# ---- regfile_wb_sink ----
## src/rtl/regfile_pkg.sv

```systemverilog
// ============================================================================
// Module      : regfile_pkg
// Description : Shared types and constants for the writeback register file.
// Revision    : 1.0 - initial release
// ============================================================================
`default_nettype none

package regfile_pkg;

  typedef enum logic [0:0] {
    CLEAR = 1'b0,
    RUN   = 1'b1
  } state_e;

  localparam int ZERO_REG       = 0;
  localparam int DEFAULT_DATA_W = 32;
  localparam int DEFAULT_ADDR_W = 5;

endpackage

`default_nettype wire

```

## src/rtl/regfile_scoreboard.sv

```systemverilog
// ============================================================================
// Module      : regfile_scoreboard
// Description : Pending-write bit vector with set-over-clear priority and the
//               RAW hazard compare for both read ports. REGFILE_BYPASS_EN
//               masks a port's hazard when its producer retires this cycle.
// Revision    : 1.0 - initial release
// ============================================================================
`default_nettype none

module regfile_scoreboard
  import regfile_pkg::*;
#(
  parameter int ADDR_W = DEFAULT_ADDR_W
) (
  input  logic              clk,
  input  logic              rst,
  input  logic              set_en,
  input  logic [ADDR_W-1:0] set_addr,
  input  logic              clr_en,
  input  logic [ADDR_W-1:0] clr_addr,
  input  logic [ADDR_W-1:0] rs_addr,
  input  logic [ADDR_W-1:0] rt_addr,
  output logic              hazard
);

  localparam int              NREG      = 2 ** ADDR_W;
  localparam logic [ADDR_W-1:0] ZERO_ADDR = ADDR_W'(ZERO_REG);

  logic [NREG-1:0] pending_q;
  logic [NREG-1:0] pending_d;
  logic            rs_hit;
  logic            rt_hit;

  // Set is applied after clear: a newer producer keeps the entry pending.
  always_comb begin
    pending_d = pending_q;
    if (clr_en) pending_d[clr_addr] = 1'b0;
    if (set_en) pending_d[set_addr] = 1'b1;
    pending_d[ZERO_REG] = 1'b0;
  end

  always_ff @(posedge clk or posedge rst) begin
    if (rst) pending_q <= '0;
    else     pending_q <= pending_d;
  end

  always_comb begin
    rs_hit = (rs_addr != ZERO_ADDR) && pending_q[rs_addr];
    rt_hit = (rt_addr != ZERO_ADDR) && pending_q[rt_addr];
`ifdef REGFILE_BYPASS_EN
    if (clr_en && (clr_addr == rs_addr) && !(set_en && (set_addr == rs_addr))) rs_hit = 1'b0;
    if (clr_en && (clr_addr == rt_addr) && !(set_en && (set_addr == rt_addr))) rt_hit = 1'b0;
`endif
    hazard = rs_hit | rt_hit;
  end

endmodule

`default_nettype wire

```

## src/rtl/regfile_wb_sink.sv

```systemverilog
// ============================================================================
// Module      : regfile_wb_sink
// Description : Register file terminating the writeback path; sequential
//               clear after reset, two combinational read ports, RAW
//               scoreboard. Optional forwarding macro: REGFILE_BYPASS_EN.
// Revision    : 1.0 - initial release
// ============================================================================
`default_nettype none

module regfile_wb_sink
  import regfile_pkg::*;
#(
  parameter int DATA_W = DEFAULT_DATA_W,
  parameter int ADDR_W = DEFAULT_ADDR_W
) (
  input  logic              clk,
  input  logic              rst,
  input  logic              wb_valid,
  input  logic [ADDR_W-1:0] wb_addr,
  input  logic [DATA_W-1:0] wb_data,
  output logic              wb_ready,
  input  logic              issue_valid,
  input  logic [ADDR_W-1:0] issue_rd,
  input  logic [ADDR_W-1:0] rs_addr,
  input  logic [ADDR_W-1:0] rt_addr,
  output logic [DATA_W-1:0] rs_data,
  output logic [DATA_W-1:0] rt_data,
  output logic              hazard,
  output logic              busy
);

  localparam int                NREG      = 2 ** ADDR_W;
  localparam logic [ADDR_W-1:0] ZERO_ADDR = ADDR_W'(ZERO_REG);
  localparam logic [ADDR_W-1:0] LAST_ADDR = ADDR_W'(NREG - 1);

  state_e              state_q;
  state_e              state_d;
  logic [ADDR_W-1:0]   clr_cnt_q;
  logic [ADDR_W-1:0]   clr_cnt_d;
  logic [DATA_W-1:0]   mem_q [NREG];
  logic                mem_we_d;
  logic [ADDR_W-1:0]   mem_addr_d;
  logic [DATA_W-1:0]   mem_wdata_d;
  logic                accept;
  logic                run;
  logic                sb_hazard;

  always_ff @(posedge clk or posedge rst) begin
    if (rst) begin
      state_q   <= CLEAR;
      clr_cnt_q <= '0;
    end else begin
      state_q   <= state_d;
      clr_cnt_q <= clr_cnt_d;
    end
  end

  always_comb begin
    state_d     = state_q;
    clr_cnt_d   = clr_cnt_q;
    mem_we_d    = 1'b0;
    mem_addr_d  = clr_cnt_q;
    mem_wdata_d = '0;
    wb_ready    = 1'b0;
    busy        = 1'b1;
    accept      = 1'b0;
    case (state_q)
      CLEAR: begin
        mem_we_d  = 1'b1;
        clr_cnt_d = clr_cnt_q + ADDR_W'(1);
        if (clr_cnt_q == LAST_ADDR) state_d = RUN;
      end
      RUN: begin
        wb_ready = 1'b1;
        busy     = 1'b0;
        accept   = wb_valid;
        // Register 0 accepts the handshake but never stores anything.
        if (wb_valid && (wb_addr != ZERO_ADDR)) begin
          mem_we_d    = 1'b1;
          mem_addr_d  = wb_addr;
          mem_wdata_d = wb_data;
        end
      end
      default: state_d = CLEAR;
    endcase
  end

  always_ff @(posedge clk) begin
    if (mem_we_d) mem_q[mem_addr_d] <= mem_wdata_d;
  end

  assign run = (state_q == RUN);

  always_comb begin
    rs_data = '0;
    rt_data = '0;
    if (run && (rs_addr != ZERO_ADDR)) rs_data = mem_q[rs_addr];
    if (run && (rt_addr != ZERO_ADDR)) rt_data = mem_q[rt_addr];
`ifdef REGFILE_BYPASS_EN
    if (accept && (wb_addr != ZERO_ADDR) && (wb_addr == rs_addr)) rs_data = wb_data;
    if (accept && (wb_addr != ZERO_ADDR) && (wb_addr == rt_addr)) rt_data = wb_data;
`endif
  end

  regfile_scoreboard #(
    .ADDR_W (ADDR_W)
  ) u_scoreboard (
    .clk      (clk),
    .rst      (rst),
    .set_en   (issue_valid && run),
    .set_addr (issue_rd),
    .clr_en   (accept),
    .clr_addr (wb_addr),
    .rs_addr  (rs_addr),
    .rt_addr  (rt_addr),
    .hazard   (sb_hazard)
  );

  // Decode must stall while the array is still being cleared.
  assign hazard = !run | sb_hazard;

endmodule

`default_nettype wire

```

## config.mk

```make
export PLATFORM = sky130hd
export DESIGN_NAME = regfile_wb_sink
export DESIGN_NICKNAME = d
export VERILOG_FILES = /design/src/rtl/regfile_pkg.sv /design/src/rtl/regfile_scoreboard.sv /design/src/rtl/regfile_wb_sink.sv
export SDC_FILE = /design/constraint.sdc
export NUM_CORES = 1
export LEC_CHECK = 0
export CORE_AREA = 10 10 359 361
export CTS_CLUSTER_DIAMETER = 50
export DETAILED_ROUTE_END_ITERATION = 10
export DIE_AREA = 0 0 369 371
export DONT_BUFFER_PORTS = 1
export SLEW_MARGIN = 10
export SYNTH_ARGS = -nofsm -noshare
export SYNTH_HDL_FRONTEND = slang
export SYNTH_SLANG_ARGS = --single-unit
```

## constraint.sdc

```tcl
create_clock -name clk -period 3.5 [get_ports clk]
set_input_delay 0.7 -clock clk [delete_from_list [all_inputs] [get_ports clk]]
set_output_delay 0.7 -clock clk [all_outputs]
set_load 0.005 [all_outputs]
```

# ---- fetch_stage ----
==> src/rtl/fetch_stage_pkg.sv <==
// Shared definitions for the rv32i instruction-fetch stage.
//   ADDR_WIDTH / DATA_WIDTH  : PC and instruction widths
//   RESET_PC_DEFAULT         : default boot PC
//   FETCH_DEPTH_DEFAULT      : default buffer depth / maximum requests in flight
//   fetch_state_t            : fetch control states
//   fetch_entry_t            : {pc, instr} pair held in the fetch FIFOs
//   next_word_pc()           : sequential word PC, wrapping at 2^32
package fetch_stage_pkg;

  localparam int ADDR_WIDTH = 32;
  localparam int DATA_WIDTH = 32;

  localparam logic [ADDR_WIDTH-1:0] RESET_PC_DEFAULT    = 32'h0000_0000;
  localparam int                    FETCH_DEPTH_DEFAULT = 2;

  typedef enum logic [1:0] {
    FETCH_IDLE,
    FETCH_RUN,
    FETCH_FLUSH
  } fetch_state_t;

  typedef struct packed {
    logic [ADDR_WIDTH-1:0] pc;
    logic [DATA_WIDTH-1:0] instr;
  } fetch_entry_t;

  function automatic logic [ADDR_WIDTH-1:0] next_word_pc(input logic [ADDR_WIDTH-1:0] pc);
    return pc + 32'd4;
  endfunction

endpackage

==> src/rtl/fetch_fifo.sv <==
// Synchronous FIFO of fetch_entry_t used by the fetch stage.
//   clk, rst    : clock, asynchronous active-high reset (pointers only)
//   push, entry : write entry when push (ignored when full and not popping)
//   pop         : drop the head entry (ignored when empty)
//   flush       : discard all entries; wins over push and pop
//   head        : oldest entry (contents undefined when empty)
//   count       : number of stored entries
//   full, empty : occupancy flags
module fetch_fifo
  import fetch_stage_pkg::*;
#(
  parameter int DEPTH = 2,
  localparam int PW = $clog2(DEPTH),
  localparam int CW = $clog2(DEPTH + 1)
) (
  input  logic          clk,
  input  logic          rst,
  input  logic          push,
  input  fetch_entry_t  entry,
  input  logic          pop,
  input  logic          flush,
  output fetch_entry_t  head,
  output logic [CW-1:0] count,
  output logic          full,
  output logic          empty
);

  fetch_entry_t  mem [DEPTH];
  logic [PW-1:0] rd_ptr;
  logic [PW-1:0] wr_ptr;
  logic          do_push;
  logic          do_pop;

  assign full    = (count == CW'(DEPTH));
  assign empty   = (count == '0);
  assign head    = mem[rd_ptr];
  // A full FIFO can still take a push in the same cycle its head leaves.
  assign do_push = push && !flush && (!full || pop);
  assign do_pop  = pop && !flush && !empty;

  always_ff @(posedge clk or posedge rst) begin
    if (rst) begin
      rd_ptr <= '0;
      wr_ptr <= '0;
      count  <= '0;
    end else if (flush) begin
      rd_ptr <= '0;
      wr_ptr <= '0;
      count  <= '0;
    end else begin
      if (do_push) wr_ptr <= wr_ptr + PW'(1);
      if (do_pop)  rd_ptr <= rd_ptr + PW'(1);
      case ({do_push, do_pop})
        2'b10:   count <= count + CW'(1);
        2'b01:   count <= count - CW'(1);
        default: count <= count;
      endcase
    end
  end

  // Storage carries data only; it needs no reset.
  always_ff @(posedge clk) begin
    if (do_push) mem[wr_ptr] <= entry;
  end

  no_overflow: assert property (@(posedge clk) disable iff (rst)
    !(push && !flush && full && !pop));

endmodule

==> src/rtl/fetch_stage.sv <==
// Instruction-fetch stage of the rv32i core.
// Issues sequential word fetches to instruction memory while credits allow,
// pairs in-order responses with their PCs and buffers them for decode.
// A redirect flushes the buffer, retargets the PC and marks every request
// still in flight as stale so its response is discarded on arrival.
//   clk, rst         : clock, asynchronous active-high reset
//   imem_req_*       : fetch request (valid/ready), word-aligned address
//   imem_resp_*      : in-order instruction return, never back-pressured
//   redirect_*       : branch/jump redirect from execute
//   if_valid/ready   : handshake toward decode
//   if_instr, if_pc  : buffered instruction and its PC
module fetch_stage
  import fetch_stage_pkg::*;
#(
  parameter logic [ADDR_WIDTH-1:0] RESET_PC    = RESET_PC_DEFAULT,
  parameter int                    FETCH_DEPTH = FETCH_DEPTH_DEFAULT
) (
  input  logic                  clk,
  input  logic                  rst,
  output logic                  imem_req_valid,
  input  logic                  imem_req_ready,
  output logic [ADDR_WIDTH-1:0] imem_req_addr,
  input  logic                  imem_resp_valid,
  input  logic [DATA_WIDTH-1:0] imem_resp_data,
  input  logic                  redirect_valid,
  input  logic [ADDR_WIDTH-1:0] redirect_pc,
  output logic                  if_valid,
  input  logic                  if_ready,
  output logic [DATA_WIDTH-1:0] if_instr,
  output logic [ADDR_WIDTH-1:0] if_pc
);

  localparam int CW = $clog2(FETCH_DEPTH + 1);

  fetch_state_t          state;
  logic [ADDR_WIDTH-1:0] pc_q;
  logic [CW-1:0]         outstanding;
  logic [CW-1:0]         drop_cnt;
  logic [CW-1:0]         drop_nxt;

  logic                  accept;
  logic                  keep_resp;
  logic                  credit_free;

  fetch_entry_t          buf_in;
  fetch_entry_t          buf_head;
  logic [CW-1:0]         buf_count;
  logic                  buf_full;
  logic                  buf_empty;
  logic                  buf_pop;

  fetch_entry_t          pcq_in;
  fetch_entry_t          pcq_head;
  logic [CW-1:0]         pcq_count;
  logic                  pcq_full;
  logic                  pcq_empty;

  logic                  unused_bits;

  // Stale responses still occupy a credit, so the buffer always has room
  // for every response that will be kept.
  assign credit_free    = ({1'b0, outstanding} + {1'b0, buf_count}) < (CW + 1)'(FETCH_DEPTH);
  assign imem_req_valid = (state != FETCH_IDLE) && !redirect_valid && credit_free;
  assign imem_req_addr  = pc_q;
  assign accept         = imem_req_valid && imem_req_ready;

  // A response arriving with a redirect belongs to the abandoned path.
  assign keep_resp = imem_resp_valid && (drop_cnt == '0) && !redirect_valid;
  assign buf_pop   = if_valid && if_ready && !redirect_valid;
  assign buf_in    = {pcq_head.pc, imem_resp_data};
  assign pcq_in    = {pc_q, {DATA_WIDTH{1'b0}}};

  assign if_valid = !buf_empty;
  assign if_instr = buf_empty ? '0 : buf_head.instr;
  assign if_pc    = buf_empty ? '0 : buf_head.pc;

  always_comb begin
    drop_nxt = drop_cnt;
    if (redirect_valid)
      drop_nxt = imem_resp_valid ? (outstanding - CW'(1)) : outstanding;
    else if (imem_resp_valid && (drop_cnt != '0))
      drop_nxt = drop_cnt - CW'(1);
  end

  always_ff @(posedge clk or posedge rst) begin
    if (rst) begin
      state       <= FETCH_IDLE;
      pc_q        <= RESET_PC;
      outstanding <= '0;
      drop_cnt    <= '0;
    end else begin
      case ({accept, imem_resp_valid})
        2'b10:   outstanding <= outstanding + CW'(1);
        2'b01:   outstanding <= outstanding - CW'(1);
        default: outstanding <= outstanding;
      endcase

      if (redirect_valid)
        pc_q <= {redirect_pc[ADDR_WIDTH-1:2], 2'b00};
      else if (accept)
        pc_q <= next_word_pc(pc_q);

      drop_cnt <= drop_nxt;

      // FLUSH lasts exactly as long as stale responses remain in flight.
      case (state)
        FETCH_IDLE: state <= FETCH_RUN;
        default:    state <= (drop_nxt != '0) ? FETCH_FLUSH : FETCH_RUN;
      endcase
    end
  end

  fetch_fifo #(.DEPTH(FETCH_DEPTH)) u_entry_buf (
    .clk   (clk),
    .rst   (rst),
    .push  (keep_resp),
    .entry (buf_in),
    .pop   (buf_pop),
    .flush (redirect_valid),
    .head  (buf_head),
    .count (buf_count),
    .full  (buf_full),
    .empty (buf_empty)
  );

  // In-flight addresses; stale entries leave through the normal pop on
  // their response, so this queue is only cleared by reset.
  fetch_fifo #(.DEPTH(FETCH_DEPTH)) u_pc_queue (
    .clk   (clk),
    .rst   (rst),
    .push  (accept),
    .entry (pcq_in),
    .pop   (imem_resp_valid),
    .flush (1'b0),
    .head  (pcq_head),
    .count (pcq_count),
    .full  (pcq_full),
    .empty (pcq_empty)
  );

  assign unused_bits = ^{pcq_head.instr, pcq_count, pcq_full, pcq_empty,
                         buf_full, redirect_pc[1:0]};

endmodule

==> config.mk <==
export PLATFORM = sky130hd
export DESIGN_NAME = fetch_stage
export DESIGN_NICKNAME = d
export VERILOG_FILES = /design/src/rtl/fetch_stage_pkg.sv /design/src/rtl/fetch_fifo.sv /design/src/rtl/fetch_stage.sv
export SDC_FILE = /design/constraint.sdc
export NUM_CORES = 1
export LEC_CHECK = 0
export CAP_MARGIN = 20
export CORE_UTILIZATION = 45
export CTS_BUF_LIST = sky130_fd_sc_hd__clkbuf_16
export CTS_CLUSTER_DIAMETER = 200
export DETAILED_ROUTE_END_ITERATION = 10
export PLACE_DENSITY_LB_ADDON = 0.2
export SYNTH_ARGS = -nofsm -noshare
export SYNTH_HDL_FRONTEND = slang
export SYNTH_HIERARCHICAL = 1
export SYNTH_SLANG_ARGS = --single-unit
==> constraint.sdc <==
create_clock -name clk -period 13.45 [get_ports clk]
set_clock_uncertainty 0.15 [all_clocks]
set_input_delay 3.3625 -clock clk [delete_from_list [all_inputs] [get_ports clk]]
set_output_delay 3.3625 -clock clk [all_outputs]
set_load 0.02 [all_outputs]
regfile_wb_sink/power_grid.png
Pins as bars on the die edge. Tap cells in grey.
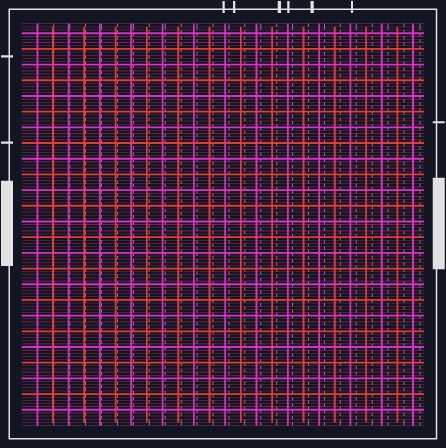
- magenta: VSS
- red: VDD
- signal pins: 123
- rows: 128
- tap cells: 1625
- met4 straps: 25
- met5 straps: 25
Die Ht: 371 microns
core box area: 0.121 sq mm
worst IR drop on VDD: 0.445 mV

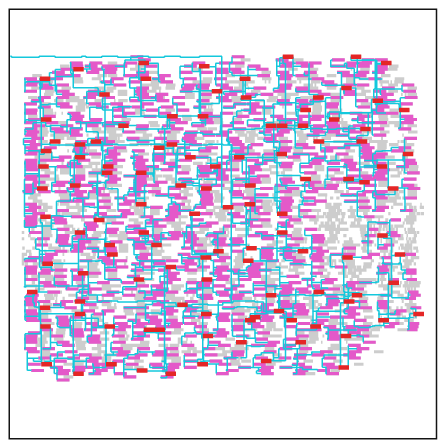
regfile_wb_sink/clk_routes.png
- cyan: clock wires (length 12900 microns)
- magenta: flip-flops (count 1061)
- red: clock drivers (count 114)
- routed clock nets: 115

==> flow_metrics.rpt, regfile_wb_sink <==
==== FLOW RESULTS ====
----------------------------------------------------
[Outcome]
  Status ........................ complete, but fails checks
  Failing checks ........................ negative setup slack

[Global route]
  Maximum number of pins on one net before global-route repair ........................ 268

[Synthesis]
  Yosys warns ........................ 0
  Cell variety after synth ........................ 47
  Yosys cell count ........................ 2326
  Share of the yosys chip area belonging to registers ........................ 0.638

[STA]
  Setup violators final ........................ 7
  Setup slack of the critical path after layout ........................ -0.0704 ns
  Setup repair after global routing missed its margin ........................ true

[Clocking]
  Htree depth ........................ 3
  Clock tree from TritonCTS ........................ built
  Insertion delay to the later sink of the worst-skew pair ........................ 0.73 ns

[Floorplanning]
  Number of primary I/O pins ........................ 123
  Overall die area ........................ 0.137 sq mm

[Power and ir drop]
  Sequential power share ........................ 0.504
  Ratio of total power to cell area ........................ 498 mW/mm^2

[Critical path]
  Critical register-to-register path endpoint ........................ mem_q[7][28]$_DFFE_PP_
  Worst Path Arrival ........................ 2.87 ns
  Worst Setup Start Kind ........................ primary input

[Cells and area]
  # fillers ........................ 10.2k
  Comb_multi_in ........................ 1011

----------------------------------------------------
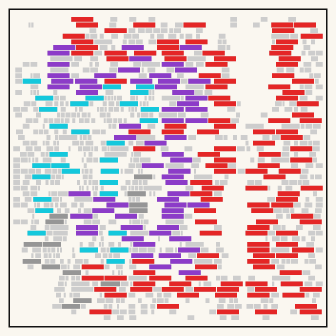
fetch_stage/flops_by_reg.png
Other sequential cells in the stronger grey, the rest of the logic in the fainter grey.
- red: u_entry_buf/mem (placed flops 128)
- cyan: imem_req_addr (placed flops 30)
- purple: u_pc_queue/mem (placed flops 64)
- not coloured: 14

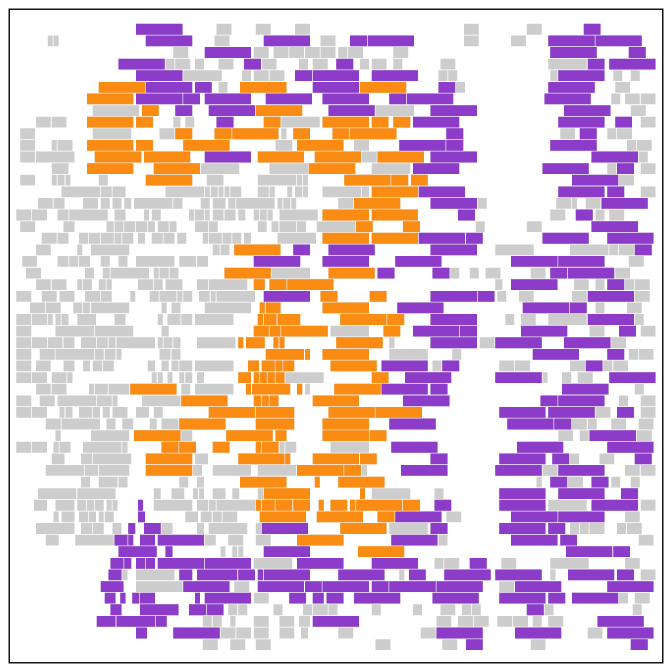
fetch_stage/by_instance.png
Other cells in grey.
- orange: u_pc_queue (cells 136)
- purple: u_entry_buf (cells 222; where widely spread)
- not coloured: 533

==> flow_metrics.rpt, fetch_stage <==
==== FLOW RESULTS ====
----------------------------------------------------
[Global route]
  Met2 Track Usage GR ........................ 0.316
  Remaining global-route overflow ........................ 0

[Clocking]
  Worst-case clock buffer depth ........................ 3
  Number of instances resized during post-cts repair ........................ 0

[Power and ir drop]
  Sequential power share ........................ 0.482
  Power Clock ........................ 0.000689 W

[Cells and area]
  Count of clock buffers in the final design ........................ 27
  # fillers ........................ 1690
  Inverter tally of the final layout excluding the clock network ........................ 16
  Count of flip-flops and latches ........................ 236
  Non-filler cells in the finished layout ........................ 1171
  Total inserted antenna cells ........................ 0

[Route]
  Detail Route Antenna Nets ........................ 0
  DRT Pass-1 Iters ........................ 10
  Uppermost layer routed ........................ met4
  Count of unresolved DRC violations after routing ........................ 13
  Sum of met3 wire segment lengths after detailed routing ........................ 1.43 mm

[Critical path]
  Largest delay contributor family on the critical path ........................ buffers and inverters
  Critical path cell sequence ........................ buf_2 > buf_4 > o21ba_2 > and2_1 > clkdlybuf4s50_1
  Critical path buffer and inverter count ........................ 3

[Job]
  Number of warnings the tools reported ........................ 28
  Number of max-capacitance violations reported ........................ 0

[STA]
  Worst-case hold slack ........................ 0.405 ns
  Final worst path period share ........................ 0.624

[Outcome]
  Failing checks ........................ design-rule violations
  Status ........................ complete, but fails checks

[Floorplanning]
  Overall die area ........................ 0.0233 sq mm

[Synthesis]
  Post-Syn Area ........................ 0.0102 sq mm

[Worst hold path]
  Beginning of the worst hold path ........................ outstanding[0]$_DFFE_PP0P_

----------------------------------------------------

==> layout pictures side by side <==
Routing congestion map.
Plate I
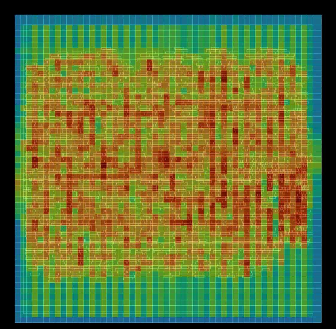
Plate II
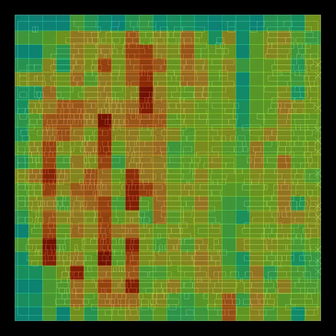
- Plate II = fetch_stage
- Plate I = regfile_wb_sink
- highest track usage: Plate I
- highest utilization: Plate II


# ---- icache_fetch_agent ----
===== src/rtl/icache_fetch_agent.sv =====
// Fetch request tracker in front of the icache: tags fetch PCs with slot-index txnids,
// collects out-of-order icache returns in a reorder buffer and delivers them in program order.
module icache_fetch_agent #(
  parameter int ENTRY_NUM   = 4,
  parameter int TXNID_WIDTH = 4,
  parameter int ADDR_WIDTH  = 32,
  parameter int DATA_WIDTH  = 256
) (
  input  logic                   clk,
  input  logic                   rst_n,
  input  logic                   fe_req_vld,
  output logic                   fe_req_rdy,
  input  logic [ADDR_WIDTH-1:0]  fe_req_pc,
  input  logic                   fe_flush,
  output logic                   fe_rsp_vld,
  input  logic                   fe_rsp_rdy,
  output logic [ADDR_WIDTH-1:0]  fe_rsp_pc,
  output logic [DATA_WIDTH-1:0]  fe_rsp_data,
  output logic                   upstream_rxreq_vld,
  input  logic                   upstream_rxreq_rdy,
  output logic [ADDR_WIDTH-1:0]  upstream_rxreq_addr,
  output logic [TXNID_WIDTH-1:0] upstream_rxreq_txnid,
  input  logic                   upstream_txdat_vld,
  output logic                   upstream_txdat_rdy,
  input  logic [TXNID_WIDTH-1:0] upstream_txdat_txnid,
  input  logic [DATA_WIDTH-1:0]  upstream_txdat_data,
  output logic                   err
);
  localparam int PTR_W = $clog2(ENTRY_NUM);
  localparam int CNT_W = PTR_W + 1;
  localparam logic [CNT_W-1:0] FULL = CNT_W'(ENTRY_NUM);

  logic [ENTRY_NUM-1:0]   valid_q, valid_d, done_q, done_d, killed_q, killed_d;
  logic [PTR_W-1:0]       wr_ptr_q, wr_ptr_d, rd_ptr_q, rd_ptr_d;
  logic [CNT_W-1:0]       cnt_q, cnt_d;
  logic                   req_vld_q, req_vld_d;
  logic [TXNID_WIDTH-1:0] req_txnid_q, req_txnid_d;
  logic [ADDR_WIDTH-1:0]  req_addr_q;
  logic                   err_q, err_d;
  logic [ADDR_WIDTH-1:0]  pc_q   [ENTRY_NUM];
  logic [DATA_WIDTH-1:0]  data_q [ENTRY_NUM];

  logic             alloc, head_done, rsp_vld, retire, ret_in_range, ret_ok;
  logic [PTR_W-1:0] ret_slot;

  assign ret_slot     = upstream_txdat_txnid[PTR_W-1:0];
  // txnids beyond the buffer depth have nonzero bits above the slot index
  assign ret_in_range = ((upstream_txdat_txnid >> PTR_W) == '0);
  assign ret_ok       = upstream_txdat_vld & ret_in_range &
                        valid_q[ret_slot] & ~done_q[ret_slot];

  assign fe_req_rdy = (cnt_q < FULL) & (~req_vld_q | upstream_rxreq_rdy) & ~fe_flush;
  assign alloc      = fe_req_vld & fe_req_rdy;
  assign head_done  = valid_q[rd_ptr_q] & done_q[rd_ptr_q];
  assign rsp_vld    = head_done & ~killed_q[rd_ptr_q] & ~fe_flush;
  // killed heads drain without a front-end handshake
  assign retire     = head_done & (killed_q[rd_ptr_q] | (rsp_vld & fe_rsp_rdy));

  always_comb begin
    valid_d     = valid_q;
    done_d      = done_q;
    killed_d    = killed_q;
    wr_ptr_d    = wr_ptr_q;
    rd_ptr_d    = rd_ptr_q;
    cnt_d       = cnt_q;
    req_vld_d   = req_vld_q;
    req_txnid_d = req_txnid_q;
    err_d       = err_q | (upstream_txdat_vld & ~ret_ok);

    if (ret_ok)
      done_d[ret_slot] = 1'b1;
    if (fe_flush)
      killed_d = killed_q | valid_q;
    if (retire) begin
      valid_d[rd_ptr_q] = 1'b0;
      rd_ptr_d          = rd_ptr_q + 1'b1;
    end
    if (upstream_rxreq_rdy)
      req_vld_d = 1'b0;
    if (alloc) begin
      valid_d[wr_ptr_q]  = 1'b1;
      done_d[wr_ptr_q]   = 1'b0;
      killed_d[wr_ptr_q] = 1'b0;
      wr_ptr_d           = wr_ptr_q + 1'b1;
      req_vld_d          = 1'b1;
      req_txnid_d        = TXNID_WIDTH'(wr_ptr_q);
    end

    case ({alloc, retire})
      2'b10:   cnt_d = cnt_q + 1'b1;
      2'b01:   cnt_d = cnt_q - 1'b1;
      default: cnt_d = cnt_q;
    endcase
  end

  always_ff @(posedge clk or negedge rst_n) begin
    if (!rst_n) begin
      valid_q     <= '0;
      done_q      <= '0;
      killed_q    <= '0;
      wr_ptr_q    <= '0;
      rd_ptr_q    <= '0;
      cnt_q       <= '0;
      req_vld_q   <= 1'b0;
      req_txnid_q <= '0;
      err_q       <= 1'b0;
    end else begin
      valid_q     <= valid_d;
      done_q      <= done_d;
      killed_q    <= killed_d;
      wr_ptr_q    <= wr_ptr_d;
      rd_ptr_q    <= rd_ptr_d;
      cnt_q       <= cnt_d;
      req_vld_q   <= req_vld_d;
      req_txnid_q <= req_txnid_d;
      err_q       <= err_d;
    end
  end

  // payload storage is qualified by the control bits and needs no reset
  always_ff @(posedge clk) begin
    if (alloc) begin
      pc_q[wr_ptr_q] <= fe_req_pc;
      req_addr_q     <= fe_req_pc;
    end
    if (ret_ok)
      data_q[ret_slot] <= upstream_txdat_data;
  end

  assign fe_rsp_vld           = rsp_vld;
  assign fe_rsp_pc            = pc_q[rd_ptr_q];
  assign fe_rsp_data          = data_q[rd_ptr_q];
  assign upstream_rxreq_vld   = req_vld_q;
  assign upstream_rxreq_addr  = req_addr_q;
  assign upstream_rxreq_txnid = req_txnid_q;
  assign upstream_txdat_rdy   = 1'b1;
  assign err                  = err_q;
endmodule

===== config.mk =====
export PLATFORM = sky130hd
export DESIGN_NAME = icache_fetch_agent
export DESIGN_NICKNAME = d
export VERILOG_FILES = /design/src/rtl/icache_fetch_agent.sv
export SDC_FILE = /design/constraint.sdc
export NUM_CORES = 1
export LEC_CHECK = 0
export ABC_CLOCK_PERIOD_IN_PS = 65900
export CAP_MARGIN = 20
export CORE_ASPECT_RATIO = 0.6
export CORE_UTILIZATION = 26
export DETAILED_ROUTE_END_ITERATION = 12
export GPL_TIMING_DRIVEN = 0
export PLACE_DENSITY = 0.46
export SYNTH_ARGS = -nofsm -noshare
export SYNTH_HDL_FRONTEND = slang
export SYNTH_SLANG_ARGS = --single-unit

===== constraint.sdc =====
create_clock -name clk -period 65.9 [get_ports clk]
set_input_delay 13.18 -clock clk [delete_from_list [all_inputs] [get_ports clk]]
set_output_delay 13.18 -clock clk [all_outputs]
set_load 0.005 [all_outputs]

# ---- output_deskew_register ----
===== config.mk =====
export PLATFORM = sky130hd
export DESIGN_NAME = output_deskew_register
export DESIGN_NICKNAME = d
export VERILOG_FILES = /design/src/rtl/output_deskew_register.sv
export SDC_FILE = /design/constraint.sdc
export NUM_CORES = 1
export LEC_CHECK = 0
export CAP_MARGIN = 20
export CORE_MARGIN = 8
export CORE_UTILIZATION = 45
export CTS_BUF_LIST = sky130_fd_sc_hd__clkbuf_8
export DETAILED_ROUTE_END_ITERATION = 12
export PLACE_DENSITY = 0.69
export RECOVER_POWER = 100
export SYNTH_ARGS = -nofsm -noshare
export SYNTH_HDL_FRONTEND = slang
export SYNTH_SLANG_ARGS = --single-unit

===== constraint.sdc =====
create_clock -name clk -period 1.82 [get_ports clk]
set_clock_uncertainty 0.2 [all_clocks]
set_input_delay 0.273 -clock clk [delete_from_list [all_inputs] [get_ports clk]]
set_output_delay 0.273 -clock clk [all_outputs]
set_load 0.02 [all_outputs]

===== src/rtl/output_deskew_register.sv =====
`default_nettype none

`ifndef DATASIZE
`define DATASIZE 16
`endif

`ifndef ARRAYWIDTH
`define ARRAYWIDTH 4
`endif

// ============================================================================
// Module      : output_deskew_register
// Description : Per-column result collector for the bottom edge of the
//               systolic array. Discards the column's leading skew strobes,
//               captures ARRAYWIDTH results in order, then replays them
//               aligned to the result writer over a valid/ready handshake.
// Revision    : 1.0 - initial release
// ============================================================================
module output_deskew_register #(
  parameter int DATASIZE   = `DATASIZE,
  parameter int ARRAYWIDTH = `ARRAYWIDTH,
  parameter int DELAY_NUM  = 0
) (
  input  logic                clk,
  input  logic                rst,
  input  logic                start,
  input  logic                in_en,
  input  logic [DATASIZE-1:0] in,
  output logic                out_valid,
  input  logic                out_ready,
  output logic [DATASIZE-1:0] out,
  output logic                out_last,
  output logic                busy,
  output logic                overrun
);

  // Pointer width is clog2 of the buffer depth, never narrower than 1 bit.
  // The skip counter shares this width since DELAY_NUM < ARRAYWIDTH.
  localparam int PTR_W = (ARRAYWIDTH > 1) ? $clog2(ARRAYWIDTH) : 1;

  localparam logic [PTR_W-1:0] LAST_IDX  = PTR_W'(ARRAYWIDTH - 1);
  localparam logic [PTR_W-1:0] SKIP_INIT = PTR_W'(DELAY_NUM);
  localparam logic [PTR_W-1:0] PTR_ONE   = PTR_W'(1);

  typedef enum logic [1:0] {
    S_IDLE    = 2'd0,
    S_SKIP    = 2'd1,
    S_CAPTURE = 2'd2,
    S_DRAIN   = 2'd3
  } state_t;

  state_t                state_q,    state_d;
  logic [PTR_W-1:0]      skip_cnt_q, skip_cnt_d;
  logic [PTR_W-1:0]      wr_ptr_q,   wr_ptr_d;
  logic [PTR_W-1:0]      rd_ptr_q,   rd_ptr_d;
  logic                  overrun_q,  overrun_d;
  logic [DATASIZE-1:0]   mem_q [ARRAYWIDTH];

  logic                  capture_fire;
  logic                  drain_fire;

  // A strobe is stored only while capturing; a beat retires only while draining.
  always_comb begin
    capture_fire = (state_q == S_CAPTURE) && in_en;
    drain_fire   = (state_q == S_DRAIN) && out_ready;
  end

  // Next-state logic for the collection sequence and its pointers.
  always_comb begin
    state_d    = state_q;
    skip_cnt_d = skip_cnt_q;
    wr_ptr_d   = wr_ptr_q;
    rd_ptr_d   = rd_ptr_q;
    overrun_d  = overrun_q;

    unique case (state_q)
      S_IDLE: begin
        // Strobes in IDLE are stray drain traffic for another pass; ignore them.
        if (start) begin
          wr_ptr_d = '0;
          if (DELAY_NUM > 0) begin
            state_d    = S_SKIP;
            skip_cnt_d = SKIP_INIT;
          end else begin
            state_d = S_CAPTURE;
          end
        end
      end

      S_SKIP: begin
        // The strobe that empties the counter is itself still a skew slot.
        if (in_en) begin
          skip_cnt_d = skip_cnt_q - PTR_ONE;
          if (skip_cnt_q == PTR_ONE) begin
            state_d = S_CAPTURE;
          end
        end
      end

      S_CAPTURE: begin
        if (in_en) begin
          if (wr_ptr_q == LAST_IDX) begin
            state_d  = S_DRAIN;
            wr_ptr_d = '0;
            rd_ptr_d = '0;
          end else begin
            wr_ptr_d = wr_ptr_q + PTR_ONE;
          end
        end
      end

      S_DRAIN: begin
        // Late strobes cannot be stored without corrupting the replay; flag them.
        if (in_en) begin
          overrun_d = 1'b1;
        end
        if (out_ready) begin
          if (rd_ptr_q == LAST_IDX) begin
            state_d  = S_IDLE;
            rd_ptr_d = '0;
          end else begin
            rd_ptr_d = rd_ptr_q + PTR_ONE;
          end
        end
      end

      default: begin
        state_d = S_IDLE;
      end
    endcase
  end

  // Control registers; reset abandons any partial collection.
  always_ff @(posedge clk) begin
    if (rst) begin
      state_q    <= S_IDLE;
      skip_cnt_q <= '0;
      wr_ptr_q   <= '0;
      rd_ptr_q   <= '0;
      overrun_q  <= 1'b0;
    end else begin
      state_q    <= state_d;
      skip_cnt_q <= skip_cnt_d;
      wr_ptr_q   <= wr_ptr_d;
      rd_ptr_q   <= rd_ptr_d;
      overrun_q  <= overrun_d;
    end
  end

  // Result buffer: written in order during capture, cleared on reset.
  always_ff @(posedge clk) begin
    if (rst) begin
      for (int i = 0; i < ARRAYWIDTH; i++) begin
        mem_q[i] <= '0;
      end
    end else if (capture_fire) begin
      mem_q[wr_ptr_q] <= in;
    end
  end

  // Outputs decode straight from registers so the writer sees no input-to-output path.
  always_comb begin
    out_valid = (state_q == S_DRAIN);
    out       = out_valid ? mem_q[rd_ptr_q] : '0;
    out_last  = out_valid && (rd_ptr_q == LAST_IDX);
    busy      = (state_q != S_IDLE);
    overrun   = overrun_q;
  end

  // drain_fire documents the retire condition used by the DRAIN branch above.
  logic unused_drain_fire;
  always_comb begin
    unused_drain_fire = drain_fire;
  end

endmodule

`default_nettype wire


# ---- apb_master ----
<file path="src/rtl/apb_master.sv">
// APB3 initiator: decodes single-shot core requests into one-hot PSEL and runs IDLE/SETUP/ACCESS.
// Optional ACCESS-phase timeout is compiled in with `define APB_MASTER_TIMEOUT_EN.
module apb_master #(
  parameter int          NUM_SLV = 4,
  parameter logic [15:0] BASE_HI = 16'h1000,
  parameter int          TIMEOUT = 64
) (
  input  logic                   PCLK,
  input  logic                   PRESET,
  input  logic                   transfer,
  input  logic                   write,
  input  logic [31:0]            addr,
  input  logic [31:0]            wdata,
  output logic [31:0]            rdata,
  output logic                   done,
  output logic                   err,
  output logic                   busy,
  output logic [31:0]            PADDR,
  output logic                   PWRITE,
  output logic [31:0]            PWDATA,
  output logic                   PENABLE,
  output logic [NUM_SLV-1:0]     PSEL,
  input  logic [NUM_SLV*32-1:0]  PRDATA,
  input  logic [NUM_SLV-1:0]     PREADY
);

  typedef enum logic [1:0] {IDLE, SETUP, ACCESS} state_e;

  localparam logic [4:0] NUM_SLV_W = 5'(NUM_SLV);

  state_e              state_q, state_d;
  logic [31:0]         paddr_q, paddr_d;
  logic                pwrite_q, pwrite_d;
  logic [31:0]         pwdata_q, pwdata_d;
  logic                penable_q, penable_d;
  logic [NUM_SLV-1:0]  psel_q, psel_d;
  logic [31:0]         rdata_q, rdata_d;
  logic                done_q, done_d;
  logic                err_q, err_d;

  logic [3:0]          req_idx;
  logic                addr_ok;
  logic [NUM_SLV-1:0]  psel_dec;
  logic                sel_ready;
  logic [31:0]         sel_rdata;

`ifdef APB_MASTER_TIMEOUT_EN
  localparam int CNT_W = (TIMEOUT > 2) ? $clog2(TIMEOUT) : 1;
  logic [CNT_W-1:0]    cnt_q, cnt_d;
`endif

  // Since PSEL is one-hot in ACCESS, masking with it picks the addressed slave
  // without indexing by the 4-bit slot number.
  always_comb begin
    req_idx   = addr[15:12];
    addr_ok   = (addr[31:16] == BASE_HI) && ({1'b0, req_idx} < NUM_SLV_W);
    sel_ready = |(PREADY & psel_q);
    sel_rdata = '0;
    psel_dec  = '0;
    for (int n = 0; n < NUM_SLV; n++) begin
      psel_dec[n] = (req_idx == 4'(n));
      if (psel_q[n]) sel_rdata = sel_rdata | PRDATA[32*n +: 32];
    end
  end

  // NOTE: every next-state signal gets a default before the case so no path
  // leaves it unassigned; otherwise synthesis would infer latches.
  always_comb begin
    state_d   = state_q;
    paddr_d   = paddr_q;
    pwrite_d  = pwrite_q;
    pwdata_d  = pwdata_q;
    penable_d = penable_q;
    psel_d    = psel_q;
    rdata_d   = rdata_q;
    done_d    = 1'b0;
    err_d     = 1'b0;
`ifdef APB_MASTER_TIMEOUT_EN
    cnt_d     = cnt_q;
`endif
    case (state_q)
      IDLE: begin
        if (transfer) begin
          paddr_d  = addr;
          pwrite_d = write;
          pwdata_d = wdata;
          if (addr_ok) begin
            state_d = SETUP;
            psel_d  = psel_dec;
          end else begin
            done_d  = 1'b1;
            err_d   = 1'b1;
            rdata_d = '0;
          end
        end
      end
      SETUP: begin
        state_d   = ACCESS;
        penable_d = 1'b1;
`ifdef APB_MASTER_TIMEOUT_EN
        cnt_d     = '0;
`endif
      end
      ACCESS: begin
        if (sel_ready) begin
          state_d   = IDLE;
          psel_d    = '0;
          penable_d = 1'b0;
          done_d    = 1'b1;
          rdata_d   = pwrite_q ? 32'h0 : sel_rdata;
        end
`ifdef APB_MASTER_TIMEOUT_EN
        // A late PREADY on the limit cycle still counts as a normal completion.
        else if (cnt_q == CNT_W'(TIMEOUT - 1)) begin
          state_d   = IDLE;
          psel_d    = '0;
          penable_d = 1'b0;
          done_d    = 1'b1;
          err_d     = 1'b1;
          rdata_d   = '0;
        end else begin
          cnt_d = cnt_q + CNT_W'(1);
        end
`endif
      end
      default: begin
        state_d   = IDLE;
        psel_d    = '0;
        penable_d = 1'b0;
      end
    endcase
  end

  // NOTE: state is updated with non-blocking assignments so every flop samples
  // the pre-edge values regardless of statement order.
  always_ff @(posedge PCLK or posedge PRESET) begin
    if (PRESET) begin
      state_q   <= IDLE;
      paddr_q   <= '0;
      pwrite_q  <= 1'b0;
      pwdata_q  <= '0;
      penable_q <= 1'b0;
      psel_q    <= '0;
      rdata_q   <= '0;
      done_q    <= 1'b0;
      err_q     <= 1'b0;
`ifdef APB_MASTER_TIMEOUT_EN
      cnt_q     <= '0;
`endif
    end else begin
      state_q   <= state_d;
      paddr_q   <= paddr_d;
      pwrite_q  <= pwrite_d;
      pwdata_q  <= pwdata_d;
      penable_q <= penable_d;
      psel_q    <= psel_d;
      rdata_q   <= rdata_d;
      done_q    <= done_d;
      err_q     <= err_d;
`ifdef APB_MASTER_TIMEOUT_EN
      cnt_q     <= cnt_d;
`endif
    end
  end

  assign PADDR   = paddr_q;
  assign PWRITE  = pwrite_q;
  assign PWDATA  = pwdata_q;
  assign PENABLE = penable_q;
  assign PSEL    = psel_q;
  assign rdata   = rdata_q;
  assign done    = done_q;
  assign err     = err_q;
  assign busy    = (state_q != IDLE);

endmodule

</file>
<file path="config.mk">
export PLATFORM = sky130hd
export DESIGN_NAME = apb_master
export DESIGN_NICKNAME = d
export VERILOG_FILES = /design/src/rtl/apb_master.sv
export SDC_FILE = /design/constraint.sdc
export NUM_CORES = 1
export LEC_CHECK = 0
export CORE_ASPECT_RATIO = 1.75
export CORE_MARGIN = 1.5
export CORE_UTILIZATION = 33
export CTS_CLUSTER_SIZE = 10
export DETAILED_ROUTE_END_ITERATION = 6
export HOLD_SLACK_MARGIN = 0.12
export PLACE_DENSITY_LB_ADDON = 0.2
export RECOVER_POWER = 50
export SYNTH_ARGS = -nofsm -noshare
export SYNTH_HDL_FRONTEND = slang
export SYNTH_SLANG_ARGS = --single-unit
</file>
<file path="constraint.sdc">
create_clock -name PCLK -period 3.9 [get_ports PCLK]
set_clock_uncertainty 0.2 [all_clocks]
set_input_delay 0.78 -clock PCLK [delete_from_list [all_inputs] [get_ports PCLK]]
set_output_delay 0.78 -clock PCLK [all_outputs]
set_load 0.02 [all_outputs]
</file>
apb_master/power_grid.png
Pins as bars on the die edge. Tap cells in grey.
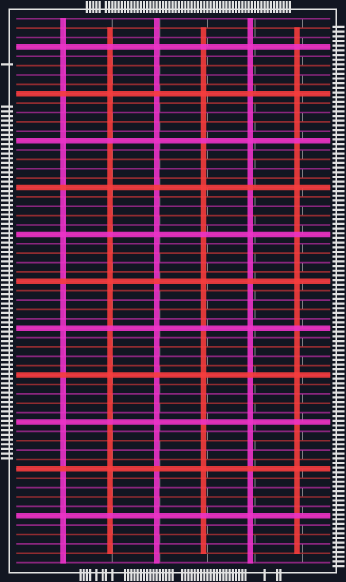
- red: VDD
- magenta: VSS
- met5 straps: 11
- rows: 58
- met1 rails: 59
- tap cells: 180

==> flow_metrics.rpt, apb_master <==
==== FLOW RESULTS ====
----------------------------------------------------
[Outcome]
  Status ........................ complete, but fails checks
  Failing checks ........................ max-capacitance violations, max-slew violations

[STA]
  Setup violators final ........................ 0
  Final count of pins violating max slew ........................ 46

[Cells and area]
  Post-layout nets ........................ 989
  Count of clock buffers in the final design ........................ 9

[Job]
  Number of max-capacitance violations reported ........................ 1

[Synthesis]
  Share of flip-flops with an asynchronous set or reset after synthesis ........................ 1.00

[Power and ir drop]
  LEAKAGE ........................ 3.61 nW
  Sequential power share ........................ 0.396

[Critical path]
  Capture point of the critical path ........................ rdata[28]$_DFFE_PP0P_
  Worst Setup Start Kind ........................ primary input
  Critical register-to-register path endpoint ........................ rdata[28]$_DFFE_PP0P_
  Worst setup path category ........................ in2reg

[Clocking]
  Count of buffers added by post-CTS timing repair for setup ........................ 0

[Route]
  Avg WL per Cell ........................ 17.2 microns

----------------------------------------------------
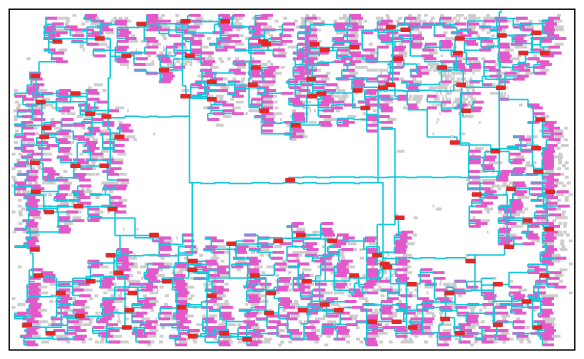
icache_fetch_agent/clk_routes.png
- red: clock drivers (count 117)
- magenta: flip-flops (count 1207)
- cyan: clock wires (length 15100 microns)
- flops lie: widely spread

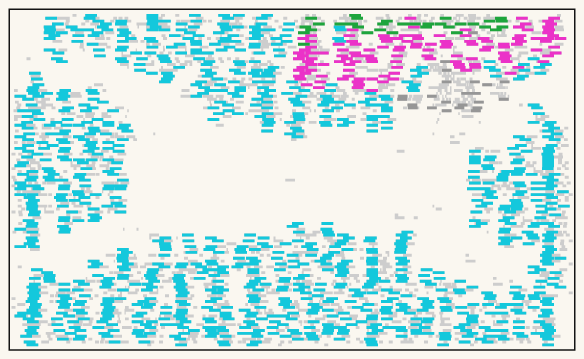
icache_fetch_agent/flops_by_reg.png
Other sequential cells in the stronger grey, the rest of the logic in the fainter grey.
- magenta: pc_q (placed flops 128)
- cyan: data_q (placed flops 1024; where widely spread)
- green: upstream_rxreq_addr (placed flops 32)
reported sequential group power: 0.000880 W
sequential fraction of total cell area: 0.629
sequential standard cell area: 0.0361 sq mm

==> flow_metrics.rpt, icache_fetch_agent <==
==== FLOW RESULTS ====
----------------------------------------------------
[Clocking]
  CTS root buf ........................ sky130_fd_sc_hd__clkbuf_16
  Htree depth ........................ 3
  Number of buffers inserted by hold repair at cts ........................ 0
  Clock tree from TritonCTS ........................ built

[Critical path]
  Critical path's slowest cell ........................ sky130_fd_sc_hd__clkdlybuf4s50_1
  Capture point of the critical path ........................ fe_req_rdy
  Critical path fanouts, max ........................ 3

[Outcome]
  Status ........................ finished clean

[Cells and area]
  Most frequently placed logic cell in the final layout ........................ sky130_fd_sc_hd__edfxtp_1
  Total inserted antenna cells ........................ 1
  Commonest cells after routing, fill and taps aside ........................ sky130_fd_sc_hd__edfxtp_1 (1184), sky130_fd_sc_hd__clkdlybuf4s50_1 (622), sky130_fd_sc_hd__mux4_2 (289), sky130_fd_sc_hd__clkbuf_16 (117)
  Post-layout instance area ........................ 0.0574 sq mm
  Comb_multi_in ........................ 373
  Fraction of final layout cells sized beyond drive strength 1 ........................ 0.226

[Synthesis]
  Library cell with the largest summed area after synthesis ........................ sky130_fd_sc_hd__edfxtp_1
  Yosys warns ........................ 0
  Top cells by count ........................ sky130_fd_sc_hd__edfxtp_1 (1184), sky130_fd_sc_hd__mux4_2 (289), sky130_fd_sc_hd__buf_2 (33)

[Route]
  Count of unresolved DRC violations after routing ........................ 0

[Global route]
  Met1 track utilization from global routing ........................ 0.161
  Wire length of the first global-routing pass ........................ 159 mm

[Job]
  Number of max-capacitance violations reported ........................ 0

[Power and ir drop]
  Internal power summed over all cells ........................ 0.00158 W
  Comb. pwr ........................ 0.000624 W

[Floorplanning]
  Core Rows ........................ 115

----------------------------------------------------
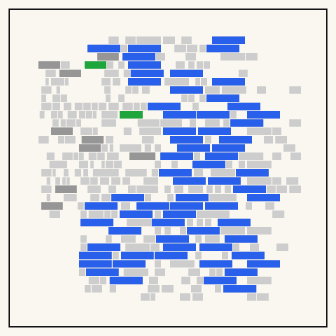
output_deskew_register/flops_by_reg.png
Other sequential cells in the stronger grey, the rest of the logic in the fainter grey.
- blue: mem_q (placed flops 64)
- green: rd_ptr_q (placed flops 2)
- not coloured: 9

==> flow_metrics.rpt, output_deskew_register <==
==== FLOW RESULTS ====
----------------------------------------------------
[Route]
  Met2 wire len ........................ 3.58 mm

[STA]
  Slew of the pin with the lowest slew margin ........................ 0.449 ns
  Setup violators final ........................ 50
  TNS Setup ........................ -5.96 ns
  Setup slack of the critical path after layout ........................ -0.300 ns

[Outcome]
  Status ........................ complete, but fails checks
  Failing checks ........................ negative setup slack

[Cells and area]
  Most frequently placed logic cell in the final layout ........................ sky130_fd_sc_hd__edfxtp_1
  Comb_multi_in ........................ 148
  Post-layout nets ........................ 325

[Power and ir drop]
  Power Clock ........................ 0.00127 W

[Synthesis]
  Mean post-synth cell area ........................ 14.6 sq um
  Synth Area in XOR/XNOR ........................ 0.00253
  Simple-Gate Fraction of Synth Area ........................ 0.215

[Critical path]
  Data required time of the critical path ........................ 1.35 ns

[Floorplanning]
  Number of primary I/O pins ........................ 41

----------------------------------------------------

# ---- alu_exec_ctrl_flat ----
alu_exec_ctrl_flat/power_grid.png
Pins as bars on the die edge. Tap cells in grey.
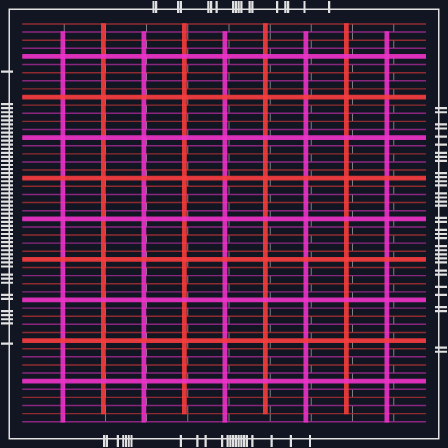

<file path="config.mk">
export PLATFORM = sky130hd
export DESIGN_NAME = alu_exec_ctrl_flat
export DESIGN_NICKNAME = d
export VERILOG_FILES = /design/src/rtl/cpu_pkg.sv /design/src/rtl/alu_exec_ctrl_if.sv /design/src/rtl/alu_regfile.sv /design/src/rtl/alu_exec_ctrl.sv /design/src/flat_wrapper.sv
export SDC_FILE = /design/constraint.sdc
export NUM_CORES = 1
export LEC_CHECK = 0
export ABC_AREA = 1
export CAP_MARGIN = 40
export CORE_MARGIN = 4
export CORE_UTILIZATION = 29
export DETAILED_ROUTE_END_ITERATION = 12
export HOLD_SLACK_MARGIN = 0.1
export PLACE_DENSITY_LB_ADDON = 0.3
export SLEW_MARGIN = 10
export SYNTH_ARGS = -nofsm -noshare
export SYNTH_HDL_FRONTEND = slang
export SYNTH_SLANG_ARGS = --single-unit
export TNS_END_PERCENT = 100
</file>
<file path="constraint.sdc">
create_clock -name clk -period 1.45 [get_ports clk]
set_input_delay 0.29 -clock clk [delete_from_list [all_inputs] [get_ports clk]]
set_output_delay 0.29 -clock clk [all_outputs]
set_load 0.05 [all_outputs]
</file>
<file path="src/rtl/cpu_pkg.sv">
// Shared definitions for the ALU execution controller: FSM encoding,
// instruction field layout and register-file geometry.
package cpu_pkg;

  typedef enum logic {
    ST_FETCH = 1'b0,
    ST_EXEC1 = 1'b1
  } state_t;

  // Field layout of IR': CODE 15:14, CIN 13:12, COND 11:8, CW 7, OP 6:4, RD 3:2, RS 1:0
  typedef struct packed {
    logic [1:0] code;
    logic [1:0] cin;
    logic [3:0] cond;
    logic       cw;
    logic [2:0] op;
    logic [1:0] rd;
    logic [1:0] rs;
  } instr_t;

  localparam logic [1:0] ARM_CODE = 2'b11;
  localparam int         NUM_REGS = 4;
  localparam int         REG_W    = 16;

endpackage

</file>
<file path="src/rtl/alu_exec_ctrl_if.sv">
// Fetch handshake plus ALU-facing bus of the execution controller.
interface alu_exec_ctrl_if;
  // Fetch handshake: an instruction transfers on a rising edge where
  // instr_valid and instr_ready are both high; instr_in must be stable while
  // instr_valid is high, and instr_ready does not depend on instr_valid.
  logic        instr_valid;
  logic        instr_ready;
  logic [15:0] instr_in;

  logic [15:0] instruction;
  logic [15:0] rddata;
  logic [15:0] rsdata;
  logic        carrystatus;
  logic        skipstatus;
  logic        exec1;

  logic [15:0] aluout;
  logic        carryout;
  logic        skipout;
  logic        carryen;
  logic        skipen;
  logic        wenout;

  modport master (
    input  instr_valid, instr_in, aluout, carryout, skipout, carryen, skipen, wenout,
    output instr_ready, instruction, rddata, rsdata, carrystatus, skipstatus, exec1
  );

  modport slave (
    output instr_valid, instr_in, aluout, carryout, skipout, carryen, skipen, wenout,
    input  instr_ready, instruction, rddata, rsdata, carrystatus, skipstatus, exec1
  );
endinterface

</file>
<file path="src/rtl/alu_regfile.sv">
// 4x16 register file: three asynchronous read ports, one synchronous write
// port, asynchronously cleared.
module alu_regfile
  import cpu_pkg::*;
(
  input  logic             clk,
  input  logic             reset_n,
  input  logic             we,
  input  logic [1:0]       waddr,
  input  logic [REG_W-1:0] wdata,
  input  logic [1:0]       raddr_a,
  output logic [REG_W-1:0] rdata_a,
  input  logic [1:0]       raddr_b,
  output logic [REG_W-1:0] rdata_b,
  input  logic [1:0]       raddr_c,
  output logic [REG_W-1:0] rdata_c
);

  logic [REG_W-1:0] regs [NUM_REGS];

  always_ff @(posedge clk or negedge reset_n) begin
    if (!reset_n) begin
      for (int i = 0; i < NUM_REGS; i++) regs[i] <= '0;
    end else if (we) begin
      regs[waddr] <= wdata;
    end
  end

  // Reads return pre-write data; a write only shows up after its edge.
  assign rdata_a = regs[raddr_a];
  assign rdata_b = regs[raddr_b];
  assign rdata_c = regs[raddr_c];

endmodule

</file>
<file path="src/rtl/alu_exec_ctrl.sv">
// Execution controller beside the ALU: holds IR', the register file and the
// CARRY/SKIP flags, and sequences FETCH -> EXEC1 for each instruction.
module alu_exec_ctrl
  import cpu_pkg::*;
#(
  parameter logic [15:0] RESET_IR = 16'h0000,
  parameter int          CNT_W    = 16
) (
  input  logic              clk,
  input  logic              reset_n,
  alu_exec_ctrl_if.master   bus,
  output logic [CNT_W-1:0]  retired,
  input  logic [1:0]        dbg_addr,
  output logic [15:0]       dbg_data,
  output logic              proto_err,
  output state_t            dbg_state
);

  state_t      state, state_nxt;
  logic [15:0] ir;
  instr_t      ir_f;
  logic        carry_q, skip_q;
  logic        accept;
  logic        any_en;

  assign ir_f   = instr_t'(ir);
  assign accept = bus.instr_valid && bus.instr_ready;
  assign any_en = bus.carryen || bus.skipen || bus.wenout;

  always_ff @(posedge clk or negedge reset_n) begin
    if (!reset_n) state <= ST_FETCH;
    else          state <= state_nxt;
  end

  always_comb begin
    state_nxt = state;
    case (state)
      ST_FETCH: if (accept) state_nxt = ST_EXEC1;
      ST_EXEC1: state_nxt = ST_FETCH;
      default:  state_nxt = ST_FETCH;
    endcase
  end

  always_comb begin
    bus.instr_ready = 1'b0;
    bus.exec1       = 1'b0;
    case (state)
      ST_FETCH: bus.instr_ready = 1'b1;
      ST_EXEC1: bus.exec1       = 1'b1;
      default:  bus.instr_ready = 1'b0;
    endcase
  end

  // Flags, IR' and the retired count only move on handshakes or EXEC1 commits.
  always_ff @(posedge clk or negedge reset_n) begin
    if (!reset_n) begin
      ir        <= RESET_IR;
      carry_q   <= 1'b0;
      skip_q    <= 1'b0;
      retired   <= '0;
      proto_err <= 1'b0;
    end else begin
      if (accept) ir <= bus.instr_in;
      if (bus.exec1) begin
        if (bus.carryen) carry_q <= bus.carryout;
        if (bus.skipen)  skip_q  <= bus.skipout;
        retired <= retired + 1'b1;
      end else if (any_en) begin
        proto_err <= 1'b1;
      end
    end
  end

  alu_regfile u_regfile (
    .clk     (clk),
    .reset_n (reset_n),
    .we      (bus.exec1 && bus.wenout),
    .waddr   (ir_f.rd),
    .wdata   (bus.aluout),
    .raddr_a (ir_f.rd),
    .rdata_a (bus.rddata),
    .raddr_b (ir_f.rs),
    .rdata_b (bus.rsdata),
    .raddr_c (dbg_addr),
    .rdata_c (dbg_data)
  );

  assign bus.instruction = ir;
  assign bus.carrystatus = carry_q;
  assign bus.skipstatus  = skip_q;
  assign dbg_state       = state;

endmodule
</file>
<file path="src/flat_wrapper.sv">
// flat-port wrapper written by rule: the top's interface ports become plain ports
module alu_exec_ctrl_flat import cpu_pkg::*;
#(
  parameter logic [15:0] RESET_IR = 16'h0000,
  parameter int          CNT_W    = 16
)
  (clk, reset_n, retired, dbg_addr, dbg_data, proto_err, dbg_state, bus_instr_valid, bus_instr_in, bus_aluout, bus_carryout, bus_skipout, bus_carryen, bus_skipen, bus_wenout, bus_instr_ready, bus_instruction, bus_rddata, bus_rsdata, bus_carrystatus, bus_skipstatus, bus_exec1);
  alu_exec_ctrl_if bus_i ();
  input  logic clk;
  input  logic reset_n;
  output logic [CNT_W-1:0] retired;
  input  logic [1:0] dbg_addr;
  output logic [15:0] dbg_data;
  output logic proto_err;
  output state_t dbg_state;
  input wire logic [$bits(bus_i.instr_valid)-1:0] bus_instr_valid;
  input wire logic [$bits(bus_i.instr_in)-1:0] bus_instr_in;
  input wire logic [$bits(bus_i.aluout)-1:0] bus_aluout;
  input wire logic [$bits(bus_i.carryout)-1:0] bus_carryout;
  input wire logic [$bits(bus_i.skipout)-1:0] bus_skipout;
  input wire logic [$bits(bus_i.carryen)-1:0] bus_carryen;
  input wire logic [$bits(bus_i.skipen)-1:0] bus_skipen;
  input wire logic [$bits(bus_i.wenout)-1:0] bus_wenout;
  output wire logic [$bits(bus_i.instr_ready)-1:0] bus_instr_ready;
  output wire logic [$bits(bus_i.instruction)-1:0] bus_instruction;
  output wire logic [$bits(bus_i.rddata)-1:0] bus_rddata;
  output wire logic [$bits(bus_i.rsdata)-1:0] bus_rsdata;
  output wire logic [$bits(bus_i.carrystatus)-1:0] bus_carrystatus;
  output wire logic [$bits(bus_i.skipstatus)-1:0] bus_skipstatus;
  output wire logic [$bits(bus_i.exec1)-1:0] bus_exec1;
  assign bus_i.instr_valid = bus_instr_valid;
  assign bus_i.instr_in = bus_instr_in;
  assign bus_i.aluout = bus_aluout;
  assign bus_i.carryout = bus_carryout;
  assign bus_i.skipout = bus_skipout;
  assign bus_i.carryen = bus_carryen;
  assign bus_i.skipen = bus_skipen;
  assign bus_i.wenout = bus_wenout;
  assign bus_instr_ready = bus_i.instr_ready;
  assign bus_instruction = bus_i.instruction;
  assign bus_rddata = bus_i.rddata;
  assign bus_rsdata = bus_i.rsdata;
  assign bus_carrystatus = bus_i.carrystatus;
  assign bus_skipstatus = bus_i.skipstatus;
  assign bus_exec1 = bus_i.exec1;
  alu_exec_ctrl #(.RESET_IR(RESET_IR), .CNT_W(CNT_W)) u_core (.clk(clk), .reset_n(reset_n), .bus(bus_i), .retired(retired), .dbg_addr(dbg_addr), .dbg_data(dbg_data), .proto_err(proto_err), .dbg_state(dbg_state));
endmodule
</file>
# ---- ext_int_ctrl ----
File: src/rtl/ext_int_ctrl.sv
// External interrupt controller: per-source gateways and pending bits, priority/threshold arbitration, claim/complete handshake.
// Build option EXT_INT_CTRL_EDGE_EN selects edge-triggered sources; the default build is level-triggered.
`ifndef REG_DATA_WIDTH
`define REG_DATA_WIDTH 32
`endif

module ext_int_ctrl (
   input  logic                       clk,
   input  logic                       rst,
   input  logic [7:0]                 src_extint_irq,
   output logic                       extint_all_int_ext_req,
   input  logic                       intif_all_int_ext_ack,
   input  logic                       commit_extint_complete,
   output logic [2:0]                 extint_commit_claim_id,
   output logic                       extint_commit_claim_valid,
   input  logic                       csrf_extint_we,
   input  logic [3:0]                 csrf_extint_addr,
   input  logic [`REG_DATA_WIDTH-1:0] csrf_extint_wdata,
   output logic [`REG_DATA_WIDTH-1:0] extint_csrf_rdata
);

   typedef enum logic [1:0] {IDLE, REQ, SERVICE} state_t;

   state_t     state_q, state_d;
   logic [2:0] prio_q [8];
   logic [7:0] enable_q;
   logic [2:0] threshold_q;
   logic [7:0] pend_q, pend_d;
   logic [2:0] claim_id_q, claim_id_d;

   logic       win_vld;
   logic [2:0] win_id;
   logic [2:0] win_prio;
   logic       claim_fire;
   logic       done_fire;
   logic [7:0] claim_hit;
   logic [7:0] gate_open;
   logic [7:0] clr;
   logic [7:0] reopen;

   logic       unused_wdata;
   assign unused_wdata = ^csrf_extint_wdata[`REG_DATA_WIDTH-1:8];

   // Highest priority wins; strict compare keeps the lowest index on ties.
   always_comb begin
      win_vld  = 1'b0;
      win_id   = '0;
      win_prio = '0;
      for (int i = 0; i < 8; i++) begin
         if (pend_q[i] && enable_q[i] && (prio_q[i] > threshold_q) && (prio_q[i] > win_prio)) begin
            win_vld  = 1'b1;
            win_id   = 3'(i);
            win_prio = prio_q[i];
         end
      end
   end

   always_comb begin
      for (int i = 0; i < 8; i++) begin
         claim_hit[i] = (claim_id_q == 3'(i));
      end
   end

   // Only the source in service has its gateway closed, so the gateway follows the FSM.
   assign gate_open  = ~(claim_hit & {8{state_q == SERVICE}});
   assign extint_all_int_ext_req = (state_q == REQ) && win_vld;
   assign claim_fire = extint_all_int_ext_req && intif_all_int_ext_ack;
   assign done_fire  = (state_q == SERVICE) && commit_extint_complete;
   assign clr        = claim_hit & {8{claim_fire}};
   assign reopen     = claim_hit & {8{done_fire}};

   assign extint_commit_claim_id    = claim_id_q;
   assign extint_commit_claim_valid = (state_q == SERVICE);

   always_comb begin
      state_d    = state_q;
      claim_id_d = claim_id_q;
      case (state_q)
         IDLE: begin
            if (win_vld) begin
               state_d    = REQ;
               claim_id_d = win_id;
            end
         end
         REQ: begin
            // An ack claims the ID latched at the previous edge, even if the winner just moved.
            if (claim_fire) begin
               state_d = SERVICE;
            end else if (!win_vld) begin
               state_d = IDLE;
            end else begin
               claim_id_d = win_id;
            end
         end
         SERVICE: begin
            if (commit_extint_complete) begin
               state_d = IDLE;
            end
         end
         default: state_d = IDLE;
      endcase
   end

`ifdef EXT_INT_CTRL_EDGE_EN
   logic [7:0] src_prev_q;
   logic [7:0] held_q, held_d;
   logic [7:0] rise;
   logic [7:0] open_now;

   assign rise     = src_extint_irq & ~src_prev_q;
   assign open_now = gate_open & ~clr;

   // Edges seen while the gateway is closed are parked and replayed on completion.
   always_comb begin
      pend_d = (pend_q & ~clr) | (rise & (open_now | reopen)) | (held_q & reopen);
      held_d = (held_q | (rise & ~open_now & ~reopen)) & ~reopen;
   end

   always_ff @(posedge clk) begin
      if (rst) begin
         src_prev_q <= '0;
         held_q     <= '0;
      end else begin
         src_prev_q <= src_extint_irq;
         held_q     <= held_d;
      end
   end
`else
   always_comb begin
      pend_d = (pend_q | (src_extint_irq & gate_open)) & ~clr;
   end
`endif

   always_ff @(posedge clk) begin
      if (rst) begin
         state_q     <= IDLE;
         claim_id_q  <= '0;
         pend_q      <= '0;
         enable_q    <= '0;
         threshold_q <= '0;
         for (int i = 0; i < 8; i++) begin
            prio_q[i] <= '0;
         end
      end else begin
         state_q    <= state_d;
         claim_id_q <= claim_id_d;
         pend_q     <= pend_d;
         if (csrf_extint_we) begin
            if (!csrf_extint_addr[3]) begin
               prio_q[csrf_extint_addr[2:0]] <= csrf_extint_wdata[2:0];
            end else if (csrf_extint_addr == 4'd8) begin
               enable_q <= csrf_extint_wdata[7:0];
            end else if (csrf_extint_addr == 4'd9) begin
               threshold_q <= csrf_extint_wdata[2:0];
            end
         end
      end
   end

   always_comb begin
      extint_csrf_rdata = '0;
      if (!csrf_extint_addr[3]) begin
         extint_csrf_rdata[2:0] = prio_q[csrf_extint_addr[2:0]];
      end else if (csrf_extint_addr == 4'd8) begin
         extint_csrf_rdata[7:0] = enable_q;
      end else if (csrf_extint_addr == 4'd9) begin
         extint_csrf_rdata[2:0] = threshold_q;
      end
   end

endmodule

File: config.mk
export PLATFORM = sky130hd
export DESIGN_NAME = ext_int_ctrl
export DESIGN_NICKNAME = d
export VERILOG_FILES = /design/src/rtl/ext_int_ctrl.sv
export SDC_FILE = /design/constraint.sdc
export NUM_CORES = 1
export LEC_CHECK = 0
export CORE_ASPECT_RATIO = 1.5
export CORE_MARGIN = 2
export CORE_UTILIZATION = 45
export DETAILED_ROUTE_END_ITERATION = 8
export PLACE_DENSITY_LB_ADDON = 0.25
export SYNTH_ARGS = -nofsm -noshare
export SYNTH_HDL_FRONTEND = slang
export SYNTH_SLANG_ARGS = --single-unit
File: constraint.sdc
create_clock -name clk -period 12 [get_ports clk]
set_input_delay 1.8 -clock clk [delete_from_list [all_inputs] [get_ports clk]]
set_output_delay 1.8 -clock clk [all_outputs]
set_load 0.05 [all_outputs]
# ---- spiker_writer ----
### src/rtl/spiker_writer.sv
// rtl/spiker_writer.sv - packs the spike nibble stream into words and issues one write per word
module spiker_writer #(
   parameter int WIDTH  = 32,
   parameter int NIB    = 4,
   parameter int N_BITS = 784,
   parameter int N_REG  = 25,
   parameter int IDX_W  = $clog2(N_REG)
) (
   input  logic             clk_i,
   input  logic             rst_ni,
   input  logic             test_mode_i,
   input  logic             start_i,
   input  logic             sample_i,
   input  logic [NIB-1:0]   nibble_i,
   output logic             wr_en_o,
   output logic [IDX_W-1:0] wr_idx_o,
   output logic [WIDTH-1:0] wr_data_o,
   output logic             busy_o,
   output logic             done_o,
   output logic             overflow_o
);

   localparam int NPW   = WIDTH / NIB;
   localparam int NTOT  = N_BITS / NIB;
   localparam int NW_W  = (NPW > 1) ? $clog2(NPW) : 1;
   localparam int TOT_W = $clog2(NTOT + 1);

   localparam logic [NW_W-1:0]  NIB_LAST = NW_W'(NPW - 1);
   localparam logic [TOT_W-1:0] TOT_LAST = TOT_W'(NTOT - 1);

   typedef enum logic [1:0] {IDLE, COLLECT, DONE} state_t;

   state_t             state_q, state_d;
   logic [NW_W-1:0]    nib_cnt_q, nib_cnt_d;
   logic [TOT_W-1:0]   tot_cnt_q, tot_cnt_d;
   logic [IDX_W-1:0]   word_cnt_q, word_cnt_d;
   logic [WIDTH-1:0]   buf_q, buf_d;
   logic               wr_en_q, wr_en_d;
   logic [IDX_W-1:0]   wr_idx_q, wr_idx_d;
   logic [WIDTH-1:0]   wr_data_q, wr_data_d;
   logic               overflow_q, overflow_d;
   logic [WIDTH-1:0]   word_fill;

   // test_mode_i has no function here; kept on the port list for DFT uniformity
   logic unused_test_mode;
   assign unused_test_mode = test_mode_i;

   always_ff @(posedge clk_i or negedge rst_ni) begin
      if (!rst_ni) begin
         state_q    <= IDLE;
         nib_cnt_q  <= '0;
         tot_cnt_q  <= '0;
         word_cnt_q <= '0;
         buf_q      <= '0;
         wr_en_q    <= 1'b0;
         wr_idx_q   <= '0;
         wr_data_q  <= '0;
         overflow_q <= 1'b0;
      end else begin
         state_q    <= state_d;
         nib_cnt_q  <= nib_cnt_d;
         tot_cnt_q  <= tot_cnt_d;
         word_cnt_q <= word_cnt_d;
         buf_q      <= buf_d;
         wr_en_q    <= wr_en_d;
         wr_idx_q   <= wr_idx_d;
         wr_data_q  <= wr_data_d;
         overflow_q <= overflow_d;
      end
   end

   always_comb begin
      word_fill = buf_q;
      word_fill[nib_cnt_q*NIB +: NIB] = nibble_i;
   end

   always_comb begin
      state_d    = state_q;
      nib_cnt_d  = nib_cnt_q;
      tot_cnt_d  = tot_cnt_q;
      word_cnt_d = word_cnt_q;
      buf_d      = buf_q;
      wr_en_d    = 1'b0;
      wr_idx_d   = wr_idx_q;
      wr_data_d  = wr_data_q;
      overflow_d = overflow_q;

      if (start_i) begin
         // start wins over a coincident sample; any partial word is discarded
         state_d    = COLLECT;
         nib_cnt_d  = '0;
         tot_cnt_d  = '0;
         word_cnt_d = '0;
         buf_d      = '0;
         overflow_d = 1'b0;
      end else begin
         unique case (state_q)
            COLLECT: begin
               if (sample_i) begin
                  tot_cnt_d = tot_cnt_q + 1'b1;
                  if (nib_cnt_q == NIB_LAST || tot_cnt_q == TOT_LAST) begin
                     wr_en_d    = 1'b1;
                     wr_data_d  = word_fill;
                     wr_idx_d   = word_cnt_q;
                     word_cnt_d = word_cnt_q + 1'b1;
                     buf_d      = '0;
                     nib_cnt_d  = '0;
                  end else begin
                     buf_d     = word_fill;
                     nib_cnt_d = nib_cnt_q + 1'b1;
                  end
                  if (tot_cnt_q == TOT_LAST) state_d = DONE;
               end
            end
            DONE: begin
               if (sample_i) overflow_d = 1'b1;
            end
            default: ;
         endcase
      end
   end

   assign wr_en_o    = wr_en_q;
   assign wr_idx_o   = wr_idx_q;
   assign wr_data_o  = wr_data_q;
   assign busy_o     = (state_q == COLLECT);
   assign done_o     = (state_q == DONE);
   assign overflow_o = overflow_q;

endmodule

### config.mk
export PLATFORM = sky130hd
export DESIGN_NAME = spiker_writer
export DESIGN_NICKNAME = d
export VERILOG_FILES = /design/src/rtl/spiker_writer.sv
export SDC_FILE = /design/constraint.sdc
export NUM_CORES = 1
export LEC_CHECK = 0
export CORE_MARGIN = 2
export CORE_UTILIZATION = 40
export CTS_CLUSTER_DIAMETER = 50
export CTS_CLUSTER_SIZE = 25
export DETAILED_ROUTE_END_ITERATION = 16
export GPL_TIMING_DRIVEN = 0
export SKIP_CTS_REPAIR_TIMING = 1
export SYNTH_ARGS = -nofsm -noshare
export SYNTH_HDL_FRONTEND = slang
export SYNTH_SLANG_ARGS = --single-unit
### constraint.sdc
create_clock -name clk_i -period 2.5 [get_ports clk_i]
set_input_delay 0.5 -clock clk_i [delete_from_list [all_inputs] [get_ports clk_i]]
set_output_delay 0.5 -clock clk_i [all_outputs]
set_load 0.05 [all_outputs]
# ---- mul_share_arb ----
File: config.mk
export PLATFORM = sky130hd
export DESIGN_NAME = mul_share_arb
export DESIGN_NICKNAME = d
export VERILOG_FILES = /design/src/rtl/mul_pkg.sv /design/src/rtl/mul_pipe2.sv /design/src/rtl/mul_share_arb.sv
export SDC_FILE = /design/constraint.sdc
export NUM_CORES = 1
export LEC_CHECK = 0
export CAP_MARGIN = 20
export CORE_ASPECT_RATIO = 0.9
export CORE_MARGIN = 2
export CORE_UTILIZATION = 48
export DETAILED_ROUTE_END_ITERATION = 16
export GPL_TIMING_DRIVEN = 0
export HOLD_SLACK_MARGIN = 0.12
export PLACE_DENSITY = 0.85
export SLEW_MARGIN = 0
export SYNTH_ARGS = -nofsm -noshare
export SYNTH_HDL_FRONTEND = slang
export SYNTH_SLANG_ARGS = --single-unit
File: constraint.sdc
create_clock -name clk -period 4.1 [get_ports clk]
set_clock_uncertainty 0.2 [all_clocks]
set_input_delay 0.82 -clock clk [delete_from_list [all_inputs] [get_ports clk]]
set_output_delay 0.82 -clock clk [all_outputs]
set_load 0.05 [all_outputs]
File: src/rtl/mul_pkg.sv
// Shared widths, grant record and the round-robin pick helper used by the
// multiplier-sharing arbiter.
package mul_pkg;

    localparam int OPW    = 4;   // operand width
    localparam int PRODW  = 8;   // product width
    localparam int MAXREQ = 8;   // largest requester count the helper handles
    localparam int MAXIDW = 3;   // tag width for MAXREQ

    typedef struct packed {
        logic              found;
        logic [MAXIDW-1:0] idx;
    } pick_t;

    // First valid requester at or after ptr, wrapping modulo n.
    function automatic pick_t rr_pick(input logic [MAXREQ-1:0] valid,
                                      input logic [MAXIDW-1:0] ptr,
                                      input int                n);
        pick_t r;
        int    j;
        r = '0;
        for (int k = 0; k < MAXREQ; k++) begin
            if (k < n) begin
                j = int'(ptr) + k;
                if (j >= n) begin
                    j = j - n;
                end
                if (!r.found && valid[j[2:0]]) begin
                    r.found = 1'b1;
                    r.idx   = j[MAXIDW-1:0];
                end
            end
        end
        return r;
    endfunction

endpackage

File: src/rtl/mul_pipe2.sv
// Two-stage 4x4 unsigned multiplier add tree. Stage 1 forms the upper and
// lower partial-sum pair, stage 2 adds them. Each stage only loads on its
// advance strobe, so a stalled stage holds its contents.
module mul_pipe2
    import mul_pkg::*;
#(
    parameter int IDW = 2
) (
    input  logic             clk,
    input  logic             rst,
    input  logic             in_valid,
    input  logic [OPW-1:0]   x,
    input  logic [OPW-1:0]   y,
    input  logic [IDW-1:0]   id,
    input  logic             adv1,
    input  logic             adv2,
    output logic             s1_valid,
    output logic             out_valid,
    output logic [PRODW-1:0] product,
    output logic [IDW-1:0]   out_id
);

    logic [PRODW-1:0] x_ext;
    logic [PRODW-1:0] p_hi_next;
    logic [PRODW-1:0] p_lo_next;
    logic [PRODW-1:0] p_hi_reg;
    logic [PRODW-1:0] p_lo_reg;
    logic [IDW-1:0]   s1_id_reg;
    logic             s1_valid_reg;
    logic             s2_valid_reg;
    logic [PRODW-1:0] s2_data_reg;
    logic [IDW-1:0]   s2_id_reg;

    // Shifted-operand partial products, widened so nothing truncates.
    always_comb begin
        x_ext     = PRODW'(x);
        p_hi_next = (y[3] ? (x_ext << 3) : '0) + (y[2] ? (x_ext << 2) : '0);
        p_lo_next = (y[1] ? (x_ext << 1) : '0) + (y[0] ? x_ext : '0);
    end

    // Stage 1: capture the partial-sum pair and tag when allowed to advance.
    always_ff @(posedge clk or posedge rst) begin
        if (rst) begin
            s1_valid_reg <= 1'b0;
            s1_id_reg    <= '0;
            p_hi_reg     <= '0;
            p_lo_reg     <= '0;
        end else if (adv1) begin
            s1_valid_reg <= in_valid;
            s1_id_reg    <= id;
            p_hi_reg     <= p_hi_next;
            p_lo_reg     <= p_lo_next;
        end
    end

    // Stage 2: final sum; holds while the response is backpressured.
    always_ff @(posedge clk or posedge rst) begin
        if (rst) begin
            s2_valid_reg <= 1'b0;
            s2_data_reg  <= '0;
            s2_id_reg    <= '0;
        end else if (adv2) begin
            s2_valid_reg <= s1_valid_reg;
            s2_data_reg  <= p_hi_reg + p_lo_reg;
            s2_id_reg    <= s1_id_reg;
        end
    end

    assign s1_valid  = s1_valid_reg;
    assign out_valid = s2_valid_reg;
    assign product   = s2_data_reg;
    assign out_id    = s2_id_reg;

endmodule

File: src/rtl/mul_share_arb.sv
// Round-robin arbiter sharing one pipelined 4x4 multiplier between NREQ
// requesters; products return tagged with the issuing requester index.
module mul_share_arb
    import mul_pkg::*;
#(
    parameter int NREQ = 4,
    parameter int IDW  = 2
) (
    input  logic                clk,
    input  logic                rst,
    input  logic [NREQ-1:0]     req_valid,
    input  logic [OPW*NREQ-1:0] req_x,
    input  logic [OPW*NREQ-1:0] req_y,
    output logic [NREQ-1:0]     req_ready,
    output logic                rsp_valid,
    output logic [PRODW-1:0]    rsp_data,
    output logic [IDW-1:0]      rsp_id,
    input  logic                rsp_ready,
    output logic                busy
);

    logic [IDW-1:0]    rr_ptr_reg;
    logic [IDW-1:0]    rr_ptr_next;
    logic [MAXREQ-1:0] valid_ext;
    logic [MAXIDW-1:0] ptr_ext;
    pick_t             pick;
    logic [IDW-1:0]    grant_idx;
    logic              xfer;
    logic              adv1;
    logic              adv2;
    logic              s1_valid;
    logic              s2_valid;
    logic [OPW-1:0]    x_arr [NREQ];
    logic [OPW-1:0]    y_arr [NREQ];

    // Widen the request vector and pointer to the helper's fixed width.
    always_comb begin
        valid_ext            = '0;
        valid_ext[NREQ-1:0]  = req_valid;
        ptr_ext              = '0;
        ptr_ext[IDW-1:0]     = rr_ptr_reg;
        pick                 = rr_pick(valid_ext, ptr_ext, NREQ);
        grant_idx            = pick.idx[IDW-1:0];
    end

    // A stage may load when it is empty or the stage after it is moving.
    assign adv2 = !s2_valid || rsp_ready;
    assign adv1 = !s1_valid || adv2;

    // Reset also masks ready so nothing is offered while state is cleared.
    assign xfer = pick.found && adv1 && !rst;

    generate
        for (genvar gi = 0; gi < NREQ; gi++) begin : g_req
            assign req_ready[gi] = xfer && (grant_idx == IDW'(gi));
            assign x_arr[gi]     = req_x[OPW*gi +: OPW];
            assign y_arr[gi]     = req_y[OPW*gi +: OPW];
        end
    endgenerate

    // Pointer moves just past the winner, only when a transfer happens.
    always_comb begin
        rr_ptr_next = rr_ptr_reg;
        if (xfer) begin
            if (grant_idx == IDW'(NREQ - 1)) begin
                rr_ptr_next = '0;
            end else begin
                rr_ptr_next = grant_idx + IDW'(1);
            end
        end
    end

    // Round-robin pointer register.
    always_ff @(posedge clk or posedge rst) begin
        if (rst) begin
            rr_ptr_reg <= '0;
        end else begin
            rr_ptr_reg <= rr_ptr_next;
        end
    end

    mul_pipe2 #(
        .IDW(IDW)
    ) u_pipe (
        .clk      (clk),
        .rst      (rst),
        .in_valid (xfer),
        .x        (x_arr[grant_idx]),
        .y        (y_arr[grant_idx]),
        .id       (grant_idx),
        .adv1     (adv1),
        .adv2     (adv2),
        .s1_valid (s1_valid),
        .out_valid(s2_valid),
        .product  (rsp_data),
        .out_id   (rsp_id)
    );

    assign rsp_valid = s2_valid;
    assign busy      = s1_valid || s2_valid;

endmodule

alu_exec_ctrl_flat/placement_by_type.png
The bar under the picture is 50 microns long.
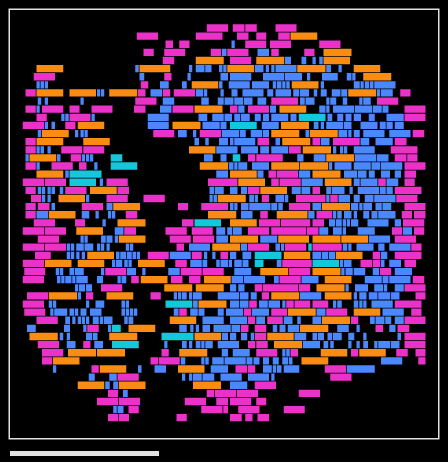
- magenta: other buffers and delay cells (cells 237)
- orange: flops (cells 100)
- cyan: clock drivers and dummy loads (cells 16)
- blue: combinational and other logic (cells 533)

About alu_exec_ctrl_flat/power_grid.png:
- red: VDD
- magenta: VSS
- signal pins: 128
- met5 straps: 9

==> flow_metrics.rpt, alu_exec_ctrl_flat <==
==== FLOW RESULTS ====
----------------------------------------------------
[Route]
  Count of unresolved DRC violations after routing ........................ 0
  Avg WL per Cell ........................ 19.5 microns
  Count of routing violations after the opening detailed-route iteration ........................ 275

[Critical path]
  Worst Setup Start Kind ........................ flop
  Critical path buffer and inverter count ........................ 4

[STA]
  Slew of the pin with the lowest slew margin ........................ 0.370 ns
  Setup violators final ........................ 106
  Setup slack of the critical path after layout ........................ -0.563 ns

[Cells and area]
  Total inserted antenna cells ........................ 0
  Sequential fraction of total cell area ........................ 0.238
  Non-Clock Buffer Area Fraction ........................ 0.327
  Cell group occupying the most layout area ........................ combinational gates
  Count of flip-flops and latches ........................ 100

[Clocking]
  Count of buffers added by post-CTS timing repair for setup ........................ 30

[Synthesis]
  Instance count of the mapped netlist ........................ 669

[Outcome]
  Failing checks ........................ negative setup slack
  Status ........................ complete, but fails checks

[Floorplanning]
  Num tapcells ........................ 229

----------------------------------------------------
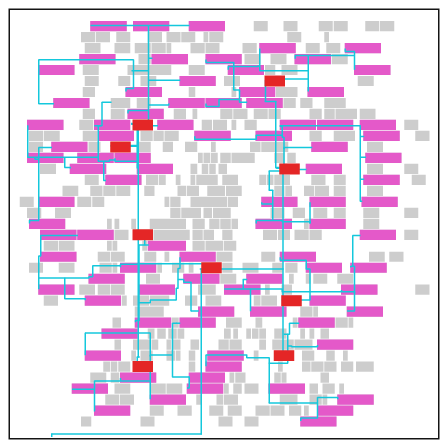
spiker_writer/clk_routes.png
- red: clock drivers (count 9)
- magenta: flip-flops (count 89)
- cyan: clock wires (length 1110 microns)
- routed clock nets: 10
- flops lie: widely spread

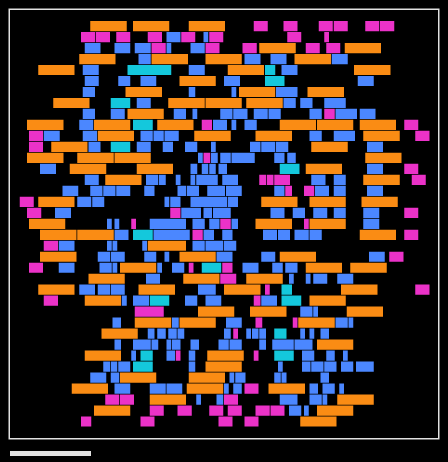
spiker_writer/placement_by_type.png
The bar under the picture is 20 microns long.
- blue: combinational and other logic (cells 225)
- magenta: other buffers and delay cells (cells 72)
- cyan: clock drivers and dummy loads (cells 16)
- orange: flops (cells 89)
post-layout instance area: 0.00514 sq mm
Core Rows: 37
core box area: 0.0102 sq mm

==> flow_metrics.rpt, spiker_writer <==
==== FLOW RESULTS ====
----------------------------------------------------
[Cells and area]
  Total inserted antenna cells ........................ 0
  Combinational gate area ........................ 0.00185 sq mm
  Final core utilization ........................ 0.503
  Commonest cells after routing, fill and taps aside ........................ sky130_fd_sc_hd__dfrtp_1 (88), sky130_fd_sc_hd__clkdlybuf4s50_1 (46), sky130_fd_sc_hd__mux2_2 (37), sky130_fd_sc_hd__a22o_1 (33), sky130_fd_sc_hd__a32o_1 (20)

[Route]
  Sum of met3 wire segment lengths after detailed routing ........................ 201 microns

[Clocking]
  TritonCTS buffer count ........................ 9
  Htree depth ........................ 3

[Synthesis]
  Total nets after synthesis ........................ 352

[Critical path]
  Crit Reg-Reg Startpoint ........................ nib_cnt_q[0]$_DFFE_PN0P_
  Crit. End Element ........................ flop
  Internal reg-to-reg setup slack ........................ 0.08 ns
  Capture point of the critical path ........................ wr_data_o[16]$_DFFE_PN0P_

[Power and ir drop]
  Sw Ratio ........................ 0.256
  Power Clock ........................ 0.00105 W
  Main power-consuming group ........................ sequential cells

[STA]
  Worst-case hold slack ........................ 0.165 ns
  Final worst path period share ........................ 0.968
  Final count of pins violating max slew ........................ 0

[Outcome]
  Status ........................ finished clean

----------------------------------------------------
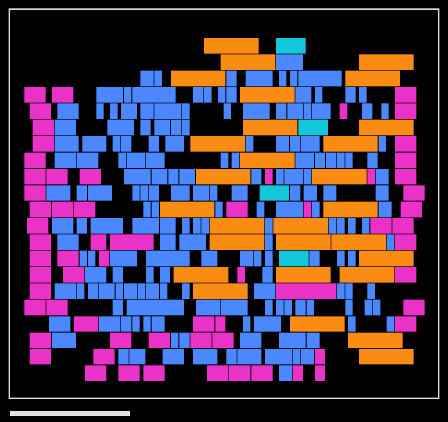
mul_share_arb/placement_by_type.png
The bar under the picture is 20 microns long.
- cyan: clock drivers and dummy loads (cells 4)
- blue: combinational and other logic (cells 180)
- orange: flops (cells 28)
- magenta: other buffers and delay cells (cells 64)

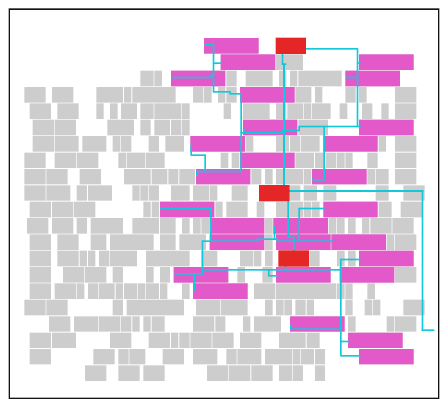
mul_share_arb/clk_routes.png
- magenta: flip-flops (count 28)
- red: clock drivers (count 3)
- cyan: clock wires (length 325 microns)
- routed clock nets: 4
clock network fraction of design power: 0.095
Power Clock: 0.000170 W

==> flow_metrics.rpt, mul_share_arb <==
==== FLOW RESULTS ====
----------------------------------------------------
[Cells and area]
  # fillers ........................ 302
  Clock-cell share of area ........................ 0.0210
  Inverter tally of the final layout excluding the clock network ........................ 11
  Most frequently placed logic cell in the final layout ........................ sky130_fd_sc_hd__clkdlybuf4s50_1
  Non-filler cells in the finished layout ........................ 322

[Global route]
  All-Layer GR Usage ........................ 0.196
  Via count of the first global-routing pass ........................ 1647

[Synthesis]
  Instance count of the mapped netlist ........................ 216
  Most used flip-flop cell ........................ sky130_fd_sc_hd__dfrtp_1
  Mean post-synth cell area ........................ 9.01 sq um
  Total nets after synthesis ........................ 272

[Power and ir drop]
  Sw Ratio ........................ 0.459

[Route]
  Count of routing violations after the opening detailed-route iteration ........................ 98
  Met2 wire len ........................ 2.01 mm
  Routed metal-1 wirelength ........................ 1.88 mm

[Floorplanning]
  Number of primary I/O pins ........................ 55

[Critical path]
  Critical path buffer and inverter count ........................ 3
  Crit. End Element ........................ flop

[Clocking]
  Clock-pin slew on the worst setup and hold paths ........................ 0.09 ns

[Outcome]
  Status ........................ finished clean

[Job]
  Number of max-capacitance violations reported ........................ 0

----------------------------------------------------
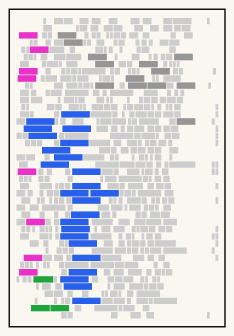
ext_int_ctrl/flops_by_reg.png
Other sequential cells in the stronger grey, the rest of the logic in the fainter grey.
- blue: prio_q (placed flops 24)
- magenta: enable_q (placed flops 8)
- green: threshold_q (placed flops 3)
- not coloured: 13
reported sequential group power: 0.000189 W
sequential fraction of total cell area: 0.230

==> flow_metrics.rpt, ext_int_ctrl <==
==== FLOW RESULTS ====
----------------------------------------------------
[Global route]
  All-Layer GR Usage ........................ 0.221
  Remaining global-route overflow ........................ 0
  Most used routing layer ........................ met2

[Cells and area]
  Inverter tally of the final layout excluding the clock network ........................ 34
  Combinational gate area ........................ 0.00288 sq mm
  Post-layout instance area ........................ 0.00522 sq mm

[Critical path]
  Critical register-to-register path endpoint ........................ extint_commit_claim_id[0]$_SDFFE_PP0P_

[Place]
  Placement Setup Slack ........................ -0.152 ns
  Count of placed standard cells including taps ........................ 619
  Input/output buffers ........................ 37

[Route]
  Detail Route Antenna Nets ........................ 0

[Synthesis]
  Synthesis area per yosys ........................ 0.00402 sq mm
  Most used standard cell by instance count after synthesis ........................ sky130_fd_sc_hd__ha_1
  Post-Syn Area ........................ 0.00402 sq mm
  Top cell type's share of synthesized area ........................ 0.179
  Yosys warns ........................ 0
  Top cells by count ........................ sky130_fd_sc_hd__ha_1 (40), sky130_fd_sc_hd__a21oi_1 (37), sky130_fd_sc_hd__inv_1 (33)
  Synth Area in XOR/XNOR ........................ 0

[Outcome]
  Status ........................ finished clean

[Floorplanning]
  Core Rows ........................ 42

[STA]
  Final worst path period share ........................ 0.985
  TNS Setup ........................ 0 ns

[Clocking]
  TritonCTS buffer count ........................ 5
  Worst-case clock buffer depth ........................ 2

[Power and ir drop]
  Sequential power share ........................ 0.448

----------------------------------------------------

# ---- matmul_c_engine ----
matmul_c_engine/placement_by_type.png
The bar under the picture is 50 microns long.
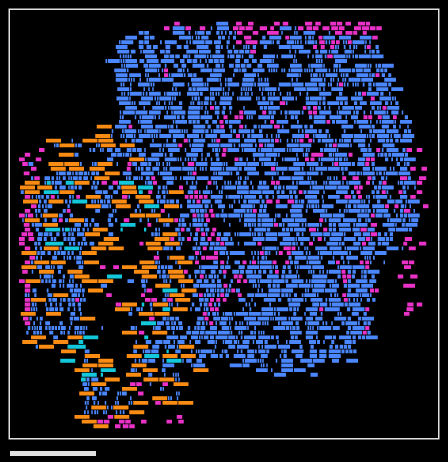

==> src/rtl/matmul_c_engine.sv <==
// rtl/matmul_c_engine.sv - single-shot C = A*B consumer over 1-cycle-latency A/B read ports
// Optional MATMUL_SAT_EN: saturate each C element instead of truncating it.
module matmul_c_engine #(
  parameter int N  = 2,
  parameter int P  = 4,
  parameter int M  = 3,
  parameter int DW = 32,
  parameter int AW = 8
) (
  input  logic          clk,
  input  logic          reset,
  input  logic          wrA_done,
  input  logic          wrB_done,
  output logic [AW-1:0] addrbA,
  input  logic [DW-1:0] doutbA,
  output logic [AW-1:0] addrbB,
  input  logic [DW-1:0] doutbB,
  output logic          weC,
  output logic [AW-1:0] addrC,
  output logic [DW-1:0] dinC,
  output logic          busy,
  output logic          mm_done
);

  localparam int PW    = 2 * DW;
  localparam int ACC_W = 2 * DW + $clog2(P);
  localparam logic [AW-1:0] K_LAST = AW'(P - 1);
  localparam logic [AW-1:0] I_LAST = AW'(N - 1);
  localparam logic [AW-1:0] J_LAST = AW'(M - 1);

  typedef enum logic [2:0] {S_IDLE, S_ISSUE, S_DRAIN, S_WRITE, S_DONE} state_t;

  state_t           state_q, state_d;
  logic [AW-1:0]    i_q, i_d, j_q, j_d, k_q, k_d;
  logic [AW-1:0]    a_row_q, a_row_d;
  logic [AW-1:0]    e_q, e_d;
  logic [AW-1:0]    addrbA_q, addrbA_d, addrbB_q, addrbB_d;
  logic             weC_q, weC_d;
  logic [AW-1:0]    addrC_q, addrC_d;
  logic [DW-1:0]    dinC_q, dinC_d;
  logic             busy_q, busy_d, done_q, done_d;
  logic             mac_en_q, mac_en_d;
  logic [ACC_W-1:0] acc_q, acc_d;
  logic [PW-1:0]    prod;

  always_ff @(posedge clk or posedge reset) begin
    if (reset) begin
      state_q  <= S_IDLE;
      i_q      <= '0;
      j_q      <= '0;
      k_q      <= '0;
      a_row_q  <= '0;
      e_q      <= '0;
      addrbA_q <= '0;
      addrbB_q <= '0;
      weC_q    <= 1'b0;
      addrC_q  <= '0;
      dinC_q   <= '0;
      busy_q   <= 1'b0;
      done_q   <= 1'b0;
      mac_en_q <= 1'b0;
      acc_q    <= '0;
    end else begin
      state_q  <= state_d;
      i_q      <= i_d;
      j_q      <= j_d;
      k_q      <= k_d;
      a_row_q  <= a_row_d;
      e_q      <= e_d;
      addrbA_q <= addrbA_d;
      addrbB_q <= addrbB_d;
      weC_q    <= weC_d;
      addrC_q  <= addrC_d;
      dinC_q   <= dinC_d;
      busy_q   <= busy_d;
      done_q   <= done_d;
      mac_en_q <= mac_en_d;
      acc_q    <= acc_d;
    end
  end

  always_comb begin
    state_d  = state_q;
    i_d      = i_q;
    j_d      = j_q;
    k_d      = k_q;
    a_row_d  = a_row_q;
    e_d      = e_q;
    addrbA_d = addrbA_q;
    addrbB_d = addrbB_q;
    weC_d    = 1'b0;
    addrC_d  = addrC_q;
    dinC_d   = dinC_q;
    busy_d   = busy_q;
    done_d   = done_q;
    // read data returns one cycle after each issue, so the MAC trails by one cycle
    mac_en_d = (state_q == S_ISSUE);
    prod     = PW'(doutbA) * PW'(doutbB);
    acc_d    = acc_q;
    if (state_q == S_ISSUE && k_q == '0) acc_d = '0;
    else if (mac_en_q)                   acc_d = acc_q + ACC_W'(prod);

    case (state_q)
      S_IDLE: begin
        if (wrA_done && wrB_done) begin
          state_d  = S_ISSUE;
          busy_d   = 1'b1;
          k_d      = '0;
          addrbA_d = a_row_q;
          addrbB_d = j_q;
        end
      end
      S_ISSUE: begin
        if (k_q == K_LAST) begin
          state_d = S_DRAIN;
        end else begin
          k_d      = k_q + 1'b1;
          addrbA_d = addrbA_q + 1'b1;
          addrbB_d = addrbB_q + AW'(M);
        end
      end
      S_DRAIN: begin
        // acc_d already holds the final product of this element
        state_d = S_WRITE;
        weC_d   = 1'b1;
        addrC_d = e_q;
`ifdef MATMUL_SAT_EN
        dinC_d  = (acc_d > ACC_W'({DW{1'b1}})) ? {DW{1'b1}} : acc_d[DW-1:0];
`else
        dinC_d  = acc_d[DW-1:0];
`endif
      end
      S_WRITE: begin
        e_d = e_q + 1'b1;
        k_d = '0;
        if (i_q == I_LAST && j_q == J_LAST) begin
          state_d = S_DONE;
          busy_d  = 1'b0;
          done_d  = 1'b1;
        end else if (j_q == J_LAST) begin
          state_d  = S_ISSUE;
          j_d      = '0;
          i_d      = i_q + 1'b1;
          a_row_d  = a_row_q + AW'(P);
          addrbA_d = a_row_q + AW'(P);
          addrbB_d = '0;
        end else begin
          state_d  = S_ISSUE;
          j_d      = j_q + 1'b1;
          addrbA_d = a_row_q;
          addrbB_d = j_q + 1'b1;
        end
      end
      S_DONE: begin
        busy_d = 1'b0;
        done_d = 1'b1;
      end
      default: state_d = S_IDLE;
    endcase
  end

  assign addrbA  = addrbA_q;
  assign addrbB  = addrbB_q;
  assign weC     = weC_q;
  assign addrC   = addrC_q;
  assign dinC    = dinC_q;
  assign busy    = busy_q;
  assign mm_done = done_q;

endmodule

==> config.mk <==
export PLATFORM = sky130hd
export DESIGN_NAME = matmul_c_engine
export DESIGN_NICKNAME = d
export VERILOG_FILES = /design/src/rtl/matmul_c_engine.sv
export SDC_FILE = /design/constraint.sdc
export NUM_CORES = 2
export LEC_CHECK = 0
export CORE_MARGIN = 5
export CORE_UTILIZATION = 40
export DETAILED_ROUTE_END_ITERATION = 8
export PLACE_DENSITY = 0.65
export SLEW_MARGIN = 5
export SYNTH_ARGS = -nofsm -noshare
export SYNTH_HDL_FRONTEND = slang
export SYNTH_SLANG_ARGS = --single-unit
export TNS_END_PERCENT = 50
==> constraint.sdc <==
create_clock -name clk -period 9.8 [get_ports clk]
set_clock_uncertainty 0.05 [all_clocks]
set_input_delay 2.45 -clock clk [delete_from_list [all_inputs] [get_ports clk]]
set_output_delay 2.45 -clock clk [all_outputs]
set_load 0.02 [all_outputs]
# ---- alu_sched_flat ----
--- config.mk ---
export PLATFORM = sky130hd
export DESIGN_NAME = alu_sched_flat
export DESIGN_NICKNAME = d
export VERILOG_FILES = /design/src/rtl/alu_sched_if.sv /design/src/rtl/alu_sched.sv /design/src/flat_wrapper.sv
export SDC_FILE = /design/constraint.sdc
export NUM_CORES = 1
export LEC_CHECK = 0
export CAP_MARGIN = 10
export CORE_MARGIN = 2
export CORE_UTILIZATION = 43
export CTS_BUF_LIST = sky130_fd_sc_hd__clkbuf_4 sky130_fd_sc_hd__clkbuf_8 sky130_fd_sc_hd__clkbuf_16
export DETAILED_ROUTE_END_ITERATION = 12
export PLACE_DENSITY = 0.88
export REMOVE_ABC_BUFFERS = 1
export SLEW_MARGIN = 20
export SYNTH_ARGS = -nofsm -noshare
export SYNTH_HDL_FRONTEND = slang
export SYNTH_SLANG_ARGS = --single-unit
--- constraint.sdc ---
create_clock -name clk_n -period 6.4 [get_ports clk_n]
set_clock_uncertainty 0.1 [all_clocks]
set_input_delay 1.28 -clock clk_n [delete_from_list [all_inputs] [get_ports clk_n]]
set_output_delay 1.28 -clock clk_n [all_outputs]
set_load 0.005 [all_outputs]
--- src/rtl/alu_sched_if.sv ---
// Requester-side bundle of the ALU scheduler: per-requester request fields
// plus the shared response bus returned to the granted requester.
interface alu_sched_if #(
  parameter int NREQ = 4
);
  logic [NREQ-1:0]      req_valid;
  logic [NREQ-1:0]      req_ready;
  logic [16*NREQ-1:0]   req_a;
  logic [16*NREQ-1:0]   req_b;
  logic [11*NREQ-1:0]   req_op;
  logic [NREQ-1:0]      rsp_valid;
  logic [15:0]          rsp_data;
  logic                 rsp_z;
  logic                 rsp_err;

  // Requesters (issue logic) drive requests and consume responses.
  modport master (
    output req_valid, req_a, req_b, req_op,
    input  req_ready, rsp_valid, rsp_data, rsp_z, rsp_err
  );

  // The scheduler accepts requests and produces responses.
  modport slave (
    input  req_valid, req_a, req_b, req_op,
    output req_ready, rsp_valid, rsp_data, rsp_z, rsp_err
  );
endinterface

--- src/rtl/alu_sched.sv ---
// Round-robin scheduler sharing one registered 16-bit ALU among NREQ
// requesters; one operation in flight, response returned as a 1-cycle pulse.
module alu_sched #(
  parameter int NREQ = 4
) (
  input  logic        clk_n,
  input  logic        rst_n,
  alu_sched_if.slave  bus,
  output logic [15:0] alu_a,
  output logic [15:0] alu_b,
  output logic [10:0] alu_opcode,
  input  logic [15:0] alu_out,
  input  logic        alu_z
);

  localparam int IW = (NREQ > 1) ? $clog2(NREQ) : 1;

  localparam logic [10:0] OP_NOOP = 11'h001;
  localparam logic [10:0] OP_CPY  = 11'h002;
  localparam logic [10:0] OP_ADD  = 11'h004;
  localparam logic [10:0] OP_SUB  = 11'h008;
  localparam logic [10:0] OP_MUL  = 11'h010;
  localparam logic [10:0] OP_AND  = 11'h020;
  localparam logic [10:0] OP_OR   = 11'h040;
  localparam logic [10:0] OP_NOT  = 11'h080;
  localparam logic [10:0] OP_XOR  = 11'h100;
  localparam logic [10:0] OP_LS   = 11'h200;
  localparam logic [10:0] OP_RS   = 11'h400;
  localparam logic [10:0] OP_ZERO = 11'h7F8;
  localparam logic [10:0] OP_NOR  = 11'h7FE;
  localparam logic [10:0] OP_XNOR = 11'h7FD;
  localparam logic [10:0] OP_NAND = 11'h7FB;

  typedef enum logic [1:0] {S_IDLE, S_ISSUE, S_WAIT, S_RESP} state_e;

  // NOOP is deliberately absent: issuing it would be a silent no-op on the ALU.
  function automatic logic op_legal(input logic [10:0] op);
    case (op)
      OP_CPY, OP_ADD, OP_SUB, OP_MUL, OP_AND, OP_OR, OP_NOT, OP_XOR,
      OP_LS, OP_RS, OP_ZERO, OP_NOR, OP_XNOR, OP_NAND: op_legal = 1'b1;
      default:                                         op_legal = 1'b0;
    endcase
  endfunction

  state_e          state_q, state_d;
  logic [IW-1:0]   last_grant_q;
  logic [IW-1:0]   grant_q;
  logic [15:0]     a_q, b_q;
  logic [10:0]     op_q;
  logic [15:0]     rsp_data_q;
  logic            rsp_z_q;
  logic            err_q;

  logic            gnt_found;
  logic [IW-1:0]   gnt_idx;
  logic [IW-1:0]   cand;
  logic [15:0]     sel_a, sel_b;
  logic [10:0]     sel_op;
  logic            sel_legal;
  logic            accept;

  // Scan upward starting one past the last grant so every waiter is reached.
  always_comb begin
    gnt_found = 1'b0;
    gnt_idx   = '0;
    cand      = '0;
    for (int k = 1; k <= NREQ; k++) begin
      cand = IW'((int'(last_grant_q) + k) % NREQ);
      if (!gnt_found && bus.req_valid[cand]) begin
        gnt_found = 1'b1;
        gnt_idx   = cand;
      end
    end
  end

  always_comb begin
    sel_a     = bus.req_a[16*gnt_idx +: 16];
    sel_b     = bus.req_b[16*gnt_idx +: 16];
    sel_op    = bus.req_op[11*gnt_idx +: 11];
    sel_legal = op_legal(sel_op);
    accept    = (state_q == S_IDLE) && gnt_found;
  end

  // NOTE: sequential state uses non-blocking (<=) so all registers update
  // from pre-edge values; blocking here would create order-dependent races.
  always_ff @(posedge clk_n or negedge rst_n) begin
    if (!rst_n) state_q <= S_IDLE;
    else        state_q <= state_d;
  end

  // NOTE: state_d gets a default before the case so no path leaves it
  // unassigned, which would otherwise infer a latch.
  always_comb begin
    state_d = state_q;
    case (state_q)
      S_IDLE:  if (gnt_found) state_d = sel_legal ? S_ISSUE : S_RESP;
      S_ISSUE: state_d = S_WAIT;
      S_WAIT:  state_d = S_RESP;
      S_RESP:  state_d = S_IDLE;
      default: state_d = S_IDLE;
    endcase
  end

  always_comb begin
    bus.req_ready = '0;
    bus.rsp_valid = '0;
    alu_opcode    = OP_NOOP;
    if (accept)                bus.req_ready[gnt_idx] = 1'b1;
    if (state_q == S_RESP)     bus.rsp_valid[grant_q] = 1'b1;
    if (state_q == S_ISSUE)    alu_opcode = op_q;
    bus.rsp_err = (state_q == S_RESP) && err_q;
  end

  assign bus.rsp_data = rsp_data_q;
  assign bus.rsp_z    = rsp_z_q;
  assign alu_a        = a_q;
  assign alu_b        = b_q;

  always_ff @(posedge clk_n or negedge rst_n) begin
    if (!rst_n) begin
      last_grant_q <= IW'(NREQ - 1);
      grant_q      <= '0;
      a_q          <= '0;
      b_q          <= '0;
      op_q         <= OP_NOOP;
      rsp_data_q   <= '0;
      rsp_z_q      <= 1'b0;
      err_q        <= 1'b0;
    end else begin
      if (accept) begin
        a_q          <= sel_a;
        b_q          <= sel_b;
        op_q         <= sel_op;
        grant_q      <= gnt_idx;
        last_grant_q <= gnt_idx;
        err_q        <= !sel_legal;
        // Rejected requests report a clean zero result rather than stale data.
        if (!sel_legal) begin
          rsp_data_q <= '0;
          rsp_z_q    <= 1'b0;
        end
      end
      if (state_q == S_WAIT) begin
        rsp_data_q <= alu_out;
        rsp_z_q    <= alu_z;
      end
    end
  end

endmodule

--- src/flat_wrapper.sv ---
// flat-port wrapper written by rule: the top's interface ports become plain ports
module alu_sched_flat 
#(
  parameter int NREQ = 4
)
  (clk_n, rst_n, alu_a, alu_b, alu_opcode, alu_out, alu_z, bus_req_valid, bus_req_a, bus_req_b, bus_req_op, bus_req_ready, bus_rsp_valid, bus_rsp_data, bus_rsp_z, bus_rsp_err);
  alu_sched_if #(.NREQ(NREQ)) bus_i ();
  input  logic clk_n;
  input  logic rst_n;
  output logic [15:0] alu_a;
  output logic [15:0] alu_b;
  output logic [10:0] alu_opcode;
  input  logic [15:0] alu_out;
  input  logic alu_z;
  input wire logic [$bits(bus_i.req_valid)-1:0] bus_req_valid;
  input wire logic [$bits(bus_i.req_a)-1:0] bus_req_a;
  input wire logic [$bits(bus_i.req_b)-1:0] bus_req_b;
  input wire logic [$bits(bus_i.req_op)-1:0] bus_req_op;
  output wire logic [$bits(bus_i.req_ready)-1:0] bus_req_ready;
  output wire logic [$bits(bus_i.rsp_valid)-1:0] bus_rsp_valid;
  output wire logic [$bits(bus_i.rsp_data)-1:0] bus_rsp_data;
  output wire logic [$bits(bus_i.rsp_z)-1:0] bus_rsp_z;
  output wire logic [$bits(bus_i.rsp_err)-1:0] bus_rsp_err;
  assign bus_i.req_valid = bus_req_valid;
  assign bus_i.req_a = bus_req_a;
  assign bus_i.req_b = bus_req_b;
  assign bus_i.req_op = bus_req_op;
  assign bus_req_ready = bus_i.req_ready;
  assign bus_rsp_valid = bus_i.rsp_valid;
  assign bus_rsp_data = bus_i.rsp_data;
  assign bus_rsp_z = bus_i.rsp_z;
  assign bus_rsp_err = bus_i.rsp_err;
  alu_sched #(.NREQ(NREQ)) u_core (.clk_n(clk_n), .rst_n(rst_n), .bus(bus_i), .alu_a(alu_a), .alu_b(alu_b), .alu_opcode(alu_opcode), .alu_out(alu_out), .alu_z(alu_z));
endmodule
# ---- at_seq_ctrl ----
$ cat config.mk
export PLATFORM = sky130hd
export DESIGN_NAME = at_seq_ctrl
export DESIGN_NICKNAME = d
export VERILOG_FILES = /design/src/rtl/at_seq_ctrl.sv
export SDC_FILE = /design/constraint.sdc
export NUM_CORES = 1
export LEC_CHECK = 0
export ABC_AREA = 0
export ABC_CLOCK_PERIOD_IN_PS = 2500
export CAP_MARGIN = 25
export CORE_ASPECT_RATIO = 1.1
export CORE_MARGIN = 4
export CORE_UTILIZATION = 38
export CTS_CLUSTER_DIAMETER = 50
export CTS_CLUSTER_SIZE = 8
export DETAILED_ROUTE_END_ITERATION = 7
export PLACE_DENSITY = 0.77
export SYNTH_ARGS = -nofsm -noshare
export SYNTH_HDL_FRONTEND = slang
export SYNTH_SLANG_ARGS = --single-unit
$ cat constraint.sdc
create_clock -name clk -period 2.5 [get_ports clk]
set_input_delay 0.375 -clock clk [delete_from_list [all_inputs] [get_ports clk]]
set_output_delay 0.375 -clock clk [all_outputs]
set_load 0.05 [all_outputs]
$ cat src/rtl/at_seq_ctrl.sv
// at_seq_ctrl: issue/writeback sequencer for the AlphaTensor 4x4 mod-2 matrix-multiply datapath.
// Optional define AT_SEQ_HAZARD_CHECK_EN adds a RAW/WAW pending-address scoreboard.
module at_seq_ctrl #(
  parameter  int unsigned ADDR_W       = 4,
  parameter  int unsigned MAX_INFLIGHT = 4,
  localparam int unsigned CNT_W        = $clog2(MAX_INFLIGHT + 1)
) (
  input  logic              clk,
  input  logic              rst_n,
  input  logic              cmd_vld,
  output logic              cmd_rdy,
  input  logic [ADDR_W-1:0] cmd_rs1,
  input  logic [ADDR_W-1:0] cmd_rs2,
  input  logic [ADDR_W-1:0] cmd_rd,
  output logic              mem_rd_en,
  output logic [ADDR_W-1:0] mem_rs1,
  output logic [ADDR_W-1:0] mem_rs2,
  output logic              pipe_vld,
  output logic [ADDR_W-1:0] pipe_rd,
  input  logic              wb_vld,
  input  logic [ADDR_W-1:0] wb_rd,
  output logic              mem_wr_en,
  output logic [ADDR_W-1:0] mem_wr_addr,
  input  logic              drain_req,
  output logic              drain_done,
  output logic              busy,
  output logic [CNT_W-1:0]  inflight_cnt,
  output logic              err
);

  typedef enum logic [1:0] {
    S_IDLE  = 2'd0,
    S_RUN   = 2'd1,
    S_DRAIN = 2'd2
  } state_t;

  state_t             r_state;
  state_t             w_state_nxt;
  logic [CNT_W-1:0]   r_cnt;
  logic [CNT_W-1:0]   w_cnt_nxt;
  logic               r_busy;
  logic               r_err;
  logic               r_rd_en;
  logic [ADDR_W-1:0]  r_rs1;
  logic [ADDR_W-1:0]  r_rs2;
  logic [ADDR_W-1:0]  r_pipe_rd;
  logic               r_drain_done;
  logic               w_drain_done_nxt;
  logic               w_hazard;
  logic               w_hs;
  logic               w_cnt_zero;
  logic               w_credit_ok;
  logic               w_wb_dec;
  logic               w_wb_bad;

  assign w_cnt_zero  = (r_cnt == {CNT_W{1'b0}});
  assign w_credit_ok = (r_cnt < CNT_W'(MAX_INFLIGHT));
  // Only registered state gates acceptance; a same-cycle writeback frees nothing until next cycle.
  assign cmd_rdy     = (r_state != S_DRAIN) && !drain_req && w_credit_ok && !w_hazard;
  assign w_hs        = cmd_vld && cmd_rdy;
  assign w_wb_dec    = wb_vld && !w_cnt_zero;

`ifdef AT_SEQ_HAZARD_CHECK_EN
  localparam int unsigned DEPTH = 1 << ADDR_W;

  logic [DEPTH-1:0] r_pending;

  assign w_hazard = r_pending[cmd_rs1] | r_pending[cmd_rs2] | r_pending[cmd_rd];
  assign w_wb_bad = wb_vld && (w_cnt_zero || !r_pending[wb_rd]);

  // One pending bit per destination; set and clear never hit the same address in one cycle.
  always_ff @(posedge clk) begin
    if (!rst_n) begin
      r_pending <= {DEPTH{1'b0}};
    end else begin
      if (wb_vld) begin
        r_pending[wb_rd] <= 1'b0;
      end
      if (w_hs) begin
        r_pending[cmd_rd] <= 1'b1;
      end
    end
  end
`else
  assign w_hazard = 1'b0;
  assign w_wb_bad = wb_vld && w_cnt_zero;
`endif

  always_comb begin
    w_cnt_nxt = r_cnt;
    if (w_hs && !w_wb_dec) begin
      w_cnt_nxt = r_cnt + CNT_W'(1);
    end else if (!w_hs && w_wb_dec) begin
      w_cnt_nxt = r_cnt - CNT_W'(1);
    end else begin
      w_cnt_nxt = r_cnt;
    end
  end

  always_comb begin
    w_state_nxt      = r_state;
    w_drain_done_nxt = 1'b0;
    case (r_state)
      S_IDLE: begin
        if (drain_req) begin
          w_state_nxt = S_DRAIN;
        end else if (w_hs) begin
          w_state_nxt = S_RUN;
        end else begin
          w_state_nxt = S_IDLE;
        end
      end
      S_RUN: begin
        if (drain_req) begin
          w_state_nxt = S_DRAIN;
        end else if (w_cnt_zero && !w_hs) begin
          w_state_nxt = S_IDLE;
        end else begin
          w_state_nxt = S_RUN;
        end
      end
      S_DRAIN: begin
        if (w_cnt_zero) begin
          w_state_nxt      = S_IDLE;
          w_drain_done_nxt = 1'b1;
        end else begin
          w_state_nxt = S_DRAIN;
        end
      end
      default: begin
        w_state_nxt = S_IDLE;
      end
    endcase
  end

  always_ff @(posedge clk) begin
    if (!rst_n) begin
      r_state      <= S_IDLE;
      r_cnt        <= {CNT_W{1'b0}};
      r_busy       <= 1'b0;
      r_err        <= 1'b0;
      r_rd_en      <= 1'b0;
      r_rs1        <= {ADDR_W{1'b0}};
      r_rs2        <= {ADDR_W{1'b0}};
      r_pipe_rd    <= {ADDR_W{1'b0}};
      r_drain_done <= 1'b0;
    end else begin
      r_state      <= w_state_nxt;
      r_cnt        <= w_cnt_nxt;
      r_busy       <= (w_cnt_nxt != {CNT_W{1'b0}});
      r_err        <= r_err | w_wb_bad;
      r_rd_en      <= w_hs;
      r_drain_done <= w_drain_done_nxt;
      // Addresses are held between launches; only the strobes are pulses.
      if (w_hs) begin
        r_rs1     <= cmd_rs1;
        r_rs2     <= cmd_rs2;
        r_pipe_rd <= cmd_rd;
      end
    end
  end

  assign mem_rd_en    = r_rd_en;
  assign mem_rs1      = r_rs1;
  assign mem_rs2      = r_rs2;
  assign pipe_vld     = r_rd_en;
  assign pipe_rd      = r_pipe_rd;
  assign mem_wr_en    = wb_vld;
  assign mem_wr_addr  = wb_rd;
  assign drain_done   = r_drain_done;
  assign busy         = r_busy;
  assign inflight_cnt = r_cnt;
  assign err          = r_err;

endmodule

at_seq_ctrl/congestion.png
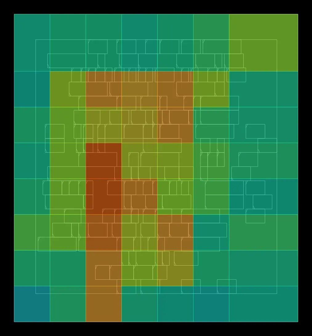
most used routing layer: met2
global routing met3 resource utilization: 0.0151

==> flow_metrics.rpt, at_seq_ctrl <==
==== FLOW RESULTS ====
----------------------------------------------------
[Clocking]
  Count of buffers added by post-CTS timing repair for setup ........................ 0
  Clock tree from TritonCTS ........................ built
  CTS root buf ........................ sky130_fd_sc_hd__clkbuf_4

[Route]
  Routed metal-1 wirelength ........................ 834 microns
  Vias ........................ 815

[Synthesis]
  Cell variety after synth ........................ 29
  Post-Syn Area ........................ 910 sq um
  Share of flip-flops with an asynchronous set or reset after synthesis ........................ 0
  Top cells by count ........................ sky130_fd_sc_hd__nand2_1 (28), sky130_fd_sc_hd__dfxtp_1 (21), sky130_fd_sc_hd__a21oi_1 (15)
  Multiplexer fraction of the synthesized cell area ........................ 0.0165

[Worst hold path]
  Hold Crit Depth ........................ 2

[Cells and area]
  Area Growth Syn to Fin ........................ 42.5%
  Count of flip-flops and latches ........................ 21
  Comb_multi_in ........................ 72
  Buffers outside the clock class ........................ 40

[Global route]
  All-Layer GR Usage ........................ 0.143

[Place]
  Post-detailed-placement cell area ........................ 0.00127 sq mm

[Outcome]
  Status ........................ finished clean

[Critical path]
  Crit. End Element ........................ flop

[Floorplanning]
  Initial core utilization ........................ 0.400

----------------------------------------------------
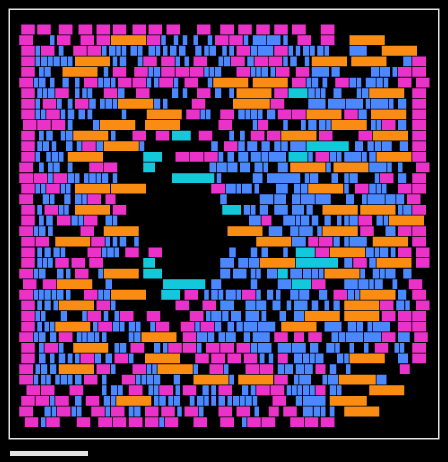
alu_sched_flat/placement_by_type.png
The bar under the picture is 20 microns long.
- blue: combinational and other logic (cells 566)
- magenta: other buffers and delay cells (cells 272)
- orange: flops (cells 67)
- cyan: clock drivers and dummy loads (cells 16)

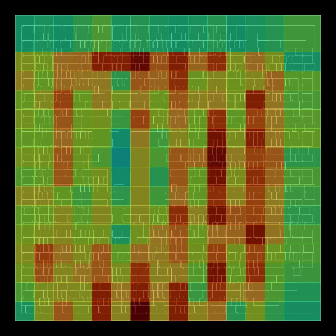
alu_sched_flat/congestion.png
met2 Track Usage GR: 0.471
global routing met3 resource utilization: 0.0806

==> flow_metrics.rpt, alu_sched_flat <==
==== FLOW RESULTS ====
----------------------------------------------------
[Outcome]
  Status ........................ finished clean

[Synthesis]
  Yosys cell count ........................ 682
  Most used standard cell by instance count after synthesis ........................ sky130_fd_sc_hd__nand2_1
  Largest cells by area after synthesis ........................ sky130_fd_sc_hd__dfrtp_1 (33%), sky130_fd_sc_hd__nand2_1 (18%), sky130_fd_sc_hd__o21ai_0 (8.5%)
  Mean post-synth cell area ........................ 7.05 sq um
  AND-OR/OR-AND Cells, Area Fraction ........................ 0.213

[Cells and area]
  Sequential fraction of total cell area ........................ 0.217
  Combinational gate area ........................ 0.00284 sq mm
  Post-layout nets ........................ 1115

[Floorplanning]
  Die Ht ........................ 110 microns
  Initial core utilization ........................ 0.441

[Global route]
  Wire length of the first global-routing pass ........................ 25.2 mm
  Met1 track utilization from global routing ........................ 0.295
  Initial antenna violation count ........................ 0

[Clocking]
  Clock-pin slew on the worst setup and hold paths ........................ 0.07 ns

[Critical path]
  Critical path fanouts, max ........................ 49
  Critical path cell sequence ........................ clkdlybuf4s50_1 > nand3b_1 > o21ai_1 > or3_2 > nor3_1 > clkdlybuf4s50_1
  Instance count on the critical path ........................ 6
  Critical path's slowest cell ........................ sky130_fd_sc_hd__or3_2

[Place]
  Input/output buffers ........................ 263
  Post-detailed-placement cell area ........................ 0.00748 sq mm
  Hpwl dp ........................ 11.9 mm

[STA]
  Slew of the pin with the lowest slew margin ........................ 0.993 ns

[Route]
  Total length of routed wires ........................ 16.2 mm

----------------------------------------------------
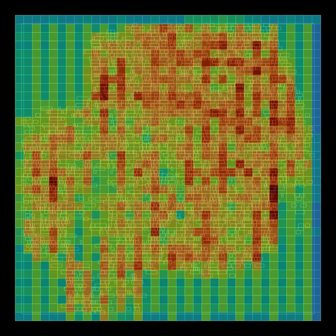
matmul_c_engine/congestion.png
met1 track utilization from global routing: 0.297
global routing met3 resource utilization: 0.0595
met2 Track Usage GR: 0.325

About matmul_c_engine/placement_by_type.png:
- cyan: clock drivers and dummy loads (cells 32)
- magenta: other buffers and delay cells (cells 323)
- blue: combinational and other logic (cells 2232)
- orange: flops (cells 133)

==> flow_metrics.rpt, matmul_c_engine <==
==== FLOW RESULTS ====
----------------------------------------------------
[Outcome]
  Status ........................ finished clean

[Critical path]
  Data required time of the critical path ........................ 10.05 ns
  Largest delay contributor family on the critical path ........................ adder cells
  Start point of the critical path ........................ doutbA[2]
  Most common cell on crit path ........................ sky130_fd_sc_hd__fa_1

[Place]
  Input/output buffers ........................ 126
  Count of placed standard cells including taps ........................ 3442
  Hpwl dp ........................ 55.1 mm

[Cells and area]
  Sequential fraction of total cell area ........................ 0.124
  Post-layout instance area ........................ 0.0269 sq mm
  Fraction of final layout cells sized beyond drive strength 1 ........................ 0.100

[Synthesis]
  Top cells by count ........................ sky130_fd_sc_hd__inv_1 (506), sky130_fd_sc_hd__fa_1 (438), sky130_fd_sc_hd__nand2_1 (352)
  Mean post-synth cell area ........................ 9.15 sq um

[STA]
  Final hold viol count ........................ 0

[Floorplanning]
  Die x size ........................ 249 microns

[Worst hold path]
  Beginning of the worst hold path ........................ e_q[7]$_DFFE_PP0P_

----------------------------------------------------

==> screenshots <==
Sequential cells coloured by netlist name.
Other sequential cells in the stronger grey, the rest of the logic in the fainter grey.
picture 1
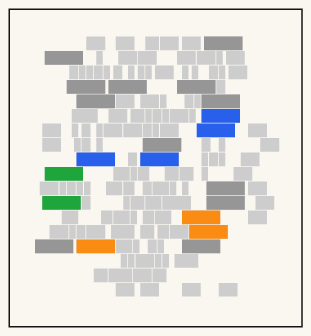
picture 2
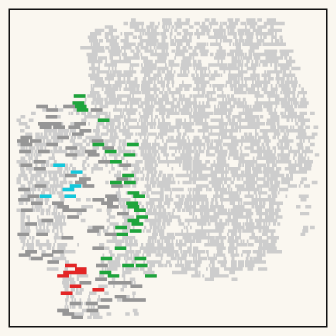
picture 3
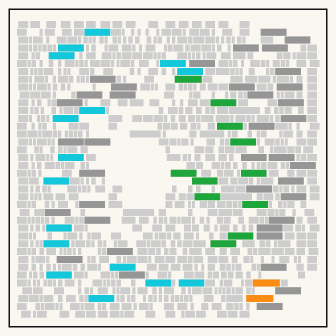
Picture 3 comes from alu_sched_flat.
Picture 2 comes from matmul_c_engine.
Picture 1 comes from at_seq_ctrl.


# ---- data_sync_mc ----
data_sync_mc/clk_routes.png
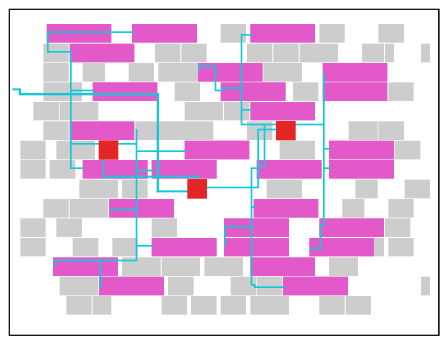
data_sync_mc/placement_by_type.png
The bar under the picture is 20 microns long.
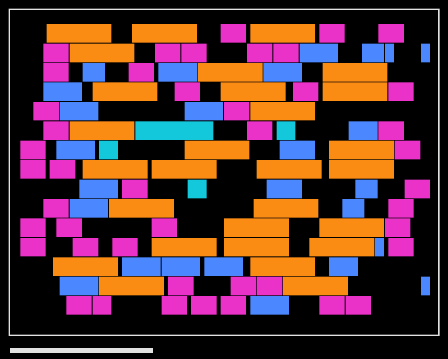
### src/rtl/data_sync_mc.sv
// rtl/data_sync_mc.sv - multi-channel enable-qualified bus synchroniser with valid/ready and toggle ack
// Optional overrun tracking is built only when DSYNC_OVERRUN_EN is defined.
module data_sync_mc #(
    parameter int NUM_STAGES  = 2,
    parameter int BUS_WIDTH   = 8,
    parameter int NUM_CH      = 2,
    parameter int TOGGLE_MODE = 0
) (
    input  logic                        CLK,
    input  logic                        RST,
    input  logic [NUM_CH*BUS_WIDTH-1:0] Unsync_bus,
    input  logic [NUM_CH-1:0]           bus_enable,
    input  logic [NUM_CH-1:0]           sync_ready,
    input  logic [NUM_CH-1:0]           overrun_clr,
    output logic [NUM_CH*BUS_WIDTH-1:0] Sync_bus,
    output logic [NUM_CH-1:0]           sync_valid,
    output logic [NUM_CH-1:0]           enable_pulse,
    output logic [NUM_CH-1:0]           ack_toggle,
    output logic [NUM_CH-1:0]           overrun
);

    for (genvar g = 0; g < NUM_CH; g++) begin : g_ch
        logic [NUM_STAGES-1:0] r_sync;
        logic                  r_prev;
        logic [BUS_WIDTH-1:0]  r_data;
        logic                  r_valid;
        logic                  r_pulse;
        logic                  r_ack;
        logic                  w_sync_last;
        logic                  w_evt;

        assign w_sync_last = r_sync[NUM_STAGES-1];

        if (TOGGLE_MODE != 0) begin : g_toggle
            assign w_evt = w_sync_last ^ r_prev;
        end else begin : g_edge
            assign w_evt = w_sync_last & ~r_prev;
        end

        // An event always reloads the word, so a simultaneous accept keeps valid high
        always_ff @(posedge CLK or negedge RST) begin
            if (!RST) begin
                r_sync  <= '0;
                r_prev  <= 1'b0;
                r_data  <= '0;
                r_valid <= 1'b0;
                r_pulse <= 1'b0;
                r_ack   <= 1'b0;
            end else begin
                r_sync  <= {r_sync[NUM_STAGES-2:0], bus_enable[g]};
                r_prev  <= w_sync_last;
                r_pulse <= w_evt;
                if (w_evt) begin
                    r_data  <= Unsync_bus[g*BUS_WIDTH +: BUS_WIDTH];
                    r_valid <= 1'b1;
                    r_ack   <= ~r_ack;
                end else if (r_valid && sync_ready[g]) begin
                    r_valid <= 1'b0;
                end
            end
        end

`ifdef DSYNC_OVERRUN_EN
        logic r_ovr;

        // A new overrun outranks a clear arriving in the same cycle
        always_ff @(posedge CLK or negedge RST) begin
            if (!RST) begin
                r_ovr <= 1'b0;
            end else if (w_evt && r_valid && !sync_ready[g]) begin
                r_ovr <= 1'b1;
            end else if (overrun_clr[g]) begin
                r_ovr <= 1'b0;
            end
        end

        assign overrun[g] = r_ovr;
`else
        assign overrun[g] = 1'b0;
`endif

        assign Sync_bus[g*BUS_WIDTH +: BUS_WIDTH] = r_data;
        assign sync_valid[g]   = r_valid;
        assign enable_pulse[g] = r_pulse;
        assign ack_toggle[g]   = r_ack;
    end

`ifndef DSYNC_OVERRUN_EN
    logic w_unused_clr;
    assign w_unused_clr = ^overrun_clr;
`endif

endmodule

### config.mk
export PLATFORM = sky130hd
export DESIGN_NAME = data_sync_mc
export DESIGN_NICKNAME = d
export VERILOG_FILES = /design/src/rtl/data_sync_mc.sv
export SDC_FILE = /design/constraint.sdc
export NUM_CORES = 1
export LEC_CHECK = 0
export ABC_CLOCK_PERIOD_IN_PS = 1600
export CORE_ASPECT_RATIO = 0.75
export CORE_UTILIZATION = 44
export DETAILED_ROUTE_END_ITERATION = 7
export MAX_ROUTING_LAYER = met4
export PLACE_DENSITY_LB_ADDON = 0.1
export SKIP_CTS_REPAIR_TIMING = 1
export SYNTH_ARGS = -nofsm -noshare
export SYNTH_HDL_FRONTEND = slang
export SYNTH_SLANG_ARGS = --single-unit
### constraint.sdc
create_clock -name CLK -period 1.6 [get_ports CLK]
set_input_delay 0.16 -clock CLK [delete_from_list [all_inputs] [get_ports CLK]]
set_output_delay 0.16 -clock CLK [all_outputs]
set_load 0.02 [all_outputs]
==> flow_metrics.rpt <==
==== FLOW RESULTS ====
----------------------------------------------------
[Outcome]
  Status ........................ finished clean

[Cells and area]
  Post-layout nets ........................ 127
  Biggest registers after layout ........................ g_ch.r_data x16, g_ch.r_sync x4

[Route]
  Count of unresolved DRC violations after routing ........................ 0
  Met2 wire len ........................ 766 microns

[Global route]
  Global routing met3 resource utilization ........................ 0.0597
  All-Layer GR Usage ........................ 0.140

[Synthesis]
  Yosys warns ........................ 0

[STA]
  Setup slack of the critical path after layout ........................ 0.118 ns
  Final worst path period share ........................ 0.926

[Power and ir drop]
  Reported sequential group power ........................ 0.000863 W
  Comb. pwr ........................ 0.000508 W
  Clock network fraction of design power ........................ 0.247

[Clocking]
  Insertion delay to the later sink of the worst-skew pair ........................ 0.32 ns

[Critical path]
  Crit. End Element ........................ primary output

----------------------------------------------------
About data_sync_mc/clk_routes.png:
- cyan: clock wires (length 277 microns)
- red: clock drivers (count 3)
- magenta: flip-flops (count 28)
- routed clock nets: 4

About data_sync_mc/placement_by_type.png:
- orange: flops (cells 28)
- cyan: clock drivers and dummy loads (cells 4)
- magenta: other buffers and delay cells (cells 44)
- blue: combinational and other logic (cells 26)



==> notes/layouts.md <==
Pictures saved along the way, in no particular order.

Routing congestion map.
panel A
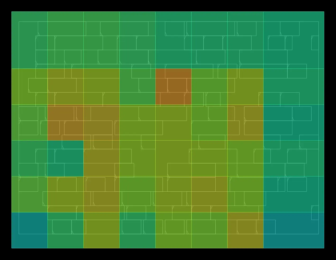
panel B
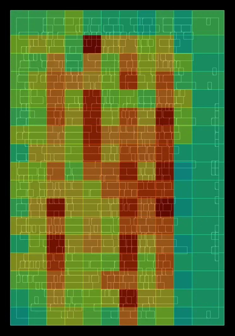
panel C
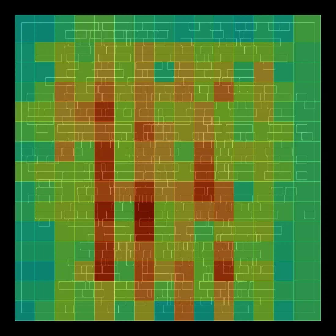
panel D
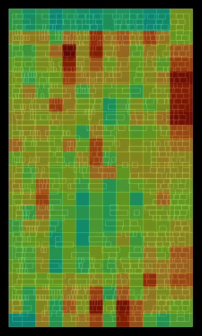
panel E
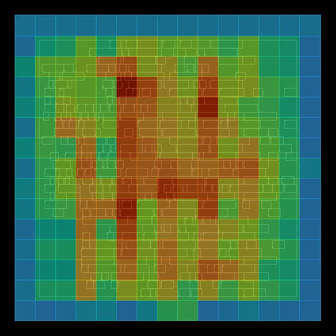
panel F
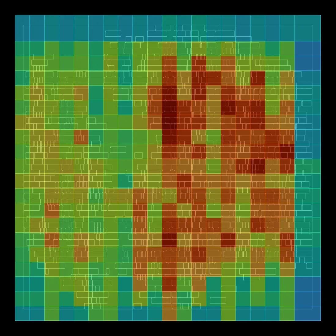
Panel D comes from apb_master.
Panel F comes from alu_exec_ctrl_flat.
Panel E comes from output_deskew_register.
Panel C comes from spiker_writer.
Panel A comes from data_sync_mc.
Panel B comes from ext_int_ctrl.


## Gallery

Routed clock nets over the placement.
(a)
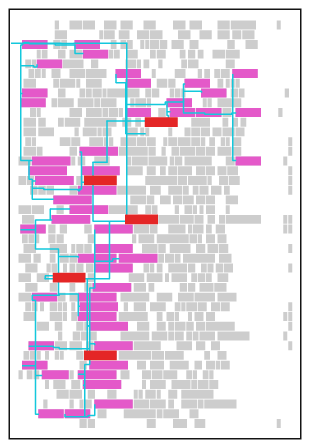
(b)
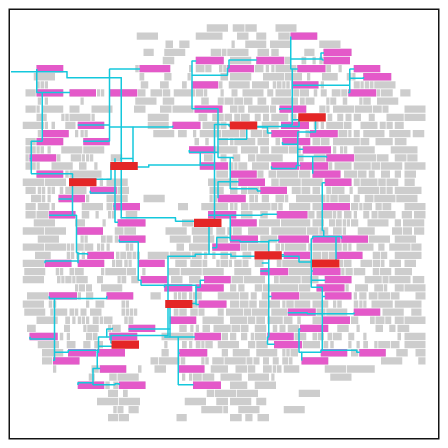
(c)
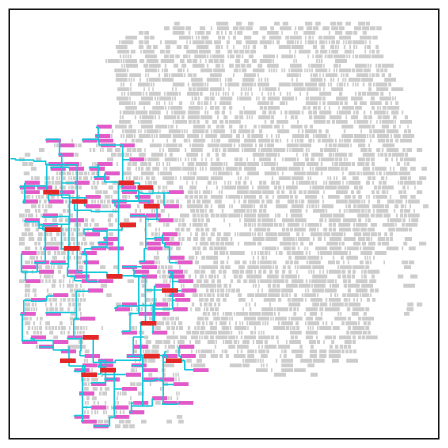
(d)
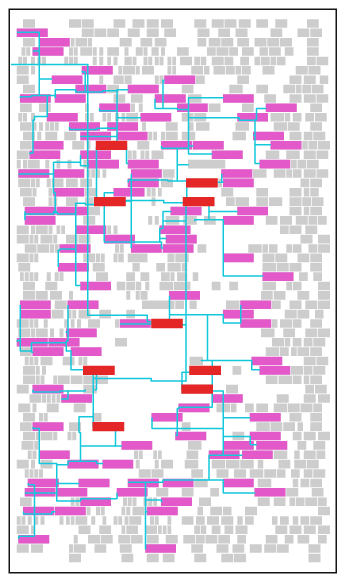
(e)
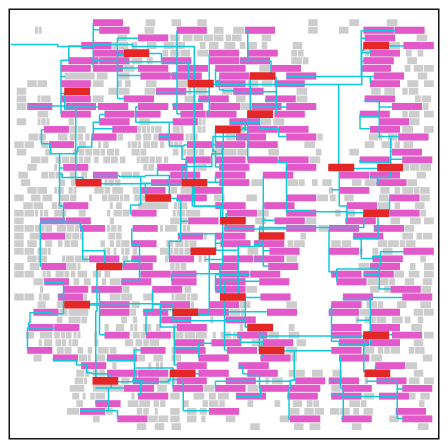
(f)
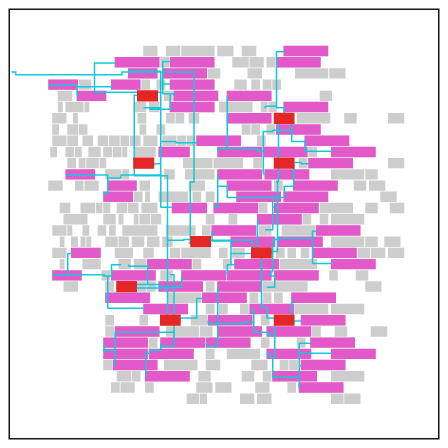
For output_deskew_register, see (f).
For alu_exec_ctrl_flat, see (b).
For apb_master, see (d).
For matmul_c_engine, see (c).
For ext_int_ctrl, see (a).
For fetch_stage, see (e).
Of these, fewest sequential cells: (a)

Power figures rest on the tool's default switching activity, not on a simulated workload.
